# ---- ras_stack ----
==> ras_stack/cell_classes.png <==
Scale bar: 50 um.
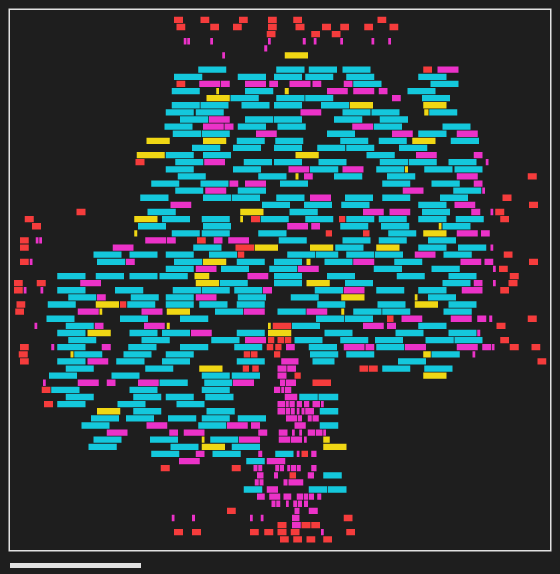

==> src/rtl/ras_stack.sv <==
// Return address stack: circular LIFO of predicted return addresses.
// The oldest entry is overwritten on overflow; pop/push requests are resolved every clock.
module ras_stack #(
  parameter int unsigned DEPTH = 8,
  localparam int unsigned PTR_W = $clog2(DEPTH)
) (
  input  logic             clk,
  input  logic             rst_n,
  input  logic             flush,
  input  logic             push,
  input  logic             pop,
  input  logic [31:0]      pc_in,
  output logic [31:0]      pc_top,
  output logic             empty,
  output logic             full,
  output logic [PTR_W:0]   count,
  output logic             overflow,
  output logic             underflow
);

  localparam int unsigned CNT_W = PTR_W + 1;

  logic [31:0]      mem [DEPTH];
  logic [PTR_W-1:0] tp, tp_nxt, waddr;
  logic [CNT_W-1:0] cnt, cnt_nxt;
  logic             ovf_q, ovf_nxt, unf_q, unf_nxt;
  logic             we;

  // Next-state resolution: flush beats any push/pop combination.
  always_comb begin
    tp_nxt  = tp;
    cnt_nxt = cnt;
    ovf_nxt = 1'b0;
    unf_nxt = 1'b0;
    we      = 1'b0;
    waddr   = tp;
    if (flush) begin
      tp_nxt  = '0;
      cnt_nxt = '0;
    end else if (push && pop && cnt != '0) begin
      we = 1'b1;
    end else if (push) begin
      tp_nxt = tp + PTR_W'(1);
      waddr  = tp + PTR_W'(1);
      we     = 1'b1;
      if (cnt == CNT_W'(DEPTH)) ovf_nxt = 1'b1;
      else                      cnt_nxt = cnt + CNT_W'(1);
    end else if (pop) begin
      if (cnt != '0) begin
        tp_nxt  = tp - PTR_W'(1);
        cnt_nxt = cnt - CNT_W'(1);
      end else begin
        unf_nxt = 1'b1;
      end
    end
  end

  always_ff @(posedge clk) begin
    if (!rst_n) begin
      tp    <= '0;
      cnt   <= '0;
      ovf_q <= 1'b0;
      unf_q <= 1'b0;
    end else begin
      tp    <= tp_nxt;
      cnt   <= cnt_nxt;
      ovf_q <= ovf_nxt;
      unf_q <= unf_nxt;
    end
  end

  // Storage is deliberately not reset; pc_top masks it while empty.
  always_ff @(posedge clk) begin
    if (rst_n && we) mem[waddr] <= pc_in;
  end

  assign pc_top    = (cnt == '0) ? 32'hFFFF_FFFF : mem[tp];
  assign empty     = (cnt == '0);
  assign full      = (cnt == CNT_W'(DEPTH));
  assign count     = cnt;
  assign overflow  = ovf_q;
  assign underflow = unf_q;

endmodule

==> config.mk <==
export PLATFORM = sky130hd
export DESIGN_NAME = ras_stack
export DESIGN_NICKNAME = d
export VERILOG_FILES = /design/src/rtl/ras_stack.sv
export SDC_FILE = /design/constraint.sdc
export NUM_CORES = 1
export LEC_CHECK = 0
export ABC_CLOCK_PERIOD_IN_PS = 4300
export CORE_MARGIN = 1
export CORE_UTILIZATION = 25
export DETAILED_ROUTE_END_ITERATION = 8
export GPL_ROUTABILITY_DRIVEN = 0
export MAX_ROUTING_LAYER = met4
export PLACE_DENSITY = 0.53
export SLEW_MARGIN = 20
export SYNTH_ARGS = -nofsm -noshare
export SYNTH_HDL_FRONTEND = slang
export SYNTH_SLANG_ARGS = --single-unit
==> constraint.sdc <==
create_clock -name clk -period 4.3 [get_ports clk]
set_clock_uncertainty 0.15 [all_clocks]
set_input_delay 0.645 -clock clk [delete_from_list [all_inputs] [get_ports clk]]
set_output_delay 0.645 -clock clk [all_outputs]
set_load 0.02 [all_outputs]
# ---- sw_mem_write_ctrl ----
--- src/rtl/sw_mem_write_ctrl_pkg.sv ---
`default_nettype none
// =============================================================================
// sw_mem_pkg : shared state encoding and default sizes for the switch write path
// Rev 1.0
// =============================================================================
package sw_mem_pkg;

  localparam int DEF_DATA_W   = 4;
  localparam int DEF_ADDR_W   = 2;
  localparam int DEF_DEBOUNCE = 3;

  typedef enum logic [1:0] {
    ST_CLEAR = 2'd0,
    ST_IDLE  = 2'd1,
    ST_WRITE = 2'd2,
    ST_HOLD  = 2'd3
  } state_t;

endpackage
`default_nettype wire

--- src/rtl/sw_mem_write_ctrl_debounce.sv ---
`default_nettype none
// =============================================================================
// sw_debounce : 2-flop synchroniser, stability counter and rising-edge detect
// Rev 1.0
// =============================================================================
module sw_debounce
  import sw_mem_pkg::*;
#(
  parameter int DEBOUNCE = DEF_DEBOUNCE
) (
  input  logic clk_2,
  input  logic reset,
  input  logic raw,
  output logic level,
  output logic rise
);

  localparam int CNT_W = (DEBOUNCE > 1) ? $clog2(DEBOUNCE) : 1;

  logic             sync1_q, sync2_q;
  logic             db_q, db_d;
  logic             db_dly_q;
  logic [CNT_W-1:0] cnt_q, cnt_d;

  always_comb begin
    db_d  = db_q;
    cnt_d = '0;
    if (sync2_q != db_q) begin
      if (cnt_q == CNT_W'(DEBOUNCE - 1)) begin
        db_d  = sync2_q;
        cnt_d = '0;
      end else begin
        cnt_d = cnt_q + CNT_W'(1);
      end
    end
  end

  always_ff @(posedge clk_2) begin
    if (reset) begin
      sync1_q  <= 1'b0;
      sync2_q  <= 1'b0;
      db_q     <= 1'b0;
      db_dly_q <= 1'b0;
      cnt_q    <= '0;
    end else begin
      sync1_q  <= raw;
      sync2_q  <= sync1_q;
      db_q     <= db_d;
      db_dly_q <= db_q;
      cnt_q    <= cnt_d;
    end
  end

  assign level = db_q;
  assign rise  = db_q & ~db_dly_q;

endmodule
`default_nettype wire

--- src/rtl/sw_mem_write_ctrl.sv ---
`default_nettype none
// =============================================================================
// sw_mem_write_ctrl : post-reset clear sweep and one write per debounced press
// Rev 1.0
// =============================================================================
module sw_mem_write_ctrl
  import sw_mem_pkg::*;
#(
  parameter int                DATA_W    = DEF_DATA_W,
  parameter int                ADDR_W    = DEF_ADDR_W,
  parameter int                DEBOUNCE  = DEF_DEBOUNCE,
  parameter logic [DATA_W-1:0] CLEAR_VAL = '0
) (
  input  logic              clk_2,
  input  logic              reset,
  input  logic              we_sw,
  input  logic [ADDR_W-1:0] addr_sw,
  input  logic [DATA_W-1:0] data_sw,
  output logic              mem_we,
  output logic [ADDR_W-1:0] mem_addr,
  output logic [DATA_W-1:0] mem_wdata,
  output logic              busy,
  output logic [7:0]        wr_count,
  output logic [1:0]        st
);

  // Debounced level is only trustworthy once the sync/debounce pipe has refilled
  localparam int SETTLE = DEBOUNCE + 2;
  localparam int SET_W  = $clog2(SETTLE + 1);

  state_t             state_q, state_d;
  logic [ADDR_W-1:0]  clr_ptr_q, clr_ptr_d;
  logic [ADDR_W-1:0]  cap_addr_q, cap_addr_d;
  logic [DATA_W-1:0]  cap_data_q, cap_data_d;
  logic [7:0]         wr_count_q, wr_count_d;
  logic [SET_W-1:0]   settle_q, settle_d;
  logic               arm_q, arm_d;
  logic               we_level, we_rise;

  sw_debounce #(
    .DEBOUNCE (DEBOUNCE)
  ) u_debounce (
    .clk_2 (clk_2),
    .reset (reset),
    .raw   (we_sw),
    .level (we_level),
    .rise  (we_rise)
  );

  always_comb begin
    state_d    = state_q;
    clr_ptr_d  = clr_ptr_q;
    cap_addr_d = cap_addr_q;
    cap_data_d = cap_data_q;
    wr_count_d = wr_count_q;
    settle_d   = settle_q;
    arm_d      = arm_q;

    if (settle_q != SET_W'(SETTLE)) begin
      settle_d = settle_q + SET_W'(1);
    end
    // A switch held since reset must be released before it can write
    if ((settle_q == SET_W'(SETTLE)) && !we_level) begin
      arm_d = 1'b1;
    end

    case (state_q)
      ST_CLEAR: begin
        clr_ptr_d = clr_ptr_q + ADDR_W'(1);
        if (clr_ptr_q == {ADDR_W{1'b1}}) begin
          state_d = ST_IDLE;
        end
      end
      ST_IDLE: begin
        if (we_rise && arm_q) begin
          cap_addr_d = addr_sw;
          cap_data_d = data_sw;
          state_d    = ST_WRITE;
        end
      end
      ST_WRITE: begin
        wr_count_d = wr_count_q + 8'd1;
        state_d    = ST_HOLD;
      end
      ST_HOLD: begin
        if (!we_level) begin
          state_d = ST_IDLE;
        end
      end
      default: state_d = ST_CLEAR;
    endcase
  end

  always_ff @(posedge clk_2) begin
    if (reset) begin
      state_q    <= ST_CLEAR;
      clr_ptr_q  <= '0;
      cap_addr_q <= '0;
      cap_data_q <= '0;
      wr_count_q <= '0;
      settle_q   <= '0;
      arm_q      <= 1'b0;
    end else begin
      state_q    <= state_d;
      clr_ptr_q  <= clr_ptr_d;
      cap_addr_q <= cap_addr_d;
      cap_data_q <= cap_data_d;
      wr_count_q <= wr_count_d;
      settle_q   <= settle_d;
      arm_q      <= arm_d;
    end
  end

  always_comb begin
    mem_we    = 1'b0;
    mem_addr  = cap_addr_q;
    mem_wdata = cap_data_q;
    busy      = 1'b1;
    st        = state_q;
    if (reset) begin
      mem_we    = 1'b1;
      mem_addr  = '0;
      mem_wdata = CLEAR_VAL;
      st        = ST_CLEAR;
    end else begin
      case (state_q)
        ST_CLEAR: begin
          mem_we    = 1'b1;
          mem_addr  = clr_ptr_q;
          mem_wdata = CLEAR_VAL;
        end
        ST_IDLE: begin
          busy      = 1'b0;
          mem_addr  = addr_sw;
          mem_wdata = data_sw;
        end
        ST_WRITE: mem_we = 1'b1;
        default:  mem_we = 1'b0;
      endcase
    end
  end

  assign wr_count = wr_count_q;

endmodule
`default_nettype wire

--- config.mk ---
export PLATFORM = sky130hd
export DESIGN_NAME = sw_mem_write_ctrl
export DESIGN_NICKNAME = d
export VERILOG_FILES = /design/src/rtl/sw_mem_write_ctrl_pkg.sv /design/src/rtl/sw_mem_write_ctrl_debounce.sv /design/src/rtl/sw_mem_write_ctrl.sv
export SDC_FILE = /design/constraint.sdc
export NUM_CORES = 1
export LEC_CHECK = 0
export CORE_MARGIN = 2
export CORE_UTILIZATION = 50
export DETAILED_ROUTE_END_ITERATION = 10
export MAX_ROUTING_LAYER = met4
export PLACE_DENSITY_LB_ADDON = 0.15
export SETUP_SLACK_MARGIN = 0.4
export SYNTH_ARGS = -nofsm -noshare
export SYNTH_HDL_FRONTEND = slang
export SYNTH_SLANG_ARGS = --single-unit
--- constraint.sdc ---
create_clock -name clk_2 -period 2.2 [get_ports clk_2]
set_input_delay 0.55 -clock clk_2 [delete_from_list [all_inputs] [get_ports clk_2]]
set_output_delay 0.55 -clock clk_2 [all_outputs]
set_load 0.01 [all_outputs]
# ---- imem_bridge ----
[src/rtl/imem_bridge_pkg.sv]
// imem_bridge_pkg: shared state encoding, default fault instruction and hold-buffer record
// for the instruction memory bridge.
package imem_bridge_pkg;
   typedef logic [1:0] imem_state_t;
   localparam imem_state_t S_IDLE  = 2'd0;
   localparam imem_state_t S_WAIT  = 2'd1;
   localparam imem_state_t S_DRAIN = 2'd2;
   localparam logic [31:0] DEF_NOP_INSTR = 32'h0000_0013;
   typedef struct packed {
      logic        valid;
      logic [29:0] tag;
      logic [31:0] data;
   } imem_buf_t;
endpackage

[src/rtl/imem_hold_buf.sv]
// imem_hold_buf: single-entry instruction hold buffer with lookup, fill and invalidate.
module imem_hold_buf
   import imem_bridge_pkg::*;
(
   input  logic        clk_i,
   input  logic        rst_i,
   input  logic [29:0] tag,
   output logic        hit,
   output logic [31:0] data,
   input  logic        fill,
   input  logic [29:0] fill_tag,
   input  logic [31:0] fill_data,
   input  logic        inval
);
   imem_buf_t b_q;
   // invalidate wins over a same-cycle fill so a fence.i is never undone
   always_ff @(posedge clk_i or posedge rst_i) begin
      if (rst_i) b_q <= '0;
      else if (inval) b_q.valid <= 1'b0;
      else if (fill) b_q <= '{valid: 1'b1, tag: fill_tag, data: fill_data};
   end
   assign hit  = b_q.valid && b_q.tag == tag;
   assign data = b_q.data;
endmodule

[src/rtl/imem_bridge.sv]
// imem_bridge: fetch-side instruction memory responder over a single-beat stb/ack bus.
// Define IMEM_HOLD_BUF_EN to build the hold buffer; otherwise every aligned fetch goes to the bus.
module imem_bridge
   import imem_bridge_pkg::*;
#(
   parameter int          TIMEOUT_CYCLES = 255,
   parameter logic [31:0] NOP_INSTR      = DEF_NOP_INSTR
) (
   input  logic        clk_i,
   input  logic        rst_i,
   input  logic        req_i,
   input  logic [31:0] mem_addr_i,
   input  logic        flush_i,
   input  logic        inval_i,
   output logic        rvalid_o,
   output logic [31:0] rdata_o,
   output logic        fault_o,
   output logic        busy_o,
   output logic        bus_stb_o,
   output logic [31:0] bus_addr_o,
   input  logic        bus_ack_i,
   input  logic        bus_err_i,
   input  logic [31:0] bus_rdata_i
);
   imem_state_t state_q, state_d;
   logic [7:0]  cnt_q;
   logic [29:0] addr_q;
   logic        idle, misal, tmo, done, hit, rvalid_d, fault_d;
   logic [31:0] buf_data, rdata_d;

   assign idle       = state_q == S_IDLE;
   assign misal      = mem_addr_i[1:0] != 2'b00;
   assign tmo        = cnt_q == 8'(TIMEOUT_CYCLES);
   assign done       = !idle && (bus_ack_i || bus_err_i || tmo);
   assign busy_o     = !idle;
   assign bus_stb_o  = !idle;
   assign bus_addr_o = {addr_q, 2'b00};

`ifdef IMEM_HOLD_BUF_EN
   logic fill;
   // DRAIN acks still fill: the fetched word is good even though this response is dropped
   assign fill = !idle && bus_ack_i && !bus_err_i;
   imem_hold_buf u_buf (
      .clk_i     (clk_i),
      .rst_i     (rst_i),
      .tag       (mem_addr_i[31:2]),
      .hit       (hit),
      .data      (buf_data),
      .fill      (fill),
      .fill_tag  (addr_q),
      .fill_data (bus_rdata_i),
      .inval     (inval_i)
   );
`else
   logic unused_inval;
   assign unused_inval = inval_i;
   assign hit          = 1'b0;
   assign buf_data     = '0;
`endif

   assign state_d  = idle ? ((req_i && !misal && !hit) ? S_WAIT : S_IDLE)
                   : done ? S_IDLE : flush_i ? S_DRAIN : state_q;
   assign rvalid_d = !flush_i && (idle ? req_i && (misal || hit) : state_q == S_WAIT && done);
   assign fault_d  = idle ? misal : (bus_err_i || !bus_ack_i);
   assign rdata_d  = fault_d ? NOP_INSTR : idle ? buf_data : bus_rdata_i;

   always_ff @(posedge clk_i or posedge rst_i) begin
      if (rst_i) begin
         state_q  <= S_IDLE;
         cnt_q    <= '0;
         addr_q   <= '0;
         rvalid_o <= 1'b0;
         rdata_o  <= '0;
         fault_o  <= 1'b0;
      end else begin
         state_q  <= state_d;
         cnt_q    <= idle ? 8'd0 : cnt_q + 8'd1;
         rvalid_o <= rvalid_d;
         if (idle && state_d == S_WAIT) addr_q <= mem_addr_i[31:2];
         if (rvalid_d) begin
            rdata_o <= rdata_d;
            fault_o <= fault_d;
         end
      end
   end
endmodule

[config.mk]
export PLATFORM = sky130hd
export DESIGN_NAME = imem_bridge
export DESIGN_NICKNAME = d
export VERILOG_FILES = /design/src/rtl/imem_bridge_pkg.sv /design/src/rtl/imem_hold_buf.sv /design/src/rtl/imem_bridge.sv
export SDC_FILE = /design/constraint.sdc
export NUM_CORES = 1
export LEC_CHECK = 0
export CORE_UTILIZATION = 35
export DETAILED_ROUTE_END_ITERATION = 8
export PLACE_DENSITY = 0.69
export SLEW_MARGIN = 20
export SYNTH_ARGS = -nofsm -noshare
export SYNTH_HDL_FRONTEND = slang
export SYNTH_HIERARCHICAL = 1
export SYNTH_SLANG_ARGS = --single-unit
[constraint.sdc]
create_clock -name clk_i -period 2.69 [get_ports clk_i]
set_input_delay 0.538 -clock clk_i [delete_from_list [all_inputs] [get_ports clk_i]]
set_output_delay 0.538 -clock clk_i [all_outputs]
set_load 0.1 [all_outputs]
==> imem_bridge/gate_families.png <==
Scale bar: 20 um.
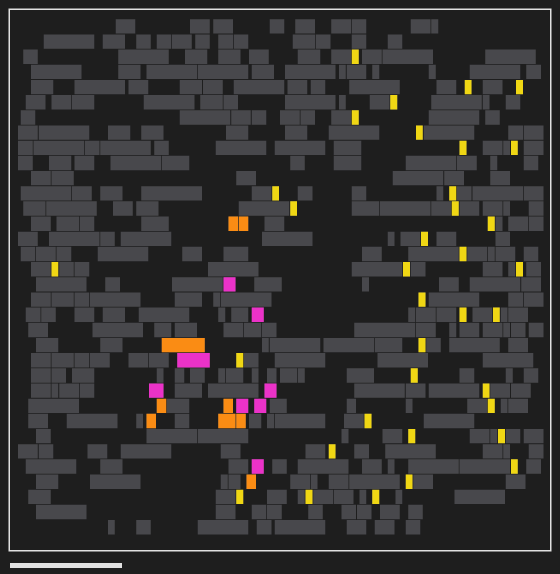
Magenta stands for AND and OR gates, cells 8, most used and3_1. Yellow stands for inverters, cells 35, most used inv_1. Orange stands for inverting AOI/OAI gates, cells 9, most used a21oi_1.
combinational share of cell area: 22.9%
most frequent logic cell in the layout: dfrtp_1

==> imem_bridge/clock_map.png <==
Scale bar: 20 um.
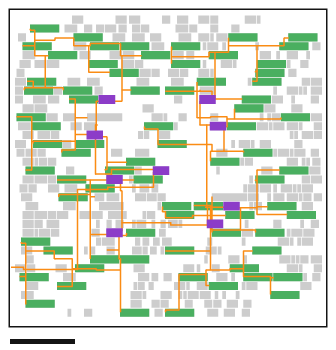
Purple stands for cells driving clock nets, count 9. Green stands for flip-flops, count 74. Orange stands for clock wires, length 1000 um.
There are 10 routed clock nets.
Worst-Skew Late Latency: 0.34 ns
Clock Skew: 0.00772 ns
clk pwr: 0.000973 W
clock share of power: 25.8%

==> flow_summary.json, imem_bridge <==
{
  "syn_to_final_growth_pct": 47.6,
  "antenna_left": 0,
  "nets": 468,
  "synth_flops": 74,
  "cts_tree": "done",
  "hp-class": "reg2reg",
  "status": "finished, final reports clean",
  "hold-path-endpoint": "cnt_q[0]",
  "min_from": "cnt_q[0]",
  "finalSetupTns_ns": 0,
  "required_ns": 2.95,
  "grt.total_usage_pct": 15.2,
  "drc": 0,
  "seq_power_share_pct": 34.6,
  "h-tree-depth": 3,
  "viasPerCell": 4.46,
  "comb_area_mm2": 0.00106
}
imem_bridge: state kept, by name, indices dropped and copies added, names as in the netlist:
| signal | count |
|---|---|
| addr_q | 30 |
| rvalid_o | 1 |
| state_q | 2 |
| cnt_q | 8 |
| rdata_o | 32 |
| fault_o | 1 |
imem_bridge: critical path, stage by stage:
cell and delay [ns]:
clkdlybuf4s50_1 0.39, nor2_1 0.25, and4bb_4 0.29, a31oi_4 0.17
buf_4 0.36, mux2i_1 0.25
==> ras_stack/final_clocks.png <==
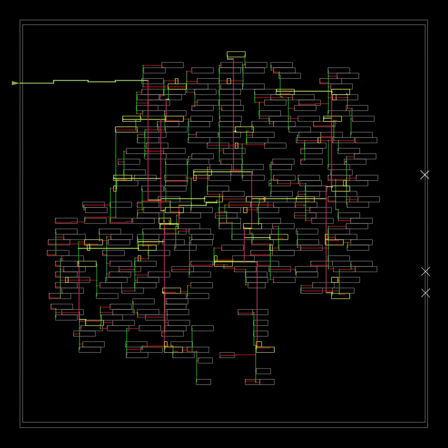
clock buffer count: 33
CTS Sinks: 268
Worst-Skew Late Latency: 0.54 ns
clock buffers created by TritonCTS: 28
flop count: 268

Notes on ras_stack/cell_classes.png above:
Red stands for other buffers and delay cells, cells 98, share of their area 7.9%. Yellow stands for clock drivers and dummy loads, cells 48, share of their area 6.8%. Magenta stands for all other logic, cells 205, share of their area 20%. Cyan stands for flops, cells 268, share of their area 65%.
Seq/total area: 61.8%
final core occ: 31.3%
post-route cell area: 0.0128 mm^2
FP Rows: 74
core area: 0.0410 mm^2

==> flow_summary.json, ras_stack <==
{
  "postSynthSeqShare_pct": 75.9,
  "worstPathArrival_ns": 2.97,
  "relSlewSlack_pct": 49.1,
  "max_freq_mhz": 266,
  "status": "complete, but fails checks",
  "grt_pass1_vias": 5217,
  "crit_fanout": 19,
  "layout.cells.non_filler": 1152,
  "violations": "DRC",
  "reg2regPathDepth": 6,
  "h-tree-depth": 1,
  "synthesis.area_mm2": 0.0104,
  "taps": 532,
  "crit_cells": 5,
  "warnings": 28,
  "grt_first_pass_wirelength_um": 32500,
  "rsz0062_at_grt": "no",
  "place_area_mm2": 0.0120,
  "synth_flops": 268,
  "layout_top_cells": "edfxtp_1, clkdlybuf4s50_1, mux4_2",
  "drc": 6
}
## ras_stack: layer usage
metal	vias up	part of all wire, %	GRT usage (%)
li1	2246	-	-
met4	0	2.2	2.52
met3	33	3.5	1.64
met5	-	0	-
met1	2533	45	13.7
met2	78	49	17.2
## ras_stack: cell families after synthesis
logic type               count (synthesis)  share of synthesized area, %
AND-OR/OR-AND                           12                         0.827
XOR/XNOR                                 5                         0.419
adder cells (fa/ha/maj)                  7                         0.910
buffers and inverters                   30                          1.23
flip-flops                             268                          75.9
multiplexers                           100                          17.3
AND/OR/NAND/NOR                         76                          3.44
==> sw_mem_write_ctrl/final_clocks.png <==
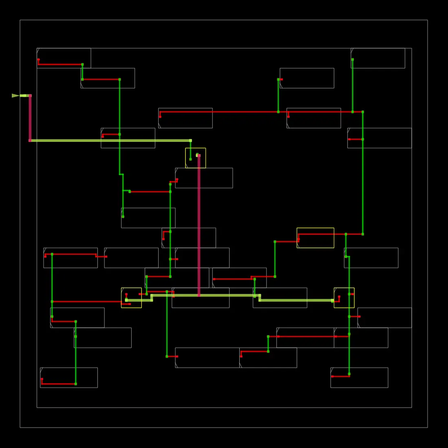
Clock Skew: 0.00488 ns
clock buffers created by TritonCTS: 3
Worst-Skew Late Latency: 0.34 ns
clock buffer count: 4
flop count: 28

==> flow_summary.json, sw_mem_write_ctrl <==
{
  "ff_latch_area_um2": 581,
  "p_total_w": 0.00172,
  "hold-path-endpoint": "u_debounce.cnt_q[0]",
  "antenna_left": 0,
  "reg2regPathDepth": 8,
  "grt_overflow": 0,
  "synthAoiAreaFrac_pct": 7.82,
  "postCtsSetupBuffers": 9,
  "io_pins": 27,
  "warnings": 34,
  "num_antenna_cells": 0,
  "final-setup-viol-count": 0,
  "grt_max_degree": 18,
  "dr_total_vias": 1207,
  "drive_gt1_share_pct": 35.9,
  "place_area_mm2": 0.00169,
  "worstMarginPinSlew_ns": 0.385,
  "slew_violations": 0,
  "sh_comb_area_pct": 43.2,
  "synth-edff-count": 0,
  "synthCells": 146,
  "ys_top_logic_family": "simple AND/OR/NAND/NOR gates",
  "rows": 18,
  "crit_cells": 7,
  "syn_to_final_growth_pct": 49.3,
  "nonClkBufAreaFrac_pct": 22.1,
  "ys_sh_mux_pct": 7.63,
  "path_cells": "inv_4 -> ha_4 -> buf_8 -> buf_4 -> a21oi_1 -> nor2_1 -> buf_2",
  "yosysCellCount": 146,
  "status": "finished, final reports clean",
  "synth_flops": 28,
  "grt_first_pass_wirelength_um": 5310,
  "cts_tree": "done",
  "reg2reg_to": "state_q[1]",
  "viasPerCell": 5.44,
  "pg_clk_w": 0.000263,
  "seq_power_share_pct": 35.4,
  "clock_tree.buffer_depth": 2,
  "grt_pass1_vias": 1172,
  "top_cell_area_share_pct": 42.2,
  "final_area_mm2": 0.00198,
  "die-height_um": 55.5
}
## sw_mem_write_ctrl: metal layers
layer	wire length (um)	track usage, %
met1	1480	27.9
met5	0	-
met4	70	4.18
met3	135	4.68
met2	1660	36.6
## sw_mem_write_ctrl: registers in the layout (all words and copies together) (netlist names), 2 cells and up
signal and flops:
settle_q 3, cap_data_q 4, state_q 2, cap_addr_q 2
u_debounce.cnt_q 2, clr_ptr_q 2, wr_count 8

# ---- fetch_unit ----
==> fetch_unit/cell_classes.png <==
Scale bar: 20 um.
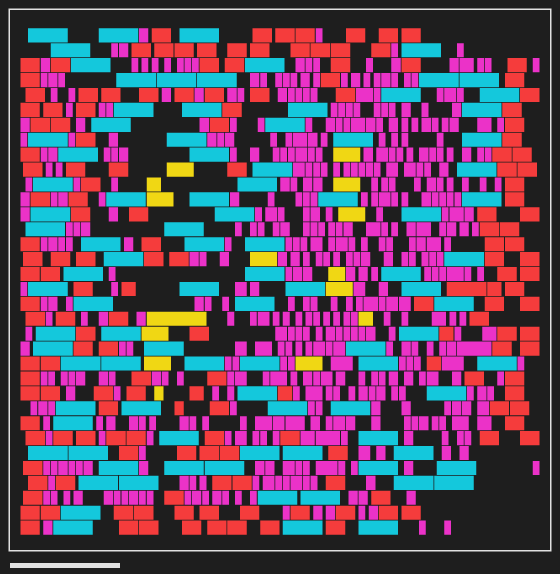

`config.mk`:
```
export PLATFORM = sky130hd
export DESIGN_NAME = fetch_unit
export DESIGN_NICKNAME = d
export VERILOG_FILES = /design/src/rtl/pkg_config.sv /design/src/rtl/fetch_buffer.sv /design/src/rtl/fetch_unit.sv
export SDC_FILE = /design/constraint.sdc
export NUM_CORES = 1
export LEC_CHECK = 0
export ABC_AREA = 1
export CAP_MARGIN = 25
export CORE_MARGIN = 1.5
export CORE_UTILIZATION = 48
export CTS_CLUSTER_SIZE = 28
export DETAILED_ROUTE_END_ITERATION = 10
export PLACE_DENSITY = 0.87
export SYNTH_ARGS = -nofsm -noshare
export SYNTH_HDL_FRONTEND = slang
export SYNTH_SLANG_ARGS = --single-unit
```
`constraint.sdc`:
```
create_clock -name clk_i -period 2.9 [get_ports clk_i]
set_input_delay 0.58 -clock clk_i [delete_from_list [all_inputs] [get_ports clk_i]]
set_output_delay 0.58 -clock clk_i [all_outputs]
set_load 0.01 [all_outputs]
```
`src/rtl/pkg_config.sv`:
```
// Core-wide configuration: datapath widths and fetch-stage state encoding.
// Shared by the fetch stage and its instruction buffer.
// No logic; types and constants only.
package pkg_config;

    localparam int DATA_WIDTH  = 32;
    localparam int INSTR_WIDTH = 32;

    typedef enum logic [1:0] {
        FETCH_REQ  = 2'd0,  // may issue a request for pc_q
        FETCH_WAIT = 2'd1,  // request granted, waiting for its response
        FETCH_DROP = 2'd2   // response in flight belongs to a squashed path
    } fetch_state_t;

endpackage

```
`src/rtl/fetch_buffer.sv`:
```
// Single-entry instruction buffer between fetch and decode.
// Latency: a load is visible on the outputs the cycle after the load edge.
// Backpressure: holds its entry until consume_i; flush_i drops it; load overrides consume.
//
// Ports: clk_i/rst_ni clock and synchronous active-low reset; load_i/instr_i/pc_i
// write a new entry; consume_i retires the entry; flush_i invalidates it;
// valid_o/instr_o/pc_o present the entry to decode.
module fetch_buffer
    import pkg_config::*;
(
    input  logic                   clk_i,
    input  logic                   rst_ni,
    input  logic                   load_i,
    input  logic [INSTR_WIDTH-1:0] instr_i,
    input  logic [DATA_WIDTH-1:0]  pc_i,
    input  logic                   consume_i,
    input  logic                   flush_i,
    output logic                   valid_o,
    output logic [INSTR_WIDTH-1:0] instr_o,
    output logic [DATA_WIDTH-1:0]  pc_o
);

    logic                   valid_q;
    logic [INSTR_WIDTH-1:0] instr_q;
    logic [DATA_WIDTH-1:0]  pc_q;

    always_ff @(posedge clk_i) begin
        if (!rst_ni) begin
            valid_q <= 1'b0;
            instr_q <= '0;
            pc_q    <= '0;
        end else if (flush_i) begin
            // Only the valid bit is cleared; stale data is harmless.
            valid_q <= 1'b0;
        end else if (load_i) begin
            valid_q <= 1'b1;
            instr_q <= instr_i;
            pc_q    <= pc_i;
        end else if (consume_i && valid_q) begin
            valid_q <= 1'b0;
        end
    end

    assign valid_o = valid_q;
    assign instr_o = instr_q;
    assign pc_o    = pc_q;

endmodule

```
`src/rtl/fetch_unit.sv`:
```
// RV32I fetch stage: PC, single-outstanding imem requests, one-entry decode buffer.
// Latency: zero-wait memory gives instr_valid_o two cycles after the request cycle.
// Backpressure: no request while the buffer is full and decode is not ready.
//
// Ports: clk_i/rst_ni clock and synchronous active-low reset; redirect_i/redirect_pc_i
// taken-branch redirect; imem_req_o/imem_addr_o/imem_gnt_i request channel;
// imem_rvalid_i/imem_rdata_i response channel; instr_valid_o/instr_o/pc_o/instr_ready_i
// buffered instruction handshake with decode.
module fetch_unit
    import pkg_config::*;
#(
    parameter logic [DATA_WIDTH-1:0] RESET_PC = '0
) (
    input  logic                   clk_i,
    input  logic                   rst_ni,
    input  logic                   redirect_i,
    input  logic [DATA_WIDTH-1:0]  redirect_pc_i,
    output logic                   imem_req_o,
    output logic [DATA_WIDTH-1:0]  imem_addr_o,
    input  logic                   imem_gnt_i,
    input  logic                   imem_rvalid_i,
    input  logic [INSTR_WIDTH-1:0] imem_rdata_i,
    output logic                   instr_valid_o,
    output logic [INSTR_WIDTH-1:0] instr_o,
    output logic [DATA_WIDTH-1:0]  pc_o,
    input  logic                   instr_ready_i
);

    fetch_state_t          state_q, state_d;
    logic [DATA_WIDTH-1:0] pc_q, pc_d;
    logic                  load;
    logic                  unused_redirect_lsb;

    // Target is word aligned by construction; low bits are dropped.
    assign unused_redirect_lsb = ^redirect_pc_i[1:0];

    // Issue only when the buffer will be free by the time the response lands,
    // so a response never finds the buffer occupied.
    assign imem_req_o  = (state_q == FETCH_REQ) && (!instr_valid_o || instr_ready_i) && rst_ni;
    assign imem_addr_o = pc_q;

    // A response that coincides with a redirect belongs to the old path.
    assign load = (state_q == FETCH_WAIT) && imem_rvalid_i && !redirect_i;

    always_comb begin
        state_d = state_q;
        pc_d    = pc_q;

        case (state_q)
            FETCH_REQ: begin
                if (imem_req_o && imem_gnt_i) begin
                    state_d = redirect_i ? FETCH_DROP : FETCH_WAIT;
                end
            end
            FETCH_WAIT: begin
                if (imem_rvalid_i) begin
                    state_d = FETCH_REQ;
                end else if (redirect_i) begin
                    state_d = FETCH_DROP;
                end
            end
            FETCH_DROP: begin
                if (imem_rvalid_i) begin
                    state_d = FETCH_REQ;
                end
            end
            default: state_d = FETCH_REQ;
        endcase

        if (redirect_i) begin
            pc_d = {redirect_pc_i[DATA_WIDTH-1:2], 2'b00};
        end else if (load) begin
            pc_d = pc_q + DATA_WIDTH'(4);
        end
    end

    always_ff @(posedge clk_i) begin
        if (!rst_ni) begin
            state_q <= FETCH_REQ;
            pc_q    <= RESET_PC;
        end else begin
            state_q <= state_d;
            pc_q    <= pc_d;
        end
    end

    fetch_buffer u_buffer (
        .clk_i     (clk_i),
        .rst_ni    (rst_ni),
        .load_i    (load),
        .instr_i   (imem_rdata_i),
        .pc_i      (pc_q),
        .consume_i (instr_ready_i),
        .flush_i   (redirect_i),
        .valid_o   (instr_valid_o),
        .instr_o   (instr_o),
        .pc_o      (pc_o)
    );

endmodule

```
# ---- adder_seg_scan ----
===== src/rtl/adder_seg_scan.sv =====
// adder_seg_scan: debounced, button-sampled adder whose WIDTH+1-bit result is shown on a scanned hex 7-segment display.
// Optional accumulate mode on MODE=1 is built only when ADDER_ACCUM_EN is defined.
module adder_seg_scan #(
   parameter int WIDTH = 8,
   parameter int DEB_CYCLES = 270000,
   parameter int SCAN_DIV = 27000,
   localparam int DIGITS = (WIDTH + 4) / 4
) (
   input  logic              CLK,
   input  logic              RST,
   input  logic [WIDTH-1:0]  IN_A,
   input  logic [WIDTH-1:0]  IN_B,
   input  logic              BTN_N,
   input  logic              MODE,
   output logic [6:0]        OUT,
   output logic [DIGITS-1:0] DIG_SEL,
   output logic              CARRY
);
   localparam int DW = $clog2(DEB_CYCLES + 1);
   localparam int SW = $clog2(SCAN_DIV + 1);
   localparam logic [DW-1:0] DEB_MAX = DW'(DEB_CYCLES - 1);
   localparam logic [SW-1:0] SCAN_MAX = SW'(SCAN_DIV - 1);
   typedef enum logic [1:0] {IDLE, PRESS_WAIT, HELD, REL_WAIT} state_t;
   state_t state_q, state_d;
   logic [DW-1:0] deb_cnt_q, deb_cnt_d;
   logic press_q, press_d;
   logic [WIDTH-1:0] a1_q, a1_d, a2_q, a2_d, b1_q, b1_d, b2_q, b2_d;
   logic btn1_q, btn1_d, btn2_q, btn2_d;
   logic [WIDTH:0] result_q, result_d, sum;
   logic [SW-1:0] scan_q, scan_d;
   logic [DIGITS-1:0] dig_q, dig_d;
   logic [6:0] out_q, out_d;
   logic [4*DIGITS-1:0] padded;
   logic [3:0] nib;

   function automatic logic [6:0] seg7(input logic [3:0] n);
      case (n)
         4'h0: seg7 = 7'h3F;
         4'h1: seg7 = 7'h06;
         4'h2: seg7 = 7'h5B;
         4'h3: seg7 = 7'h4F;
         4'h4: seg7 = 7'h66;
         4'h5: seg7 = 7'h6D;
         4'h6: seg7 = 7'h7D;
         4'h7: seg7 = 7'h07;
         4'h8: seg7 = 7'h7F;
         4'h9: seg7 = 7'h6F;
         4'hA: seg7 = 7'h77;
         4'hB: seg7 = 7'h7C;
         4'hC: seg7 = 7'h39;
         4'hD: seg7 = 7'h5E;
         4'hE: seg7 = 7'h79;
         default: seg7 = 7'h71;
      endcase
   endfunction

`ifdef ADDER_ACCUM_EN
   always_comb sum = MODE ? {1'b0, result_q[WIDTH-1:0]} + {1'b0, ~a2_q} : {1'b0, ~a2_q} + {1'b0, ~b2_q};
`else
   logic unused_mode;
   assign unused_mode = MODE;
   always_comb sum = {1'b0, ~a2_q} + {1'b0, ~b2_q};
`endif

   always_comb begin
      a1_d = IN_A;
      a2_d = a1_q;
      b1_d = IN_B;
      b2_d = b1_q;
      btn1_d = BTN_N;
      btn2_d = btn1_q;
      state_d = state_q;
      deb_cnt_d = deb_cnt_q;
      press_d = 1'b0;
      case (state_q)
         IDLE: if (!btn2_q) begin
            state_d = PRESS_WAIT;
            deb_cnt_d = '0;
         end
         PRESS_WAIT: if (btn2_q) begin
            state_d = IDLE;
            deb_cnt_d = '0;
         end else if (deb_cnt_q == DEB_MAX) begin
            state_d = HELD;
            press_d = 1'b1;
            deb_cnt_d = '0;
         end else deb_cnt_d = deb_cnt_q + 1'b1;
         HELD: if (btn2_q) begin
            state_d = REL_WAIT;
            deb_cnt_d = '0;
         end
         REL_WAIT: if (!btn2_q) begin
            state_d = HELD;
            deb_cnt_d = '0;
         end else if (deb_cnt_q == DEB_MAX) begin
            state_d = IDLE;
            deb_cnt_d = '0;
         end else deb_cnt_d = deb_cnt_q + 1'b1;
         default: state_d = IDLE;
      endcase
      result_d = press_q ? sum : result_q;
      scan_d = (scan_q == SCAN_MAX) ? '0 : scan_q + 1'b1;
      dig_d = (scan_q == SCAN_MAX) ? ((dig_q << 1) | (dig_q >> (DIGITS - 1))) : dig_q;
      // Decode from the next digit select so OUT and DIG_SEL switch on the same edge
      padded = (4*DIGITS)'(result_q);
      nib = '0;
      for (int i = 0; i < DIGITS; i++) if (dig_d[i]) nib = nib | padded[i*4 +: 4];
      out_d = seg7(nib);
   end

   always_ff @(posedge CLK) begin
      if (RST) begin
         a1_q <= '0;
         a2_q <= '0;
         b1_q <= '0;
         b2_q <= '0;
         btn1_q <= 1'b1;
         btn2_q <= 1'b1;
         state_q <= IDLE;
         deb_cnt_q <= '0;
         press_q <= 1'b0;
         result_q <= '0;
         scan_q <= '0;
         dig_q <= DIGITS'(1);
         out_q <= 7'h3F;
      end else begin
         a1_q <= a1_d;
         a2_q <= a2_d;
         b1_q <= b1_d;
         b2_q <= b2_d;
         btn1_q <= btn1_d;
         btn2_q <= btn2_d;
         state_q <= state_d;
         deb_cnt_q <= deb_cnt_d;
         press_q <= press_d;
         result_q <= result_d;
         scan_q <= scan_d;
         dig_q <= dig_d;
         out_q <= out_d;
      end
   end

   assign OUT = out_q;
   assign DIG_SEL = dig_q;
   assign CARRY = result_q[WIDTH];
endmodule

===== config.mk =====
export PLATFORM = sky130hd
export DESIGN_NAME = adder_seg_scan
export DESIGN_NICKNAME = d
export VERILOG_FILES = /design/src/rtl/adder_seg_scan.sv
export SDC_FILE = /design/constraint.sdc
export NUM_CORES = 1
export LEC_CHECK = 0
export CAP_MARGIN = 20
export CORE_ASPECT_RATIO = 2
export CORE_MARGIN = 2
export CORE_UTILIZATION = 32
export DETAILED_ROUTE_END_ITERATION = 8
export RECOVER_POWER = 100
export SYNTH_ARGS = -nofsm -noshare
export SYNTH_HDL_FRONTEND = slang
export SYNTH_SLANG_ARGS = --single-unit

===== constraint.sdc =====
create_clock -name CLK -period 3.1 [get_ports CLK]
set_clock_uncertainty 0.15 [all_clocks]
set_input_delay 0.93 -clock CLK [delete_from_list [all_inputs] [get_ports CLK]]
set_output_delay 0.93 -clock CLK [all_outputs]
set_load 0.1 [all_outputs]

# ---- display_scan_ctrl ----
==> src/rtl/disp_pkg.sv <==
// Shared constants and helpers for the 7-segment scan controller.
// Segment and anode vectors are active low throughout.
package disp_pkg;

    localparam logic [7:0] SEG_OFF      = 8'hFF;
    localparam logic [3:0] NIBBLE_BLANK = 4'hF;

    function automatic logic [7:0] an_onehot_n(
        input logic [2:0]  idx,
        input int unsigned n
    );
        logic [7:0] v;
        v = 8'hFF;
        if (32'(idx) < n) v[idx] = 1'b0;
        return v;
    endfunction

endpackage

==> src/rtl/nibble_encoder.sv <==
// BCD nibble to active-low {dp,g..a} segment pattern.
// Codes 10..15 (including the blank code) light nothing.
module nibble_encoder
    import disp_pkg::*;
(
    input  logic [3:0] i_nib,
    output logic [7:0] o_seg
);

    always_comb begin
        o_seg = SEG_OFF;
        case (i_nib)
            4'd0:    o_seg = 8'b1_1000000;
            4'd1:    o_seg = 8'b1_1111001;
            4'd2:    o_seg = 8'b1_0100100;
            4'd3:    o_seg = 8'b1_0110000;
            4'd4:    o_seg = 8'b1_0011001;
            4'd5:    o_seg = 8'b1_0010010;
            4'd6:    o_seg = 8'b1_0000010;
            4'd7:    o_seg = 8'b1_1111000;
            4'd8:    o_seg = 8'b1_0000000;
            4'd9:    o_seg = 8'b1_0010000;
            default: o_seg = SEG_OFF;
        endcase
    end

endmodule

==> src/rtl/display_scan_ctrl.sv <==
// Time-multiplexed N-digit common-anode 7-segment scan controller
// with per-slot anti-ghost blanking, frame snapshots and leading-zero blanking.
module display_scan_ctrl
    import disp_pkg::*;
#(
    parameter int N_DIGITS     = 4,
    parameter int SCAN_DIV     = 50000,
    parameter int BLANK_CYCLES = 64
) (
    input  logic                  clk,
    input  logic                  rst_n,
    input  logic                  en,
    input  logic [4*N_DIGITS-1:0] digits_in,
    input  logic [N_DIGITS-1:0]   dp_in,
    input  logic                  lz_blank,
    output logic [7:0]            seg_out,
    output logic [N_DIGITS-1:0]   an_out,
    output logic                  frame_tick
);

    localparam int CW = $clog2(SCAN_DIV);
    localparam int IW = (N_DIGITS > 1) ? $clog2(N_DIGITS) : 1;

    localparam logic [CW-1:0] CNT_LAST  = CW'(SCAN_DIV - 1);
    localparam logic [CW-1:0] CNT_BLANK = CW'(BLANK_CYCLES);
    localparam logic [IW-1:0] IDX_LAST  = IW'(N_DIGITS - 1);

    logic [CW-1:0]                r_cnt;
    logic [IW-1:0]                r_idx;
    logic [N_DIGITS-1:0][3:0]     r_shadow;
    logic [N_DIGITS-1:0]          r_dp;
    logic                         r_primed;
    logic [7:0]                   r_seg;
    logic [N_DIGITS-1:0]          r_an;
    logic                         r_tick;

    logic                         w_slot_end;
    logic                         w_load;
    logic                         w_off;
    logic                         w_lz;
    logic [N_DIGITS-1:0]          w_zero_up;
    logic [3:0]                   w_nib;
    logic [7:0]                   w_enc;
    logic [7:0]                   w_an_full;
    logic [7:0]                   w_seg_nxt;
    logic [N_DIGITS-1:0]          w_an_nxt;
    logic                         w_unused;

    assign w_slot_end = en && (r_cnt == CNT_LAST);
    assign w_load     = (en && !r_primed) ||
                        (w_slot_end && (r_idx == IDX_LAST));
    assign w_off      = !en || (r_cnt < CNT_BLANK);

    // w_zero_up[k]: digit k and every digit above it are zero
    always_comb begin
        logic v_acc;
        v_acc     = 1'b1;
        w_zero_up = '0;
        for (int k = N_DIGITS - 1; k >= 0; k--) begin
            v_acc        = v_acc && (r_shadow[k] == 4'd0);
            w_zero_up[k] = v_acc;
        end
    end

    assign w_lz  = lz_blank && (r_idx != '0) && w_zero_up[r_idx];
    assign w_nib = w_lz ? NIBBLE_BLANK : r_shadow[r_idx];

    nibble_encoder u_enc (
        .i_nib (w_nib),
        .o_seg (w_enc)
    );

    assign w_an_full = an_onehot_n(3'(r_idx), N_DIGITS);
    assign w_unused  = ^{w_an_full, w_enc[7]};

    always_comb begin
        w_seg_nxt = SEG_OFF;
        w_an_nxt  = '1;
        if (!w_off) begin
            w_seg_nxt = {~r_dp[r_idx], w_enc[6:0]};
            w_an_nxt  = w_an_full[N_DIGITS-1:0];
        end
    end

    always_ff @(posedge clk or negedge rst_n) begin
        if (!rst_n) begin
            r_cnt <= '0;
            r_idx <= '0;
        end else if (en) begin
            if (w_slot_end) begin
                r_cnt <= '0;
                r_idx <= (r_idx == IDX_LAST) ? '0 : r_idx + 1'b1;
            end else begin
                r_cnt <= r_cnt + 1'b1;
            end
        end
    end

    always_ff @(posedge clk or negedge rst_n) begin
        if (!rst_n) begin
            r_shadow <= '0;
            r_dp     <= '0;
            r_primed <= 1'b0;
        end else if (w_load) begin
            r_shadow <= digits_in;
            r_dp     <= dp_in;
            r_primed <= 1'b1;
        end
    end

    always_ff @(posedge clk or negedge rst_n) begin
        if (!rst_n) begin
            r_seg  <= SEG_OFF;
            r_an   <= '1;
            r_tick <= 1'b0;
        end else begin
            r_seg  <= w_seg_nxt;
            r_an   <= w_an_nxt;
            r_tick <= w_load;
        end
    end

    assign seg_out    = r_seg;
    assign an_out     = r_an;
    assign frame_tick = r_tick;

endmodule

==> config.mk <==
export PLATFORM = sky130hd
export DESIGN_NAME = display_scan_ctrl
export DESIGN_NICKNAME = d
export VERILOG_FILES = /design/src/rtl/disp_pkg.sv /design/src/rtl/nibble_encoder.sv /design/src/rtl/display_scan_ctrl.sv
export SDC_FILE = /design/constraint.sdc
export NUM_CORES = 1
export LEC_CHECK = 0
export CORE_MARGIN = 1
export CORE_UTILIZATION = 40
export CTS_CLUSTER_DIAMETER = 100
export DETAILED_ROUTE_END_ITERATION = 10
export PLACE_DENSITY = 0.71
export SYNTH_ARGS = -nofsm -noshare
export SYNTH_HDL_FRONTEND = slang
export SYNTH_SLANG_ARGS = --single-unit
==> constraint.sdc <==
create_clock -name clk -period 2.75 [get_ports clk]
set_input_delay 0.55 -clock clk [delete_from_list [all_inputs] [get_ports clk]]
set_output_delay 0.55 -clock clk [all_outputs]
set_load 0.01 [all_outputs]
==> fetch_unit/final_clocks.png <==
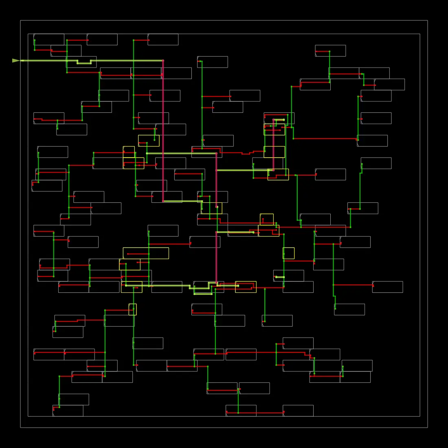
CTS Sinks: 95
flop count: 95

## Picture notes: fetch_unit/cell_classes.png
Magenta stands for all other logic, cells 517, share of their area 38%. Cyan stands for flops, cells 95, share of their area 31%. Red stands for other buffers and delay cells, cells 168, share of their area 28%. Yellow stands for clock drivers and dummy loads, cells 15, share of their area 3.2%.
final core occ: 70.9%
Seq/total area: 30.6%

==> flow_summary.json, fetch_unit <==
{
  "crit_buf_inv": 3,
  "drt_wl_total_um": 13400,
  "holdPathStages": 2,
  "p_total_w": 0.00264,
  "grt_first_pass_wirelength_um": 21600,
  "syn_avg_cell_area_um2": 6.79,
  "powerDensity_mw_per_mm2": 425,
  "synth_flops": 95,
  "synthTopCellsByCount": "nor2_1, nand2_1, dfxtp_1, o21ai_0, inv_1",
  "reg2reg_to": "u_buffer.instr_o[30]",
  "fin_ws_ns": 0.461,
  "portBuffers": 161,
  "final-setup-viol-count": 0,
  "required_ns": 2.32,
  "gr-usage-met2_pct": 43.9,
  "postSynthSeqShare_pct": 43.5,
  "clk_latency_ns": 0.35,
  "layout.cells.non_filler": 903,
  "clkTransAtPathRegs_ns": 0.10,
  "die_w_um": 98.5,
  "synthAoiAreaFrac_pct": 13.8,
  "comb_area_mm2": 0.00212,
  "dp_slack_ns": 0.388,
  "largest_cell_class": "combinational gates",
  "antenna_found_initial": 0,
  "clkPwrFrac_pct": 33.8,
  "pg_clk_w": 0.000892,
  "startpoint_type": "input port",
  "die-height_um": 98.5,
  "rsz0062_at_grt": "no",
  "dr_total_vias": 4811,
  "io_pins": 168,
  "warnings": 28,
  "met1_length_um": 5450,
  "holdBufCountCts": 0,
  "adder_share_pct": 0.286,
  "yosysCellCount": 644,
  "routed.top_layer": "met4",
  "top_area_cell": "dfxtp_1",
  "crit_fanout": 3,
  "logic_gate_count": 468,
  "seq_power_share_pct": 52.9,
  "syn_to_final_growth_pct": 42.0,
  "drc": 0,
  "status": "finished, final reports clean"
}
==> fetch_unit: how the worst max path moves through the flow <==
stage	slack (ns)	endpoint	from
6_report	0.46	imem_req_o	instr_ready_i
3_5_place_dp	0.39	u_buffer.instr_o[30]	imem_rvalid_i
4_1_cts	0.45	imem_req_o	instr_ready_i
3_3_place_gp	0.47	imem_req_o	instr_ready_i
2_1_floorplan	0.88	imem_req_o	rst_ni
5_1_grt	0.38	imem_req_o	instr_ready_i
==> fetch_unit: state kept, by name, indices dropped and copies added (netlist names) <==
register          count
u_buffer.instr_o     32
imem_addr_o          30
u_buffer.pc_o        30
state_q               2
u_buffer.valid_o      1
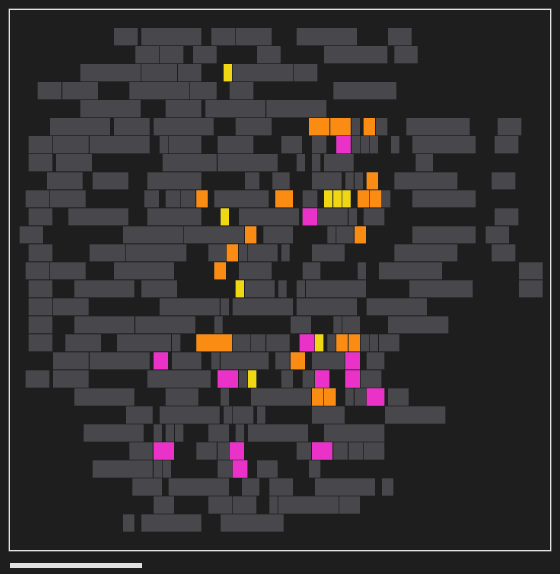
(display_scan_ctrl/gate_families.png)
Scale bar: 20 um.
Magenta stands for AND and OR gates, cells 13. Orange stands for inverting AOI/OAI gates, cells 18, most used o21ai_0. Yellow stands for inverters, cells 8, most used inv_1.
Layout Cells excl Fill: 324
most frequent logic cell in the layout: dfrtp_1

==> flow_summary.json, display_scan_ctrl <==
{
  "fin_ws_ns": 0.438,
  "worstMarginPinSlew_ns": 0.981,
  "num-nonclk-buffers": 42,
  "r2r_start": "r_shadow[8]",
  "final-clk-cell-share_pct": 2.93,
  "synthAoiAreaFrac_pct": 5.34,
  "ys_top_logic_family": "multiplexers",
  "cpMostUsedCell": "o21ai_0",
  "endpoint_kind": "register",
  "cts_tree": "done",
  "drive_gt1_share_pct": 22.1,
  "clock-sinks": 52,
  "wl_per_cell_um": 13.5,
  "viasPerCell": 5.05,
  "busiest_layer": "met2",
  "gp_congestion": 0.821,
  "placed_cells": 316,
  "dp_slack_ns": 0.451,
  "p_total_w": 0.00172,
  "startpoint_type": "register",
  "logic_gate_count": 139,
  "powerDensity_mw_per_mm2": 560,
  "met1_length_um": 2090,
  "nets": 280,
  "h-tree-depth": 2,
  "critPathCapture": "seg_out[1]",
  "ys_sh_simple_pct": 14.2,
  "hpwl_um": 3200,
  "grt_pass1_vias": 1596,
  "grt_overflow": 0,
  "status": "finished, final reports clean",
  "syn_to_final_growth_pct": 21.5,
  "synth_flops": 52,
  "crit_cells": 8,
  "clock_tree.buffer_depth": 2,
  "nonClkBufAreaFrac_pct": 13.4
}
-- display_scan_ctrl: report_power, final --
group / internal (W) / switching [W] / leakage, nW / total, W
Sequential: 0.000866 / 0.0000896 / 0.626 / 0.000956
Clock: 0.000206 / 0.000228 / 0.0455 / 0.000434
Combinational: 0.000194 / 0.000137 / 0.739 / 0.000331
Total: 0.00127 / 0.000455 / 1.41 / 0.00172
==> adder_seg_scan/gate_families.png <==
Scale bar: 20 um.
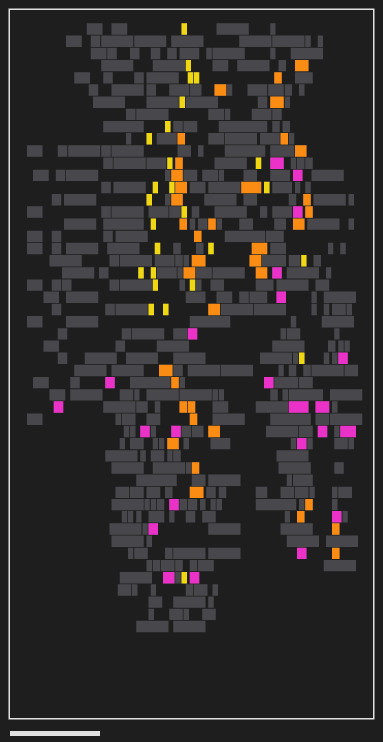
Magenta stands for AND and OR gates, cells 23, most used and3_1. Orange stands for inverting AOI/OAI gates, cells 37, most used o21ai_0. Yellow stands for inverters, cells 26, most used inv_1.
combinational share of cell area: 41.5%
most frequent logic cell in the layout: dfxtp_1
Layout Cells excl Fill: 589

==> flow_summary.json, adder_seg_scan <==
{
  "status": "finished, final reports clean",
  "gp_congestion": 0.777,
  "antenna_left": 0,
  "fillCellCount": 1219,
  "ys_sh_simple_pct": 24.2,
  "synth.distinct_cells": 52,
  "clock_tree.buffer_depth": 2,
  "relSlewSlack_pct": 19.5,
  "grt_pass1_vias": 2758,
  "ff_latch_area_mm2": 0.00180,
  "synthAoiAreaFrac_pct": 7.95,
  "num-nonclk-buffers": 33,
  "drive_gt1_share_pct": 6.53,
  "die_w_um": 81.0,
  "synth_top_flop_cell": "dfxtp_1",
  "cpPeakStageDelay_ns": 0.54,
  "crit_buf_inv": 1,
  "power_top_consumer": "registers"
}
-- adder_seg_scan: cell families (layout without fill, tap and decap cells) --
kind of cell,after synthesis,count (layout)
DFF,90,90
buffers and inverters,36,75
xor gates and xnor gates,31,31
muxes,12,12
AOI/OAI and AO/OA,43,43
and+or+nand+nor,175,175
adders and majority gates,18,18
-- adder_seg_scan: flip-flops by register name, indices dropped and copies added (netlist names), named ones only --
signal     count
DIG_SEL        3
OUT            7
a1_q           8
a2_q           8
b1_q           8
b2_q           8
btn1_q         1
btn2_q         1
deb_cnt_q     19
press_q        1
result_q       9
scan_q        15
state_q        1

# ---- excep_ctrl ----
## src/rtl/excep_ctrl_pkg.sv

```systemverilog
// Shared definitions for the MEM-stage exception controller: vector bit
// positions, bus width and FSM state encodings.
package excep_ctrl_pkg;
  localparam int EXCEP_TYPE_W = 32;

  localparam int EXC_FETCH_ADEL = 31;
  localparam int EXC_RI         = 30;
  localparam int EXC_OV         = 29;
  localparam int EXC_BP         = 28;
  localparam int EXC_SYS        = 27;
  localparam int EXC_LOAD_ADEL  = 26;
  localparam int EXC_STORE_ADES = 25;
  localparam int EXC_ERET       = 0;

  // An ERET on its own still enters CP0 but must let the instruction retire.
  localparam logic [EXCEP_TYPE_W-1:0] ERET_ONLY = EXCEP_TYPE_W'(1) << EXC_ERET;

  typedef enum logic [1:0] {
    ST_IDLE     = 2'd0,
    ST_WAIT_CP0 = 2'd1,
    ST_REDIRECT = 2'd2
  } state_t;
endpackage

```

## src/rtl/excep_ctrl_encode.sv

```systemverilog
// Maps the raw MEM-stage flag byte onto the CP0 exception vector layout.
module excep_ctrl_encode
  import excep_ctrl_pkg::*;
(
  input  logic [7:0]              flags,
  output logic [EXCEP_TYPE_W-1:0] vec
);
  always_comb begin
    vec                 = '0;
    vec[EXC_FETCH_ADEL] = flags[7];
    vec[EXC_RI]         = flags[6];
    vec[EXC_OV]         = flags[5];
    vec[EXC_BP]         = flags[4];
    vec[EXC_SYS]        = flags[3];
    vec[EXC_LOAD_ADEL]  = flags[2];
    vec[EXC_STORE_ADES] = flags[1];
    vec[EXC_ERET]       = flags[0];
  end
endmodule

```

## src/rtl/excep_ctrl.sv

```systemverilog
// MEM-stage exception controller: reports exceptions to CP0, turns the CP0
// flush into a pipeline flush plus a held fetch redirect.
module excep_ctrl
  import excep_ctrl_pkg::*;
(
  input  logic                    clk,
  input  logic                    rst,
  input  logic                    mem_valid_i,
  input  logic [31:0]             mem_pc_i,
  input  logic                    mem_in_delayslot_i,
  input  logic [7:0]              mem_excep_i,
  input  logic [31:0]             mem_addr_i,
  input  logic                    cp0_flush_i,
  input  logic [31:0]             cp0_return_pc_i,
  input  logic                    redirect_ready_i,
  output logic [EXCEP_TYPE_W-1:0] exception_type_o,
  output logic [31:0]             exception_addr_o,
  output logic [31:0]             pc_o,
  output logic                    in_delayslot_o,
  output logic                    mem_kill_o,
  output logic                    flush_all_o,
  output logic                    redirect_valid_o,
  output logic [31:0]             redirect_pc_o
);
  state_t state, state_nxt;
  logic [EXCEP_TYPE_W-1:0] enc_vec;
  logic                    excep_hit;

  excep_ctrl_encode u_enc (.flags(mem_excep_i), .vec(enc_vec));

  assign excep_hit        = (state == ST_IDLE) && mem_valid_i && (enc_vec != '0);
  assign exception_addr_o = mem_excep_i[7] ? mem_pc_i : mem_addr_i;
  assign pc_o             = mem_pc_i;
  assign in_delayslot_o   = mem_in_delayslot_i;

  always_ff @(posedge clk) begin
    if (rst) begin
      state         <= ST_IDLE;
      redirect_pc_o <= 32'h0;
    end else begin
      state <= state_nxt;
      if (flush_all_o) redirect_pc_o <= cp0_return_pc_i;
    end
  end

  always_comb begin
    state_nxt = state;
    case (state)
      ST_IDLE:     if (excep_hit) state_nxt = ST_WAIT_CP0;
                   else if (cp0_flush_i) state_nxt = ST_REDIRECT;
      // No flush here means CP0 already had EXL set: drop the exception quietly.
      ST_WAIT_CP0: state_nxt = cp0_flush_i ? ST_REDIRECT : ST_IDLE;
      ST_REDIRECT: if (!cp0_flush_i && redirect_ready_i) state_nxt = ST_IDLE;
      default:     state_nxt = ST_IDLE;
    endcase
  end

  always_comb begin
    exception_type_o = excep_hit ? enc_vec : '0;
    redirect_valid_o = (state == ST_REDIRECT);
    mem_kill_o       = 1'b0;
    flush_all_o      = 1'b0;
    case (state)
      ST_IDLE: begin
        mem_kill_o  = excep_hit && (enc_vec != ERET_ONLY);
        // A flush coinciding with a fresh exception defers to the exception.
        flush_all_o = cp0_flush_i && !excep_hit && !rst;
      end
      ST_WAIT_CP0, ST_REDIRECT: begin
        mem_kill_o  = 1'b1;
        flush_all_o = cp0_flush_i && !rst;
      end
      default: ;
    endcase
  end
endmodule

```

## config.mk

```make
export PLATFORM = sky130hd
export DESIGN_NAME = excep_ctrl
export DESIGN_NICKNAME = d
export VERILOG_FILES = /design/src/rtl/excep_ctrl_pkg.sv /design/src/rtl/excep_ctrl_encode.sv /design/src/rtl/excep_ctrl.sv
export SDC_FILE = /design/constraint.sdc
export NUM_CORES = 1
export LEC_CHECK = 0
export ABC_CLOCK_PERIOD_IN_PS = 3900
export CELL_PAD_IN_SITES_DETAIL_PLACEMENT = 0
export CELL_PAD_IN_SITES_GLOBAL_PLACEMENT = 1
export CORE_AREA = 2 2 95 97
export DETAILED_ROUTE_END_ITERATION = 10
export DIE_AREA = 0 0 97 99
export DONT_BUFFER_PORTS = 1
export HOLD_SLACK_MARGIN = 0.02
export PLACE_DENSITY = 0.68
export SLEW_MARGIN = 20
export SYNTH_ARGS = -nofsm -noshare
export SYNTH_HDL_FRONTEND = slang
export SYNTH_SLANG_ARGS = --single-unit
```

## constraint.sdc

```tcl
create_clock -name clk -period 3.9 [get_ports clk]
set_clock_uncertainty 0.2 [all_clocks]
set_input_delay 0.78 -clock clk [delete_from_list [all_inputs] [get_ports clk]]
set_output_delay 0.78 -clock clk [all_outputs]
set_load 0.1 [all_outputs]
```

# ---- com_transfer_ctrl_flat ----
==> src/rtl/com_transfer_ctrl_if.sv <==
// com_transfer_ctrl_if
// Bundles the host byte streams, data-memory selector port and processor
// handshake of the communication-side transfer controller.
//   start                  : one-cycle transfer request
//   rx_data/rx_valid/rx_ready : host -> controller byte stream
//   tx_data/tx_valid/tx_ready : controller -> host byte stream
//   status                 : selector mode (00 com/idle, 01 processor, 10 readback)
//   com_addr/com_data_in/com_wr_en/com_data_out : data-memory selector port
//   proc_start/proc_done   : processor run handshake
//   busy/done              : controller status
// Modports: master = controller side, slave = environment side.
interface com_transfer_ctrl_if;
  logic        start;
  logic [7:0]  rx_data;
  logic        rx_valid;
  logic        rx_ready;
  logic [7:0]  tx_data;
  logic        tx_valid;
  logic        tx_ready;
  logic [1:0]  status;
  logic [15:0] com_addr;
  logic [15:0] com_data_in;
  logic        com_wr_en;
  logic [15:0] com_data_out;
  logic        proc_start;
  logic        proc_done;
  logic        busy;
  logic        done;

  modport master (
    input  start, rx_data, rx_valid, tx_ready, com_data_out, proc_done,
    output rx_ready, tx_data, tx_valid, status, com_addr, com_data_in,
           com_wr_en, proc_start, busy, done
  );

  modport slave (
    output start, rx_data, rx_valid, tx_ready, com_data_out, proc_done,
    input  rx_ready, tx_data, tx_valid, status, com_addr, com_data_in,
           com_wr_en, proc_start, busy, done
  );
endinterface

==> src/rtl/com_transfer_ctrl.sv <==
// com_transfer_ctrl
// Loads WORD_COUNT 16-bit words from a host byte stream into data memory
// starting at BASE_ADDR (low byte first), hands memory to the processor
// until proc_done, then streams the block back to the host low byte first.
// Ports:
//   clk   : rising-edge clock
//   rst_n : asynchronous active-low reset
//   bus   : com_transfer_ctrl_if.master (byte streams, selector port,
//           processor handshake, busy/done)
// Optional feature macro: COM_CHECKSUM_EN -- appends a 16-bit trailer
// (sum modulo 2^16 of the words read back, low byte first) to the stream.
// Every output is a register loaded from the decode of the next state, so
// outputs line up with the state they belong to without combinational paths.
module com_transfer_ctrl #(
  parameter int unsigned WORD_COUNT = 64,
  parameter logic [15:0] BASE_ADDR  = 16'h0000
) (
  input logic                 clk,
  input logic                 rst_n,
  com_transfer_ctrl_if.master bus
);

  localparam logic [15:0] LAST_IDX = 16'(WORD_COUNT - 1);

`ifdef COM_CHECKSUM_EN
  typedef enum logic [3:0] {
    IDLE    = 4'd0,
    LOAD_LO = 4'd1,
    LOAD_HI = 4'd2,
    WRITE   = 4'd3,
    RUN     = 4'd4,
    RD_ADDR = 4'd5,
    RD_WAIT = 4'd6,
    SEND_LO = 4'd7,
    SEND_HI = 4'd8,
    SUM_LO  = 4'd9,
    SUM_HI  = 4'd10
  } state_t;
`else
  typedef enum logic [3:0] {
    IDLE    = 4'd0,
    LOAD_LO = 4'd1,
    LOAD_HI = 4'd2,
    WRITE   = 4'd3,
    RUN     = 4'd4,
    RD_ADDR = 4'd5,
    RD_WAIT = 4'd6,
    SEND_LO = 4'd7,
    SEND_HI = 4'd8
  } state_t;
`endif

  state_t      state_r, state_s;
  logic [15:0] idx_r, idx_s;
  logic [7:0]  lo_r, lo_s;
  logic [15:0] word_r, word_s;
`ifdef COM_CHECKSUM_EN
  logic [15:0] sum_r, sum_s;
`endif

  logic        rx_hs_s, tx_hs_s, last_s;

  logic        rx_ready_r, rx_ready_s;
  logic [7:0]  tx_data_r, tx_data_s;
  logic        tx_valid_r, tx_valid_s;
  logic [1:0]  status_r, status_s;
  logic [15:0] com_addr_r, com_addr_s;
  logic [15:0] com_data_in_r, com_data_in_s;
  logic        com_wr_en_r, com_wr_en_s;
  logic        proc_start_r, proc_start_s;
  logic        busy_r, busy_s;
  logic        done_r, done_s;

  // Next-state, datapath and next-output decode for the transfer sequencer
  always_comb begin
    state_s = state_r;
    idx_s   = idx_r;
    lo_s    = lo_r;
    word_s  = word_r;
`ifdef COM_CHECKSUM_EN
    sum_s   = sum_r;
`endif
    // rx_ready/tx_valid registers mirror the state, so they are the handshake qualifiers
    rx_hs_s = bus.rx_valid && rx_ready_r;
    tx_hs_s = tx_valid_r && bus.tx_ready;
    last_s  = (idx_r == LAST_IDX);

    case (state_r)
      IDLE: begin
        if (bus.start) begin
          idx_s   = 16'd0;
          state_s = LOAD_LO;
        end else begin
          state_s = IDLE;
        end
      end
      LOAD_LO: begin
        if (rx_hs_s) begin
          lo_s    = bus.rx_data;
          state_s = LOAD_HI;
        end else begin
          state_s = LOAD_LO;
        end
      end
      LOAD_HI: begin
        if (rx_hs_s) begin
          word_s  = {bus.rx_data, lo_r};
          state_s = WRITE;
        end else begin
          state_s = LOAD_HI;
        end
      end
      WRITE: begin
        if (last_s) begin
          state_s = RUN;
        end else begin
          idx_s   = idx_r + 16'd1;
          state_s = LOAD_LO;
        end
      end
      RUN: begin
        if (bus.proc_done) begin
          idx_s   = 16'd0;
`ifdef COM_CHECKSUM_EN
          sum_s   = 16'd0;
`endif
          state_s = RD_ADDR;
        end else begin
          state_s = RUN;
        end
      end
      RD_ADDR: begin
        state_s = RD_WAIT;
      end
      RD_WAIT: begin
        // read data is valid one cycle after the address was presented
        word_s  = bus.com_data_out;
`ifdef COM_CHECKSUM_EN
        sum_s   = sum_r + bus.com_data_out;
`endif
        state_s = SEND_LO;
      end
      SEND_LO: begin
        if (tx_hs_s) begin
          state_s = SEND_HI;
        end else begin
          state_s = SEND_LO;
        end
      end
      SEND_HI: begin
        if (tx_hs_s) begin
          if (last_s) begin
`ifdef COM_CHECKSUM_EN
            state_s = SUM_LO;
`else
            state_s = IDLE;
`endif
          end else begin
            idx_s   = idx_r + 16'd1;
            state_s = RD_ADDR;
          end
        end else begin
          state_s = SEND_HI;
        end
      end
`ifdef COM_CHECKSUM_EN
      SUM_LO: begin
        if (tx_hs_s) begin
          state_s = SUM_HI;
        end else begin
          state_s = SUM_LO;
        end
      end
      SUM_HI: begin
        if (tx_hs_s) begin
          state_s = IDLE;
        end else begin
          state_s = SUM_HI;
        end
      end
`endif
      default: begin
        state_s = IDLE;
      end
    endcase

    // Output values for the state being entered
    busy_s       = (state_s != IDLE);
    rx_ready_s   = (state_s == LOAD_LO) || (state_s == LOAD_HI);
    com_wr_en_s  = (state_s == WRITE);
    proc_start_s = (state_s == RUN) && (state_r != RUN);
    done_s       = (state_s == IDLE) && (state_r != IDLE);
    com_addr_s   = BASE_ADDR + idx_s;
    if (state_s == WRITE) begin
      com_data_in_s = word_s;
    end else begin
      com_data_in_s = com_data_in_r;
    end

    status_s   = 2'b00;
    tx_valid_s = 1'b0;
    tx_data_s  = tx_data_r;
    case (state_s)
      RUN: begin
        status_s = 2'b01;
      end
      RD_ADDR, RD_WAIT: begin
        status_s = 2'b10;
      end
      SEND_LO: begin
        status_s   = 2'b10;
        tx_valid_s = 1'b1;
        tx_data_s  = word_s[7:0];
      end
      SEND_HI: begin
        status_s   = 2'b10;
        tx_valid_s = 1'b1;
        tx_data_s  = word_s[15:8];
      end
`ifdef COM_CHECKSUM_EN
      SUM_LO: begin
        status_s   = 2'b10;
        tx_valid_s = 1'b1;
        tx_data_s  = sum_s[7:0];
      end
      SUM_HI: begin
        status_s   = 2'b10;
        tx_valid_s = 1'b1;
        tx_data_s  = sum_s[15:8];
      end
`endif
      default: begin
        status_s = 2'b00;
      end
    endcase
  end

  // State, datapath and output registers; reset clears everything at once
  always_ff @(posedge clk or negedge rst_n) begin
    if (!rst_n) begin
      state_r       <= IDLE;
      idx_r         <= 16'd0;
      lo_r          <= 8'd0;
      word_r        <= 16'd0;
`ifdef COM_CHECKSUM_EN
      sum_r         <= 16'd0;
`endif
      rx_ready_r    <= 1'b0;
      tx_data_r     <= 8'd0;
      tx_valid_r    <= 1'b0;
      status_r      <= 2'b00;
      com_addr_r    <= BASE_ADDR;
      com_data_in_r <= 16'd0;
      com_wr_en_r   <= 1'b0;
      proc_start_r  <= 1'b0;
      busy_r        <= 1'b0;
      done_r        <= 1'b0;
    end else begin
      state_r       <= state_s;
      idx_r         <= idx_s;
      lo_r          <= lo_s;
      word_r        <= word_s;
`ifdef COM_CHECKSUM_EN
      sum_r         <= sum_s;
`endif
      rx_ready_r    <= rx_ready_s;
      tx_data_r     <= tx_data_s;
      tx_valid_r    <= tx_valid_s;
      status_r      <= status_s;
      com_addr_r    <= com_addr_s;
      com_data_in_r <= com_data_in_s;
      com_wr_en_r   <= com_wr_en_s;
      proc_start_r  <= proc_start_s;
      busy_r        <= busy_s;
      done_r        <= done_s;
    end
  end

  assign bus.rx_ready    = rx_ready_r;
  assign bus.tx_data     = tx_data_r;
  assign bus.tx_valid    = tx_valid_r;
  assign bus.status      = status_r;
  assign bus.com_addr    = com_addr_r;
  assign bus.com_data_in = com_data_in_r;
  assign bus.com_wr_en   = com_wr_en_r;
  assign bus.proc_start  = proc_start_r;
  assign bus.busy        = busy_r;
  assign bus.done        = done_r;

endmodule
==> src/flat_wrapper.sv <==
// flat-port wrapper written by rule: the top's interface ports become plain ports
module com_transfer_ctrl_flat 
#(
  parameter int unsigned WORD_COUNT = 64,
  parameter logic [15:0] BASE_ADDR  = 16'h0000
)
  (clk, rst_n, bus_start, bus_rx_data, bus_rx_valid, bus_tx_ready, bus_com_data_out, bus_proc_done, bus_rx_ready, bus_tx_data, bus_tx_valid, bus_status, bus_com_addr, bus_com_data_in, bus_com_wr_en, bus_proc_start, bus_busy, bus_done);
  com_transfer_ctrl_if bus_i ();
  input logic clk;
  input logic rst_n;
  input wire logic [$bits(bus_i.start)-1:0] bus_start;
  input wire logic [$bits(bus_i.rx_data)-1:0] bus_rx_data;
  input wire logic [$bits(bus_i.rx_valid)-1:0] bus_rx_valid;
  input wire logic [$bits(bus_i.tx_ready)-1:0] bus_tx_ready;
  input wire logic [$bits(bus_i.com_data_out)-1:0] bus_com_data_out;
  input wire logic [$bits(bus_i.proc_done)-1:0] bus_proc_done;
  output wire logic [$bits(bus_i.rx_ready)-1:0] bus_rx_ready;
  output wire logic [$bits(bus_i.tx_data)-1:0] bus_tx_data;
  output wire logic [$bits(bus_i.tx_valid)-1:0] bus_tx_valid;
  output wire logic [$bits(bus_i.status)-1:0] bus_status;
  output wire logic [$bits(bus_i.com_addr)-1:0] bus_com_addr;
  output wire logic [$bits(bus_i.com_data_in)-1:0] bus_com_data_in;
  output wire logic [$bits(bus_i.com_wr_en)-1:0] bus_com_wr_en;
  output wire logic [$bits(bus_i.proc_start)-1:0] bus_proc_start;
  output wire logic [$bits(bus_i.busy)-1:0] bus_busy;
  output wire logic [$bits(bus_i.done)-1:0] bus_done;
  assign bus_i.start = bus_start;
  assign bus_i.rx_data = bus_rx_data;
  assign bus_i.rx_valid = bus_rx_valid;
  assign bus_i.tx_ready = bus_tx_ready;
  assign bus_i.com_data_out = bus_com_data_out;
  assign bus_i.proc_done = bus_proc_done;
  assign bus_rx_ready = bus_i.rx_ready;
  assign bus_tx_data = bus_i.tx_data;
  assign bus_tx_valid = bus_i.tx_valid;
  assign bus_status = bus_i.status;
  assign bus_com_addr = bus_i.com_addr;
  assign bus_com_data_in = bus_i.com_data_in;
  assign bus_com_wr_en = bus_i.com_wr_en;
  assign bus_proc_start = bus_i.proc_start;
  assign bus_busy = bus_i.busy;
  assign bus_done = bus_i.done;
  com_transfer_ctrl #(.WORD_COUNT(WORD_COUNT), .BASE_ADDR(BASE_ADDR)) u_core (.clk(clk), .rst_n(rst_n), .bus(bus_i));
endmodule
==> config.mk <==
export PLATFORM = sky130hd
export DESIGN_NAME = com_transfer_ctrl_flat
export DESIGN_NICKNAME = d
export VERILOG_FILES = /design/src/rtl/com_transfer_ctrl_if.sv /design/src/rtl/com_transfer_ctrl.sv /design/src/flat_wrapper.sv
export SDC_FILE = /design/constraint.sdc
export NUM_CORES = 1
export LEC_CHECK = 0
export ABC_CLOCK_PERIOD_IN_PS = 4350
export CAP_MARGIN = 20
export CELL_PAD_IN_SITES_DETAIL_PLACEMENT = 1
export CELL_PAD_IN_SITES_GLOBAL_PLACEMENT = 1
export CORE_MARGIN = 10
export CORE_UTILIZATION = 42
export CTS_CLUSTER_DIAMETER = 120
export DETAILED_ROUTE_END_ITERATION = 12
export PLACE_DENSITY_LB_ADDON = 0.1
export SYNTH_ARGS = -nofsm -noshare
export SYNTH_HDL_FRONTEND = slang
export SYNTH_SLANG_ARGS = --single-unit
==> constraint.sdc <==
create_clock -name clk -period 4.35 [get_ports clk]
set_input_delay 0.87 -clock clk [delete_from_list [all_inputs] [get_ports clk]]
set_output_delay 0.87 -clock clk [all_outputs]
set_load 0.01 [all_outputs]
# ---- alu_ctrl_unit ----
<file path="src/rtl/alu_ctrl_pkg.sv">
// alu_ctrl_pkg: shared opcodes, instruction field positions and FSM states for alu_ctrl_unit (ALU_CTRL_MUL_HI_EN adds the WB_HI state)
package alu_ctrl_pkg;
   localparam int DW = 16;
   localparam int AW = 3;
   localparam int NR = 8;
   localparam int OP_HI = 15;
   localparam int OP_LO = 12;
   localparam int RD_HI = 11;
   localparam int RD_LO = 9;
   localparam int RS_HI = 8;
   localparam int RS_LO = 6;
   localparam int RT_HI = 5;
   localparam int RT_LO = 3;
   localparam int IMM_HI = 8;
   localparam int IMM_LO = 0;
   localparam logic [3:0] OP_NOP = 4'h0;
   localparam logic [3:0] OP_ADD = 4'h1;
   localparam logic [3:0] OP_SUB = 4'h2;
   localparam logic [3:0] OP_MUL = 4'h3;
   localparam logic [3:0] OP_DIV = 4'h4;
   localparam logic [3:0] OP_AND = 4'h5;
   localparam logic [3:0] OP_OR  = 4'h6;
   localparam logic [3:0] OP_NOR = 4'h7;
   localparam logic [3:0] OP_XOR = 4'h8;
   localparam logic [3:0] OP_ROR = 4'h9;
   localparam logic [3:0] OP_ROL = 4'hA;
   localparam logic [3:0] OP_LI  = 4'hF;
`ifdef ALU_CTRL_MUL_HI_EN
   typedef enum logic [1:0] {S_IDLE, S_EXEC, S_WB, S_WB_HI} state_t;
`else
   typedef enum logic [1:0] {S_IDLE, S_EXEC, S_WB} state_t;
`endif
   function automatic logic is_illegal(input logic [3:0] op);
      return op inside {[4'hB:4'hE]};
   endfunction
endpackage

</file>
<file path="src/rtl/alu_ctrl_regfile.sv">
// alu_ctrl_regfile: 8x16 register file, two operand reads plus debug read, one synchronous write, R0 reads zero
module alu_ctrl_regfile
   import alu_ctrl_pkg::*;
(
   input  logic          clk,
   input  logic          rst,
   input  logic          we,
   input  logic [AW-1:0] waddr,
   input  logic [DW-1:0] wdata,
   input  logic [AW-1:0] raddr_a,
   input  logic [AW-1:0] raddr_b,
   input  logic [AW-1:0] dbg_addr,
   output logic [DW-1:0] rdata_a,
   output logic [DW-1:0] rdata_b,
   output logic [DW-1:0] dbg_data
);
   logic [DW-1:0] r [NR];
   assign rdata_a  = (raddr_a == '0) ? '0 : r[raddr_a];
   assign rdata_b  = (raddr_b == '0) ? '0 : r[raddr_b];
   assign dbg_data = (dbg_addr == '0) ? '0 : r[dbg_addr];
   // storage update; writes aimed at R0 are dropped
   always_ff @(posedge clk or posedge rst)
      if (rst)
         for (int i = 0; i < NR; i++) r[i] <= '0;
      else if (we && waddr != '0)
         r[waddr] <= wdata;
endmodule

</file>
<file path="src/rtl/alu_ctrl_unit.sv">
// alu_ctrl_unit: sequences one instruction at a time through EXEC/WB to an external ALU; ALU_CTRL_MUL_HI_EN adds MUL high-half writeback
module alu_ctrl_unit
   import alu_ctrl_pkg::*;
(
   input  logic          clk,
   input  logic          rst,
   input  logic          instr_valid,
   input  logic [15:0]   instr,
   output logic          instr_ready,
   output logic [3:0]    alu_op,
   output logic [DW-1:0] alu_a,
   output logic [DW-1:0] alu_b,
   input  logic [DW-1:0] alu_res16,
   input  logic [31:0]   alu_res32,
   output logic          wb_valid,
   output logic [AW-1:0] wb_addr,
   output logic [DW-1:0] wb_data,
   output logic          err,
   input  logic [AW-1:0] dbg_addr,
   output logic [DW-1:0] dbg_data
);
   state_t state, state_n;
   logic [3:0] op, op_q;
   logic [AW-1:0] rd_q;
   logic [8:0] imm_q;
   logic dz_q, skip_q;
   logic [DW-1:0] ra, rb, hi_data;
   logic accept, illegal, dz, hi_phase;
   assign op = instr[OP_HI:OP_LO];
   assign instr_ready = (state == S_IDLE) && !rst;
   assign accept = instr_valid && instr_ready;
   assign illegal = is_illegal(op);
   assign dz = (op == OP_DIV) && (rb == '0);
`ifdef ALU_CTRL_MUL_HI_EN
   logic [DW-1:0] hi_q;
   assign hi_phase = state == S_WB_HI;
   assign hi_data = hi_q;
   // hold the product high half across the low-half write
   always_ff @(posedge clk or posedge rst)
      if (rst)
         hi_q <= '0;
      else if (state == S_WB && op_q == OP_MUL)
         hi_q <= alu_res32[31:16];
`else
   logic unused_hi;
   assign unused_hi = ^alu_res32[31:16];
   assign hi_phase = 1'b0;
   assign hi_data = '0;
`endif
   assign wb_valid = (state == S_WB && !skip_q) || hi_phase;
   assign wb_addr = !wb_valid ? '0 : hi_phase ? rd_q + 3'd1 : rd_q;
   assign wb_data = !wb_valid ? '0 :
                    hi_phase ? hi_data :
                    dz_q ? 16'hFFFF :
                    op_q == OP_LI ? {7'b0, imm_q} :
                    op_q == OP_MUL ? alu_res32[15:0] : alu_res16;
   alu_ctrl_regfile u_rf (
      .clk      (clk),
      .rst      (rst),
      .we       (wb_valid),
      .waddr    (wb_addr),
      .wdata    (wb_data),
      .raddr_a  (instr[RS_HI:RS_LO]),
      .raddr_b  (instr[RT_HI:RT_LO]),
      .dbg_addr (dbg_addr),
      .rdata_a  (ra),
      .rdata_b  (rb),
      .dbg_data (dbg_data)
   );
   // state register
   always_ff @(posedge clk or posedge rst)
      if (rst)
         state <= S_IDLE;
      else
         state <= state_n;
   // next state: IDLE -> EXEC -> WB -> (WB_HI for MUL) -> IDLE
   always_comb begin
      state_n = state;
      case (state)
         S_IDLE:  state_n = accept ? S_EXEC : S_IDLE;
         S_EXEC:  state_n = S_WB;
`ifdef ALU_CTRL_MUL_HI_EN
         S_WB:    state_n = (op_q == OP_MUL) ? S_WB_HI : S_IDLE;
`endif
         default: state_n = S_IDLE;
      endcase
   end
   // issue to the ALU on accept only; LI, illegal and divide-by-zero never reach the ALU
   always_ff @(posedge clk or posedge rst)
      if (rst) begin
         alu_op <= OP_NOP;
         alu_a  <= '0;
         alu_b  <= '0;
         err    <= 1'b0;
         op_q   <= OP_NOP;
         rd_q   <= '0;
         imm_q  <= '0;
         dz_q   <= 1'b0;
         skip_q <= 1'b0;
      end else begin
         alu_op <= (accept && !(illegal || dz || op == OP_LI)) ? op : OP_NOP;
         err    <= accept && (illegal || dz);
         if (accept) begin
            alu_a  <= ra;
            alu_b  <= rb;
            op_q   <= op;
            rd_q   <= instr[RD_HI:RD_LO];
            imm_q  <= instr[IMM_HI:IMM_LO];
            dz_q   <= dz;
            skip_q <= illegal || op == OP_NOP;
         end
      end
endmodule
</file>
<file path="config.mk">
export PLATFORM = sky130hd
export DESIGN_NAME = alu_ctrl_unit
export DESIGN_NICKNAME = d
export VERILOG_FILES = /design/src/rtl/alu_ctrl_pkg.sv /design/src/rtl/alu_ctrl_regfile.sv /design/src/rtl/alu_ctrl_unit.sv
export SDC_FILE = /design/constraint.sdc
export NUM_CORES = 1
export LEC_CHECK = 0
export ABC_AREA = 1
export ABC_CLOCK_PERIOD_IN_PS = 18200
export CORE_MARGIN = 2
export CORE_UTILIZATION = 53
export DETAILED_ROUTE_END_ITERATION = 6
export PLACE_DENSITY = 0.88
export RECOVER_POWER = 100
export SYNTH_ARGS = -nofsm -noshare
export SYNTH_HDL_FRONTEND = slang
export SYNTH_SLANG_ARGS = --single-unit
</file>
<file path="constraint.sdc">
create_clock -name clk -period 18.2 [get_ports clk]
set_input_delay 4.55 -clock clk [delete_from_list [all_inputs] [get_ports clk]]
set_output_delay 4.55 -clock clk [all_outputs]
set_load 0.1 [all_outputs]
</file>
# ---- memory_out_reader ----
$ cat src/rtl/npu_mem_pkg.sv
// Shared definitions for the NPU output-memory datapath.
// Holds the geometry of the four-bank output memory (address width, word
// width, lane count), the address/word/row types derived from it, and the
// state encoding of the readout controller.
package npu_mem_pkg;

  localparam int ADDR_W = 13;
  localparam int DATA_W = 16;
  localparam int LANES  = 4;
  localparam int LANE_W = $clog2(LANES);

  typedef logic [ADDR_W-1:0] mem_addr_t;
  // One extra bit so a full sweep of all 2^ADDR_W rows is representable.
  typedef logic [ADDR_W:0]   row_cnt_t;
  typedef logic [DATA_W-1:0] mem_word_t;
  typedef mem_word_t         mem_row_t [LANES];
  typedef logic [LANE_W-1:0] lane_t;

  typedef enum logic [1:0] {
    IDLE = 2'd0,
    READ = 2'd1,
    SEND = 2'd2,
    FIN  = 2'd3
  } rd_state_t;

endpackage

$ cat src/rtl/memory_out_reader.sv
// Read-side controller for the NPU output memory.
// On an accepted start it walks row_count rows from base_addr (wrapping at
// the top of the address space), reads the four bank words of each row and
// serialises them, lane 0 first, onto a 16-bit valid/ready stream.
//
// Ports:
//   clk, rst_n          clock, synchronous active-low reset
//   start               one-cycle command strobe, honoured only in IDLE
//   base_addr           first row of the job (sampled on acceptance)
//   row_count           number of rows, 0..8192 (sampled on acceptance)
//   busy                high from accepted start until done
//   done                one-cycle completion pulse
//   mem_addr, mem_we    shared bank address; write enable tied low
//   mem_q               read data of the four banks (lane 0 = bank 0)
//   out_data, out_lane  stream word and the bank it came from
//   out_valid/out_ready stream handshake
//   out_last            marks lane 3 of the final row
module memory_out_reader
  import npu_mem_pkg::*;
#(
  parameter int READ_LATENCY = 1
) (
  input  logic      clk,
  input  logic      rst_n,
  input  logic      start,
  input  mem_addr_t base_addr,
  input  row_cnt_t  row_count,
  output logic      busy,
  output logic      done,
  output mem_addr_t mem_addr,
  output logic      mem_we,
  input  mem_row_t  mem_q,
  output mem_word_t out_data,
  output lane_t     out_lane,
  output logic      out_valid,
  input  logic      out_ready,
  output logic      out_last
);

  localparam logic [1:0] WAIT_RELOAD = 2'(READ_LATENCY);
  localparam lane_t      LAST_LANE   = lane_t'(LANES - 1);

  rd_state_t  state_q, state_d;
  mem_addr_t  mem_addr_q;
  row_cnt_t   rows_left_q;
  logic [1:0] wait_q;
  mem_row_t   row_buf_q;
  lane_t      lane_q;
  logic       out_valid_q;
  logic       busy_q;
  logic       done_q;
  logic       xfer_s;

  assign xfer_s = out_valid_q && out_ready;

  // State register.
  always_ff @(posedge clk) begin
    if (!rst_n) begin
      state_q <= IDLE;
    end else begin
      state_q <= state_d;
    end
  end

  // Next-state logic.
  always_comb begin
    state_d = state_q;
    case (state_q)
      IDLE: begin
        if (start) begin
          state_d = (row_count != '0) ? READ : FIN;
        end else begin
          state_d = IDLE;
        end
      end
      READ: begin
        // Counter at zero means mem_q now reflects mem_addr.
        if (wait_q == 2'd0) begin
          state_d = SEND;
        end else begin
          state_d = READ;
        end
      end
      SEND: begin
        if (xfer_s && (lane_q == LAST_LANE)) begin
          state_d = (rows_left_q > row_cnt_t'(1)) ? READ : FIN;
        end else begin
          state_d = SEND;
        end
      end
      FIN:     state_d = IDLE;
      default: state_d = IDLE;
    endcase
  end

  // Datapath registers: address walk, row buffer, lane pointer, handshake flags.
  always_ff @(posedge clk) begin
    if (!rst_n) begin
      mem_addr_q  <= '0;
      rows_left_q <= '0;
      wait_q      <= 2'd0;
      row_buf_q   <= '{default: '0};
      lane_q      <= '0;
      out_valid_q <= 1'b0;
      busy_q      <= 1'b0;
      done_q      <= 1'b0;
    end else begin
      done_q <= 1'b0;
      case (state_q)
        IDLE: begin
          if (start) begin
            busy_q <= 1'b1;
            // An empty job leaves the address untouched.
            if (row_count != '0) begin
              mem_addr_q  <= base_addr;
              rows_left_q <= row_count;
              wait_q      <= WAIT_RELOAD;
            end
          end
        end
        READ: begin
          if (wait_q == 2'd0) begin
            row_buf_q   <= mem_q;
            lane_q      <= '0;
            out_valid_q <= 1'b1;
          end else begin
            wait_q <= wait_q - 2'd1;
          end
        end
        SEND: begin
          if (xfer_s) begin
            if (lane_q != LAST_LANE) begin
              lane_q <= lane_q + lane_t'(1);
            end else begin
              out_valid_q <= 1'b0;
              if (rows_left_q > row_cnt_t'(1)) begin
                // Natural overflow gives the wrap from the top row to row 0.
                mem_addr_q  <= mem_addr_q + mem_addr_t'(1);
                rows_left_q <= rows_left_q - row_cnt_t'(1);
                wait_q      <= WAIT_RELOAD;
              end
            end
          end
        end
        FIN: begin
          done_q <= 1'b1;
          busy_q <= 1'b0;
        end
        default: begin
          out_valid_q <= 1'b0;
        end
      endcase
    end
  end

  // Outputs: all derived from registers only, never from out_ready.
  always_comb begin
    out_data  = row_buf_q[lane_q];
    out_lane  = lane_q;
    out_valid = out_valid_q;
    out_last  = out_valid_q && (lane_q == LAST_LANE) && (rows_left_q == row_cnt_t'(1));
    busy      = busy_q;
    done      = done_q;
    mem_addr  = mem_addr_q;
    mem_we    = 1'b0;
  end

endmodule

$ cat config.mk
export PLATFORM = sky130hd
export DESIGN_NAME = memory_out_reader
export DESIGN_NICKNAME = d
export VERILOG_FILES = /design/src/rtl/npu_mem_pkg.sv /design/src/rtl/memory_out_reader.sv
export SDC_FILE = /design/constraint.sdc
export NUM_CORES = 1
export LEC_CHECK = 0
export CAP_MARGIN = 10
export CORE_MARGIN = 10
export CORE_UTILIZATION = 51
export CTS_CLUSTER_DIAMETER = 80
export DETAILED_ROUTE_END_ITERATION = 6
export GPL_ROUTABILITY_DRIVEN = 0
export PLACE_DENSITY = 0.89
export SLEW_MARGIN = 10
export SYNTH_ARGS = -nofsm -noshare
export SYNTH_HDL_FRONTEND = slang
export SYNTH_SLANG_ARGS = --single-unit
export TNS_END_PERCENT = 10
$ cat constraint.sdc
create_clock -name clk -period 3.81 [get_ports clk]
set_input_delay 0.762 -clock clk [delete_from_list [all_inputs] [get_ports clk]]
set_output_delay 0.762 -clock clk [all_outputs]
set_load 0.05 [all_outputs]
==> excep_ctrl/gate_families.png <==
Scale bar: 20 um.
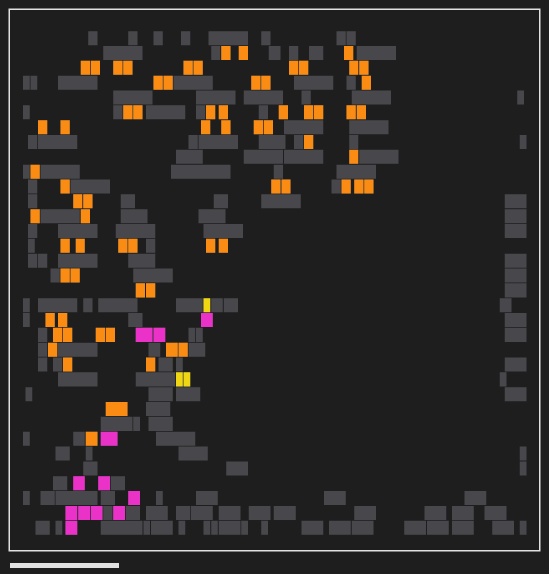
Magenta stands for AND and OR gates, cells 12, most used and3_1, where lower left. Orange stands for inverting AOI/OAI gates, cells 69, most used a21oi_1. Yellow stands for inverters, cells 3, most used inv_1.
Layout Cells excl Fill: 356
most frequent logic cell in the layout: dfxtp_1
combinational share of cell area: 54.9%

==> flow_summary.json, excep_ctrl <==
{
  "p_total_w": 0.00136,
  "slew_violations": 0,
  "warnings": 30,
  "synth.distinct_cells": 30,
  "seq_power_share_pct": 37.1,
  "syn_to_final_growth_pct": -5.29,
  "p_leak_nw": 0.841,
  "fin_ws_ns": 0.644,
  "startpoint_type": "register",
  "h-tree-depth": 2,
  "startpoint": "state[0]",
  "root_buffer": "clkbuf_8",
  "adder_share_pct": 2.59,
  "top_area_cell": "dfxtp_1",
  "rows": 34,
  "taps": 108,
  "comb_area_mm2": 0.00125,
  "status": "finished, final reports clean",
  "final.period_utilization_pct": 83.5,
  "synthAoiAreaFrac_pct": 15.7,
  "portBuffers": 0,
  "hold_viol_final": 0,
  "peakVddDrop_uv": 279,
  "antenna_found_initial": 0,
  "holdBufCountCts": 0,
  "required_ns": 2.92,
  "finish.utilization_pct": 26.7,
  "chip_area_mm2": 0.00960,
  "synth_chip_area_mm2": 0.00241
}
[excep_ctrl: cell families after synthesis]
group,Yosys count
buffers and inverters,82
AOI/OAI and AO/OA,71
and+or+nand+nor,59
DFF,34
muxes,32
adders and majority gates,5
other,1
[excep_ctrl: power groups by stage]
| stage | combinational [W] | clock (W) | sequential (W) |
|---|---|---|---|
| floorplan | 0.000689 | 0 | 0.000509 |
| finish | 0.000530 | 0.000327 | 0.000506 |
| CTS | 0.000530 | 0.000337 | 0.000507 |
| global route | 0.000547 | 0.000351 | 0.000509 |
| global placement | 0.000528 | 0 | 0.000514 |
| detailed placement | 0.000529 | 0 | 0.000515 |
==> alu_ctrl_unit/cell_classes.png <==
Scale bar: 50 um.
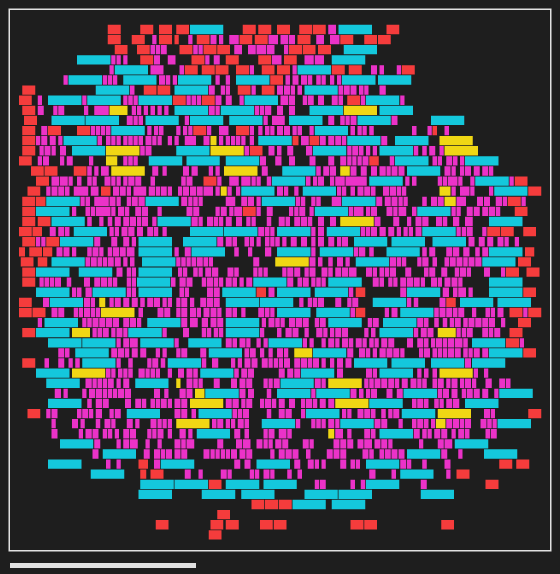
Red stands for other buffers and delay cells, cells 142, share of their area 11%. Cyan stands for flops, cells 185, share of their area 39%. Magenta stands for all other logic, cells 1206, share of their area 45%. Yellow stands for clock drivers and dummy loads, cells 32, share of their area 4.6%.
post-route cell area: 0.0122 mm^2
FP Rows: 51

==> flow_summary.json, alu_ctrl_unit <==
{
  "status": "complete, but fails checks",
  "violations": "DRC, capacitance limit, slew limit",
  "synth.distinct_cells": 28,
  "ys_sh_simple_pct": 23.3,
  "grt_max_degree": 115,
  "critPathCapture": "dbg_data[14]",
  "busiest_layer": "met2",
  "die-height_um": 145,
  "pg_clk_w": 0.000355,
  "r2r_start": "state[1]",
  "dp_slack_ns": 4.82,
  "max_cap_violations": 5,
  "reg2reg_to": "alu_a[12]",
  "dr_total_vias": 11200,
  "min_from": "u_rf.r[117]",
  "final-setup-viol-count": 0,
  "clkPwrFrac_pct": 20.8,
  "sw_frac_of_total_pct": 45.8,
  "top_area_cell": "dfrtp_1",
  "syn_nets": 1574,
  "startpoint_type": "input port",
  "worstPathArrival_ns": 9.22,
  "clock-sinks": 185,
  "grtUsageMet1_pct": 42.3,
  "first_iter_violations": 1682,
  "slew_violations": 287,
  "crit_type": "in2out",
  "synthesis.area_mm2": 0.0106,
  "hpwl_um": 21600,
  "rsz0062_at_grt": "no",
  "hp-class": "reg2reg",
  "drc": 53,
  "fillCellCount": 1720,
  "layout_top_cell": "nand2_1",
  "wl_met2_um": 16000,
  "chip_area_mm2": 0.0211,
  "largest_register_ff_count": 128,
  "p_total_w": 0.00171,
  "required_ns": 13.65,
  "relSlewSlack_pct": -237,
  "root_buffer": "clkbuf_16",
  "p_leak_nw": 5.86,
  "gr-usage-met3_pct": 9.84,
  "worstMarginPinSlew_ns": 5.03,
  "powerDensity_mw_per_mm2": 139
}
## alu_ctrl_unit: final cells by class
type                    instances  area [um^2]  area share, %
multi-input cells            1048         4770           39.0
flip-flops and latches        185         4630           37.8
repair buffers                142         1360           11.1
inverters                     158          594           4.85
clock buffers                  22          484           3.96
well taps                     265          332           2.71
clock inverters                10         68.8          0.562
## alu_ctrl_unit: critical path, delay by kind of cell
kind	cells	cell delay [ns]
AND-OR/OR-AND	1	0.33
AND/OR/NAND/NOR	2	0.85
buffers and inverters	4	3.47
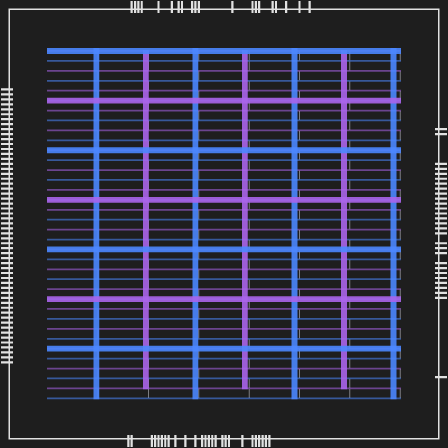
(memory_out_reader/pdn.png)
Pins as bars on the die edge. Tap cells in grey.
Purple stands for VDD. Blue stands for VSS.
129 tap cells. The core has 35 rows. 7 straps on met4. 7 straps on met5. 131 signal pins sit on the boundary.
die width: 117 um
core area: 0.00924 mm^2
Die H: 117 um
worst vdd ir: 277 uV

==> memory_out_reader/cell_classes.png <==
Scale bar: 20 um.
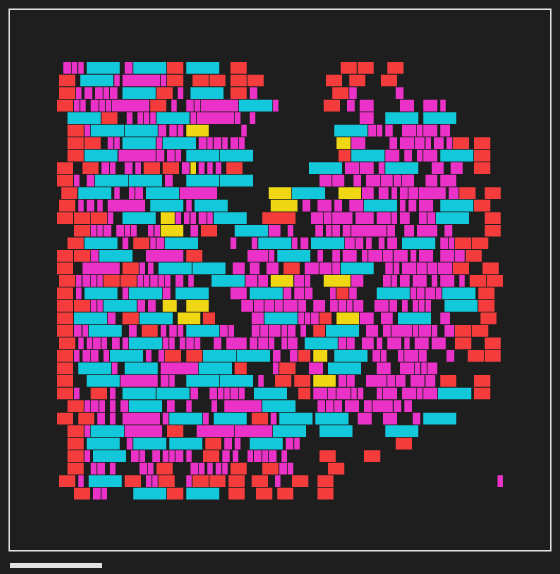
Magenta stands for all other logic, cells 438, share of their area 42%. Yellow stands for clock drivers and dummy loads, cells 16, share of their area 3.2%. Cyan stands for flops, cells 100, share of their area 32%. Red stands for other buffers and delay cells, cells 138, share of their area 22%.
final core occ: 68.6%
FP Rows: 35
post-route cell area: 0.00634 mm^2
Seq/total area: 31.6%

==> flow_summary.json, memory_out_reader <==
{
  "num-nonclk-buffers": 138,
  "synth_top_flop_cell": "dfxtp_1",
  "routed.top_layer": "met4",
  "ff_latch_area_mm2": 0.00200,
  "clock_tree.buffer_depth": 2,
  "synth.distinct_cells": 60,
  "pg_clk_w": 0.000669,
  "crit_buf_inv": 2,
  "fp-utilization_pct": 52.3,
  "clk_latency_ns": 0.37,
  "holdPathStages": 2,
  "ys_top_logic_family": "AND-OR/OR-AND gates",
  "logic_gate_count": 427,
  "postSynthSeqShare_pct": 41.5,
  "async_flop_share_pct": 0,
  "io_pins": 131,
  "synthTopCellsByCount": "nand2_1, dfxtp_1, a21oi_1, clkbuf_1, nor2_1",
  "r2r_slack_ns": 1.50,
  "endpoint_kind": "primary output",
  "yosysCellCount": 589,
  "ys_sh_mux_pct": 7.88,
  "antenna_left": 0,
  "r2r_start": "out_lane[1]",
  "synthesis.area_mm2": 0.00483,
  "cts_tree": "done",
  "seq_power_share_pct": 45.1,
  "power_frac_comb_pct": 31.0,
  "finalSetupTns_ns": 0,
  "relSlewSlack_pct": 21.9,
  "wl_per_cell_um": 17.2,
  "holdBufCountCts": 0,
  "chip_area_mm2": 0.0138,
  "final-clk-cell-share_pct": 3.08,
  "gr-usage-met3_pct": 7.29,
  "worstMarginPinSlew_ns": 1.17,
  "reg2regPathDepth": 6,
  "rsz0062_at_grt": "no",
  "final-setup-viol-count": 0,
  "drive_gt1_share_pct": 7.80,
  "status": "finished, final reports clean"
}
==> memory_out_reader: stage by stage <==
step | area (um^2) | instances | power (W)
2_1_floorplan | 4830 | 589 | 0.00186
3_3_place_gp | 6140 | 805 | 0.00211
3_5_place_dp | 6140 | 805 | 0.00215
4_1_cts | 6340 | 821 | 0.00280
5_1_grt | 6340 | 821 | 0.00294
6_report | 6340 | 821 | 0.00280
==> memory_out_reader: tightest hold or removal path, stage by stage (launching register included) <==
cell and delay, ns:
dfxtp_1 0.32, nand2_1 0.05, a21oi_1 0.05
==> com_transfer_ctrl_flat/final_clocks.png <==
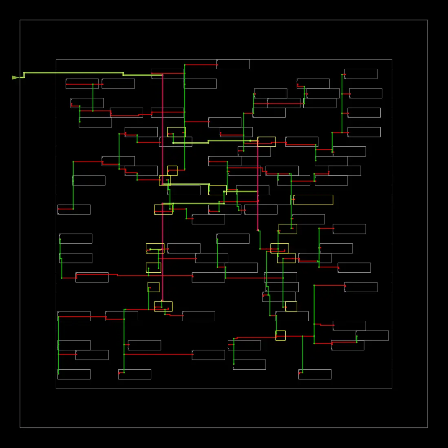
clock buffers created by TritonCTS: 9
clock buffer count: 9
flop count: 76

==> flow_summary.json, com_transfer_ctrl_flat <==
{
  "ys_sh_mux_pct": 3.74,
  "hold-path-endpoint": "u_core.bus.com_data_in[5]",
  "cp_top_family": "buffers and inverters",
  "power_top_consumer": "registers",
  "p_total_w": 0.00239,
  "synthCells": 379,
  "fp-utilization_pct": 42.9,
  "powerDensity_mw_per_mm2": 501,
  "dr_total_vias": 3274,
  "crit_fanout": 33,
  "topCellsByArea": "dfrtp_1, nand2_1, mux2_2",
  "status": "finished, final reports clean",
  "clk_latency_ns": 0.35,
  "ys_top_logic_family": "simple AND/OR/NAND/NOR gates",
  "holdBufCountCts": 0,
  "cell_internal_pwr_w": 0.00154,
  "synthAoiAreaFrac_pct": 17.5,
  "clkTransAtPathRegs_ns": 0.09,
  "h-tree-depth": 3,
  "layout_top_cells": "clkdlybuf4s50_1, dfrtp_1, nand2_1",
  "sequentialPower_w": 0.00103,
  "grtUsageMet1_pct": 23.1,
  "busiest_layer": "met2",
  "die-height_um": 114,
  "die_w_um": 114,
  "async_flop_share_pct": 100,
  "dp_slack_ns": 0.862,
  "hold_ws_ns": 0.481,
  "gp_congestion": 0.810,
  "postCtsSetupBuffers": 0,
  "syn_to_final_growth_pct": 27.1,
  "antenna_found_initial": 0,
  "p_leak_nw": 2.14,
  "grt_overflow": 0,
  "synthTopCellsByCount": "dfrtp_1, nand2_1, inv_1, a21oi_1",
  "layout.cells.non_filler": 562,
  "holdPathStages": 2,
  "num_antenna_cells": 0,
  "cts_tree": "done",
  "critPathCapture": "u_core.bus.tx_data[3]",
  "routed.top_layer": "met4",
  "clock-sinks": 76,
  "slew_violations": 0,
  "warnings": 26,
  "largest_cell_class": "registers"
}
==> com_transfer_ctrl_flat: registers in the layout, indices dropped and copies added (netlist names) <==
register / count
u_core.bus.com_data_in: 16
u_core.idx_r: 16
u_core.word_r: 16
u_core.bus.tx_data: 8
u_core.lo_r: 8
u_core.state_r: 4
u_core.bus.status: 2
u_core.bus.busy: 1
u_core.bus.com_wr_en: 1
u_core.bus.done: 1
u_core.bus.proc_start: 1
u_core.bus.rx_ready: 1
u_core.bus.tx_valid: 1

==> notes/layouts.md <==
Pictures saved along the way, in no particular order.

Clock distribution.
image #1
Scale bar: 20 um.
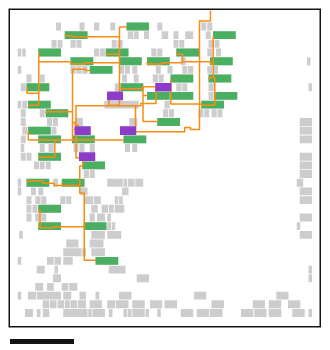
image #2
Scale bar: 20 um.
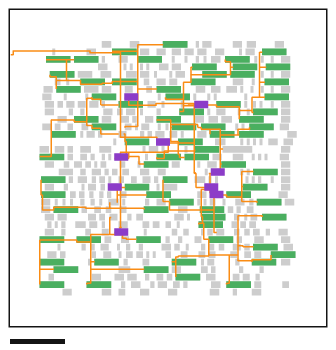
image #3
Scale bar: 20 um.
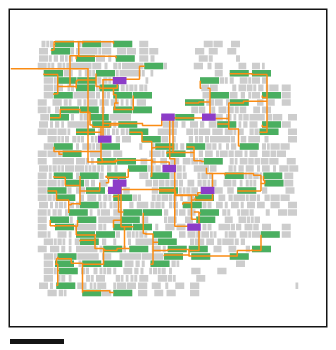
image #4
Scale bar: 50 um.
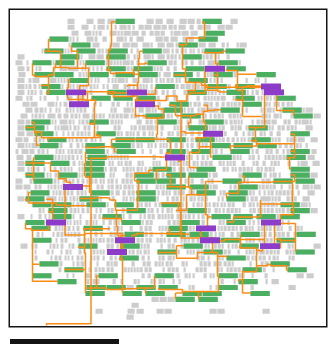
For excep_ctrl, see image #1.
For alu_ctrl_unit, see image #4.
For com_transfer_ctrl_flat, see image #2.
For memory_out_reader, see image #3.



==> notes/layouts.md <==
Pictures saved along the way, in no particular order.

Supply network.
Pins as bars on the die edge. Tap cells in grey.
shot_01.png
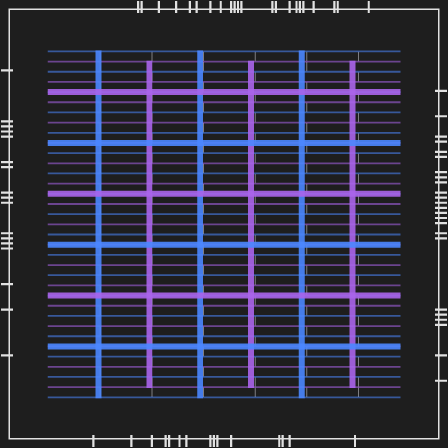
shot_02.png
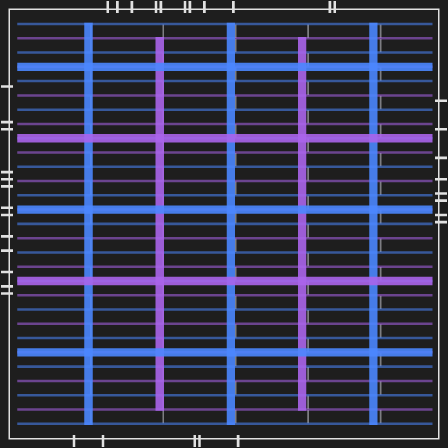
shot_03.png
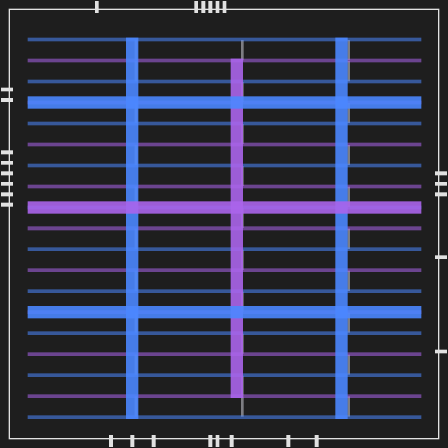
shot_04.png
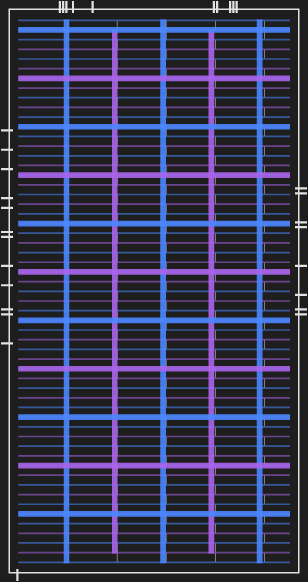
shot_05.png
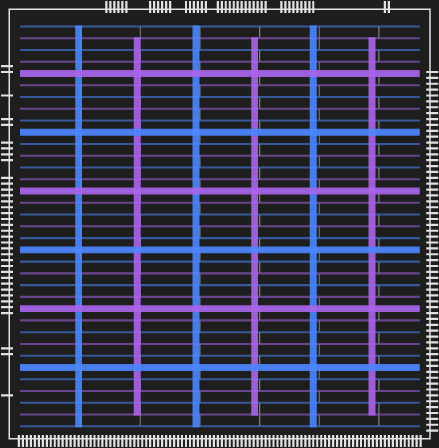
shot_06.png
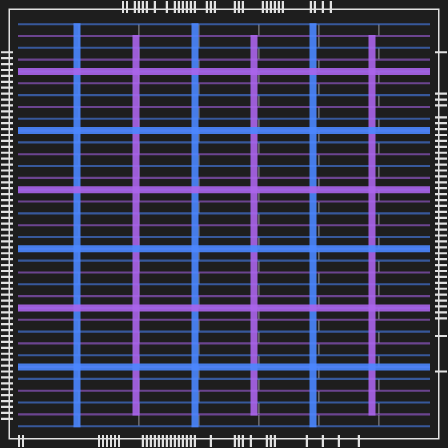
shot_06.png is fetch_unit.
shot_02.png is display_scan_ctrl.
shot_01.png is com_transfer_ctrl_flat.
shot_04.png is adder_seg_scan.
shot_05.png is excep_ctrl.
shot_03.png is sw_mem_write_ctrl.


## Gallery

Clock wiring as the flow saved it.
panel A
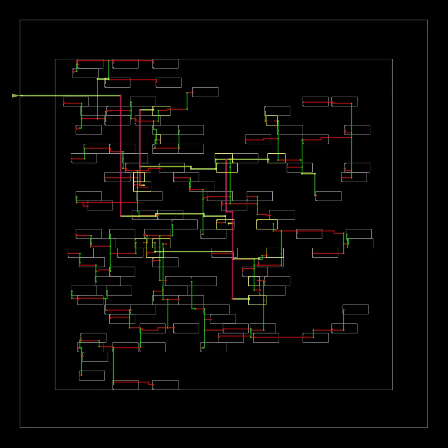
panel B
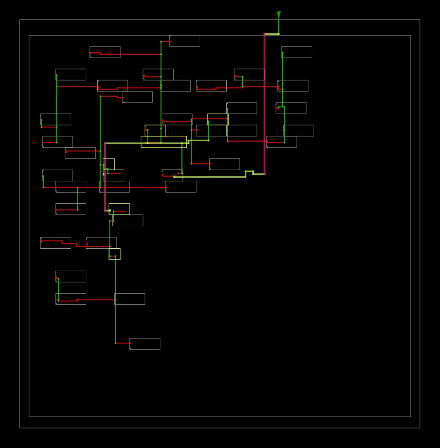
panel C
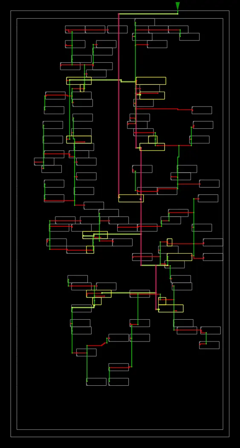
panel D
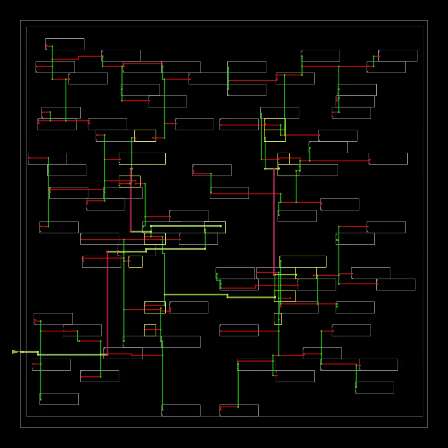
panel E
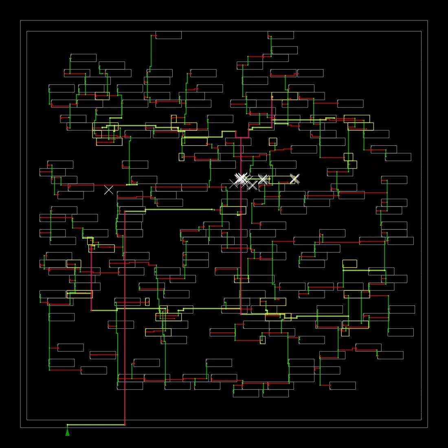
panel F
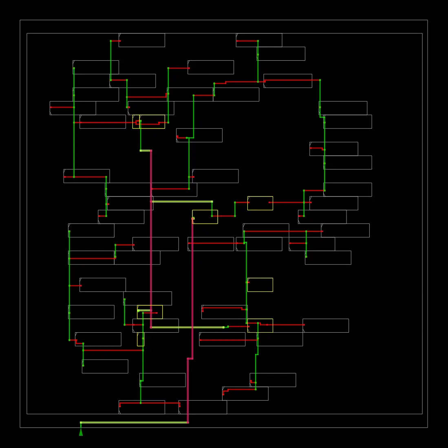
Of these, most clock buffers: panel E
- alu_ctrl_unit = panel E
- excep_ctrl = panel B
- memory_out_reader = panel A
- adder_seg_scan = panel C
- imem_bridge = panel D
- display_scan_ctrl = panel F

Power figures rest on the tool's default switching activity, not on a simulated workload.
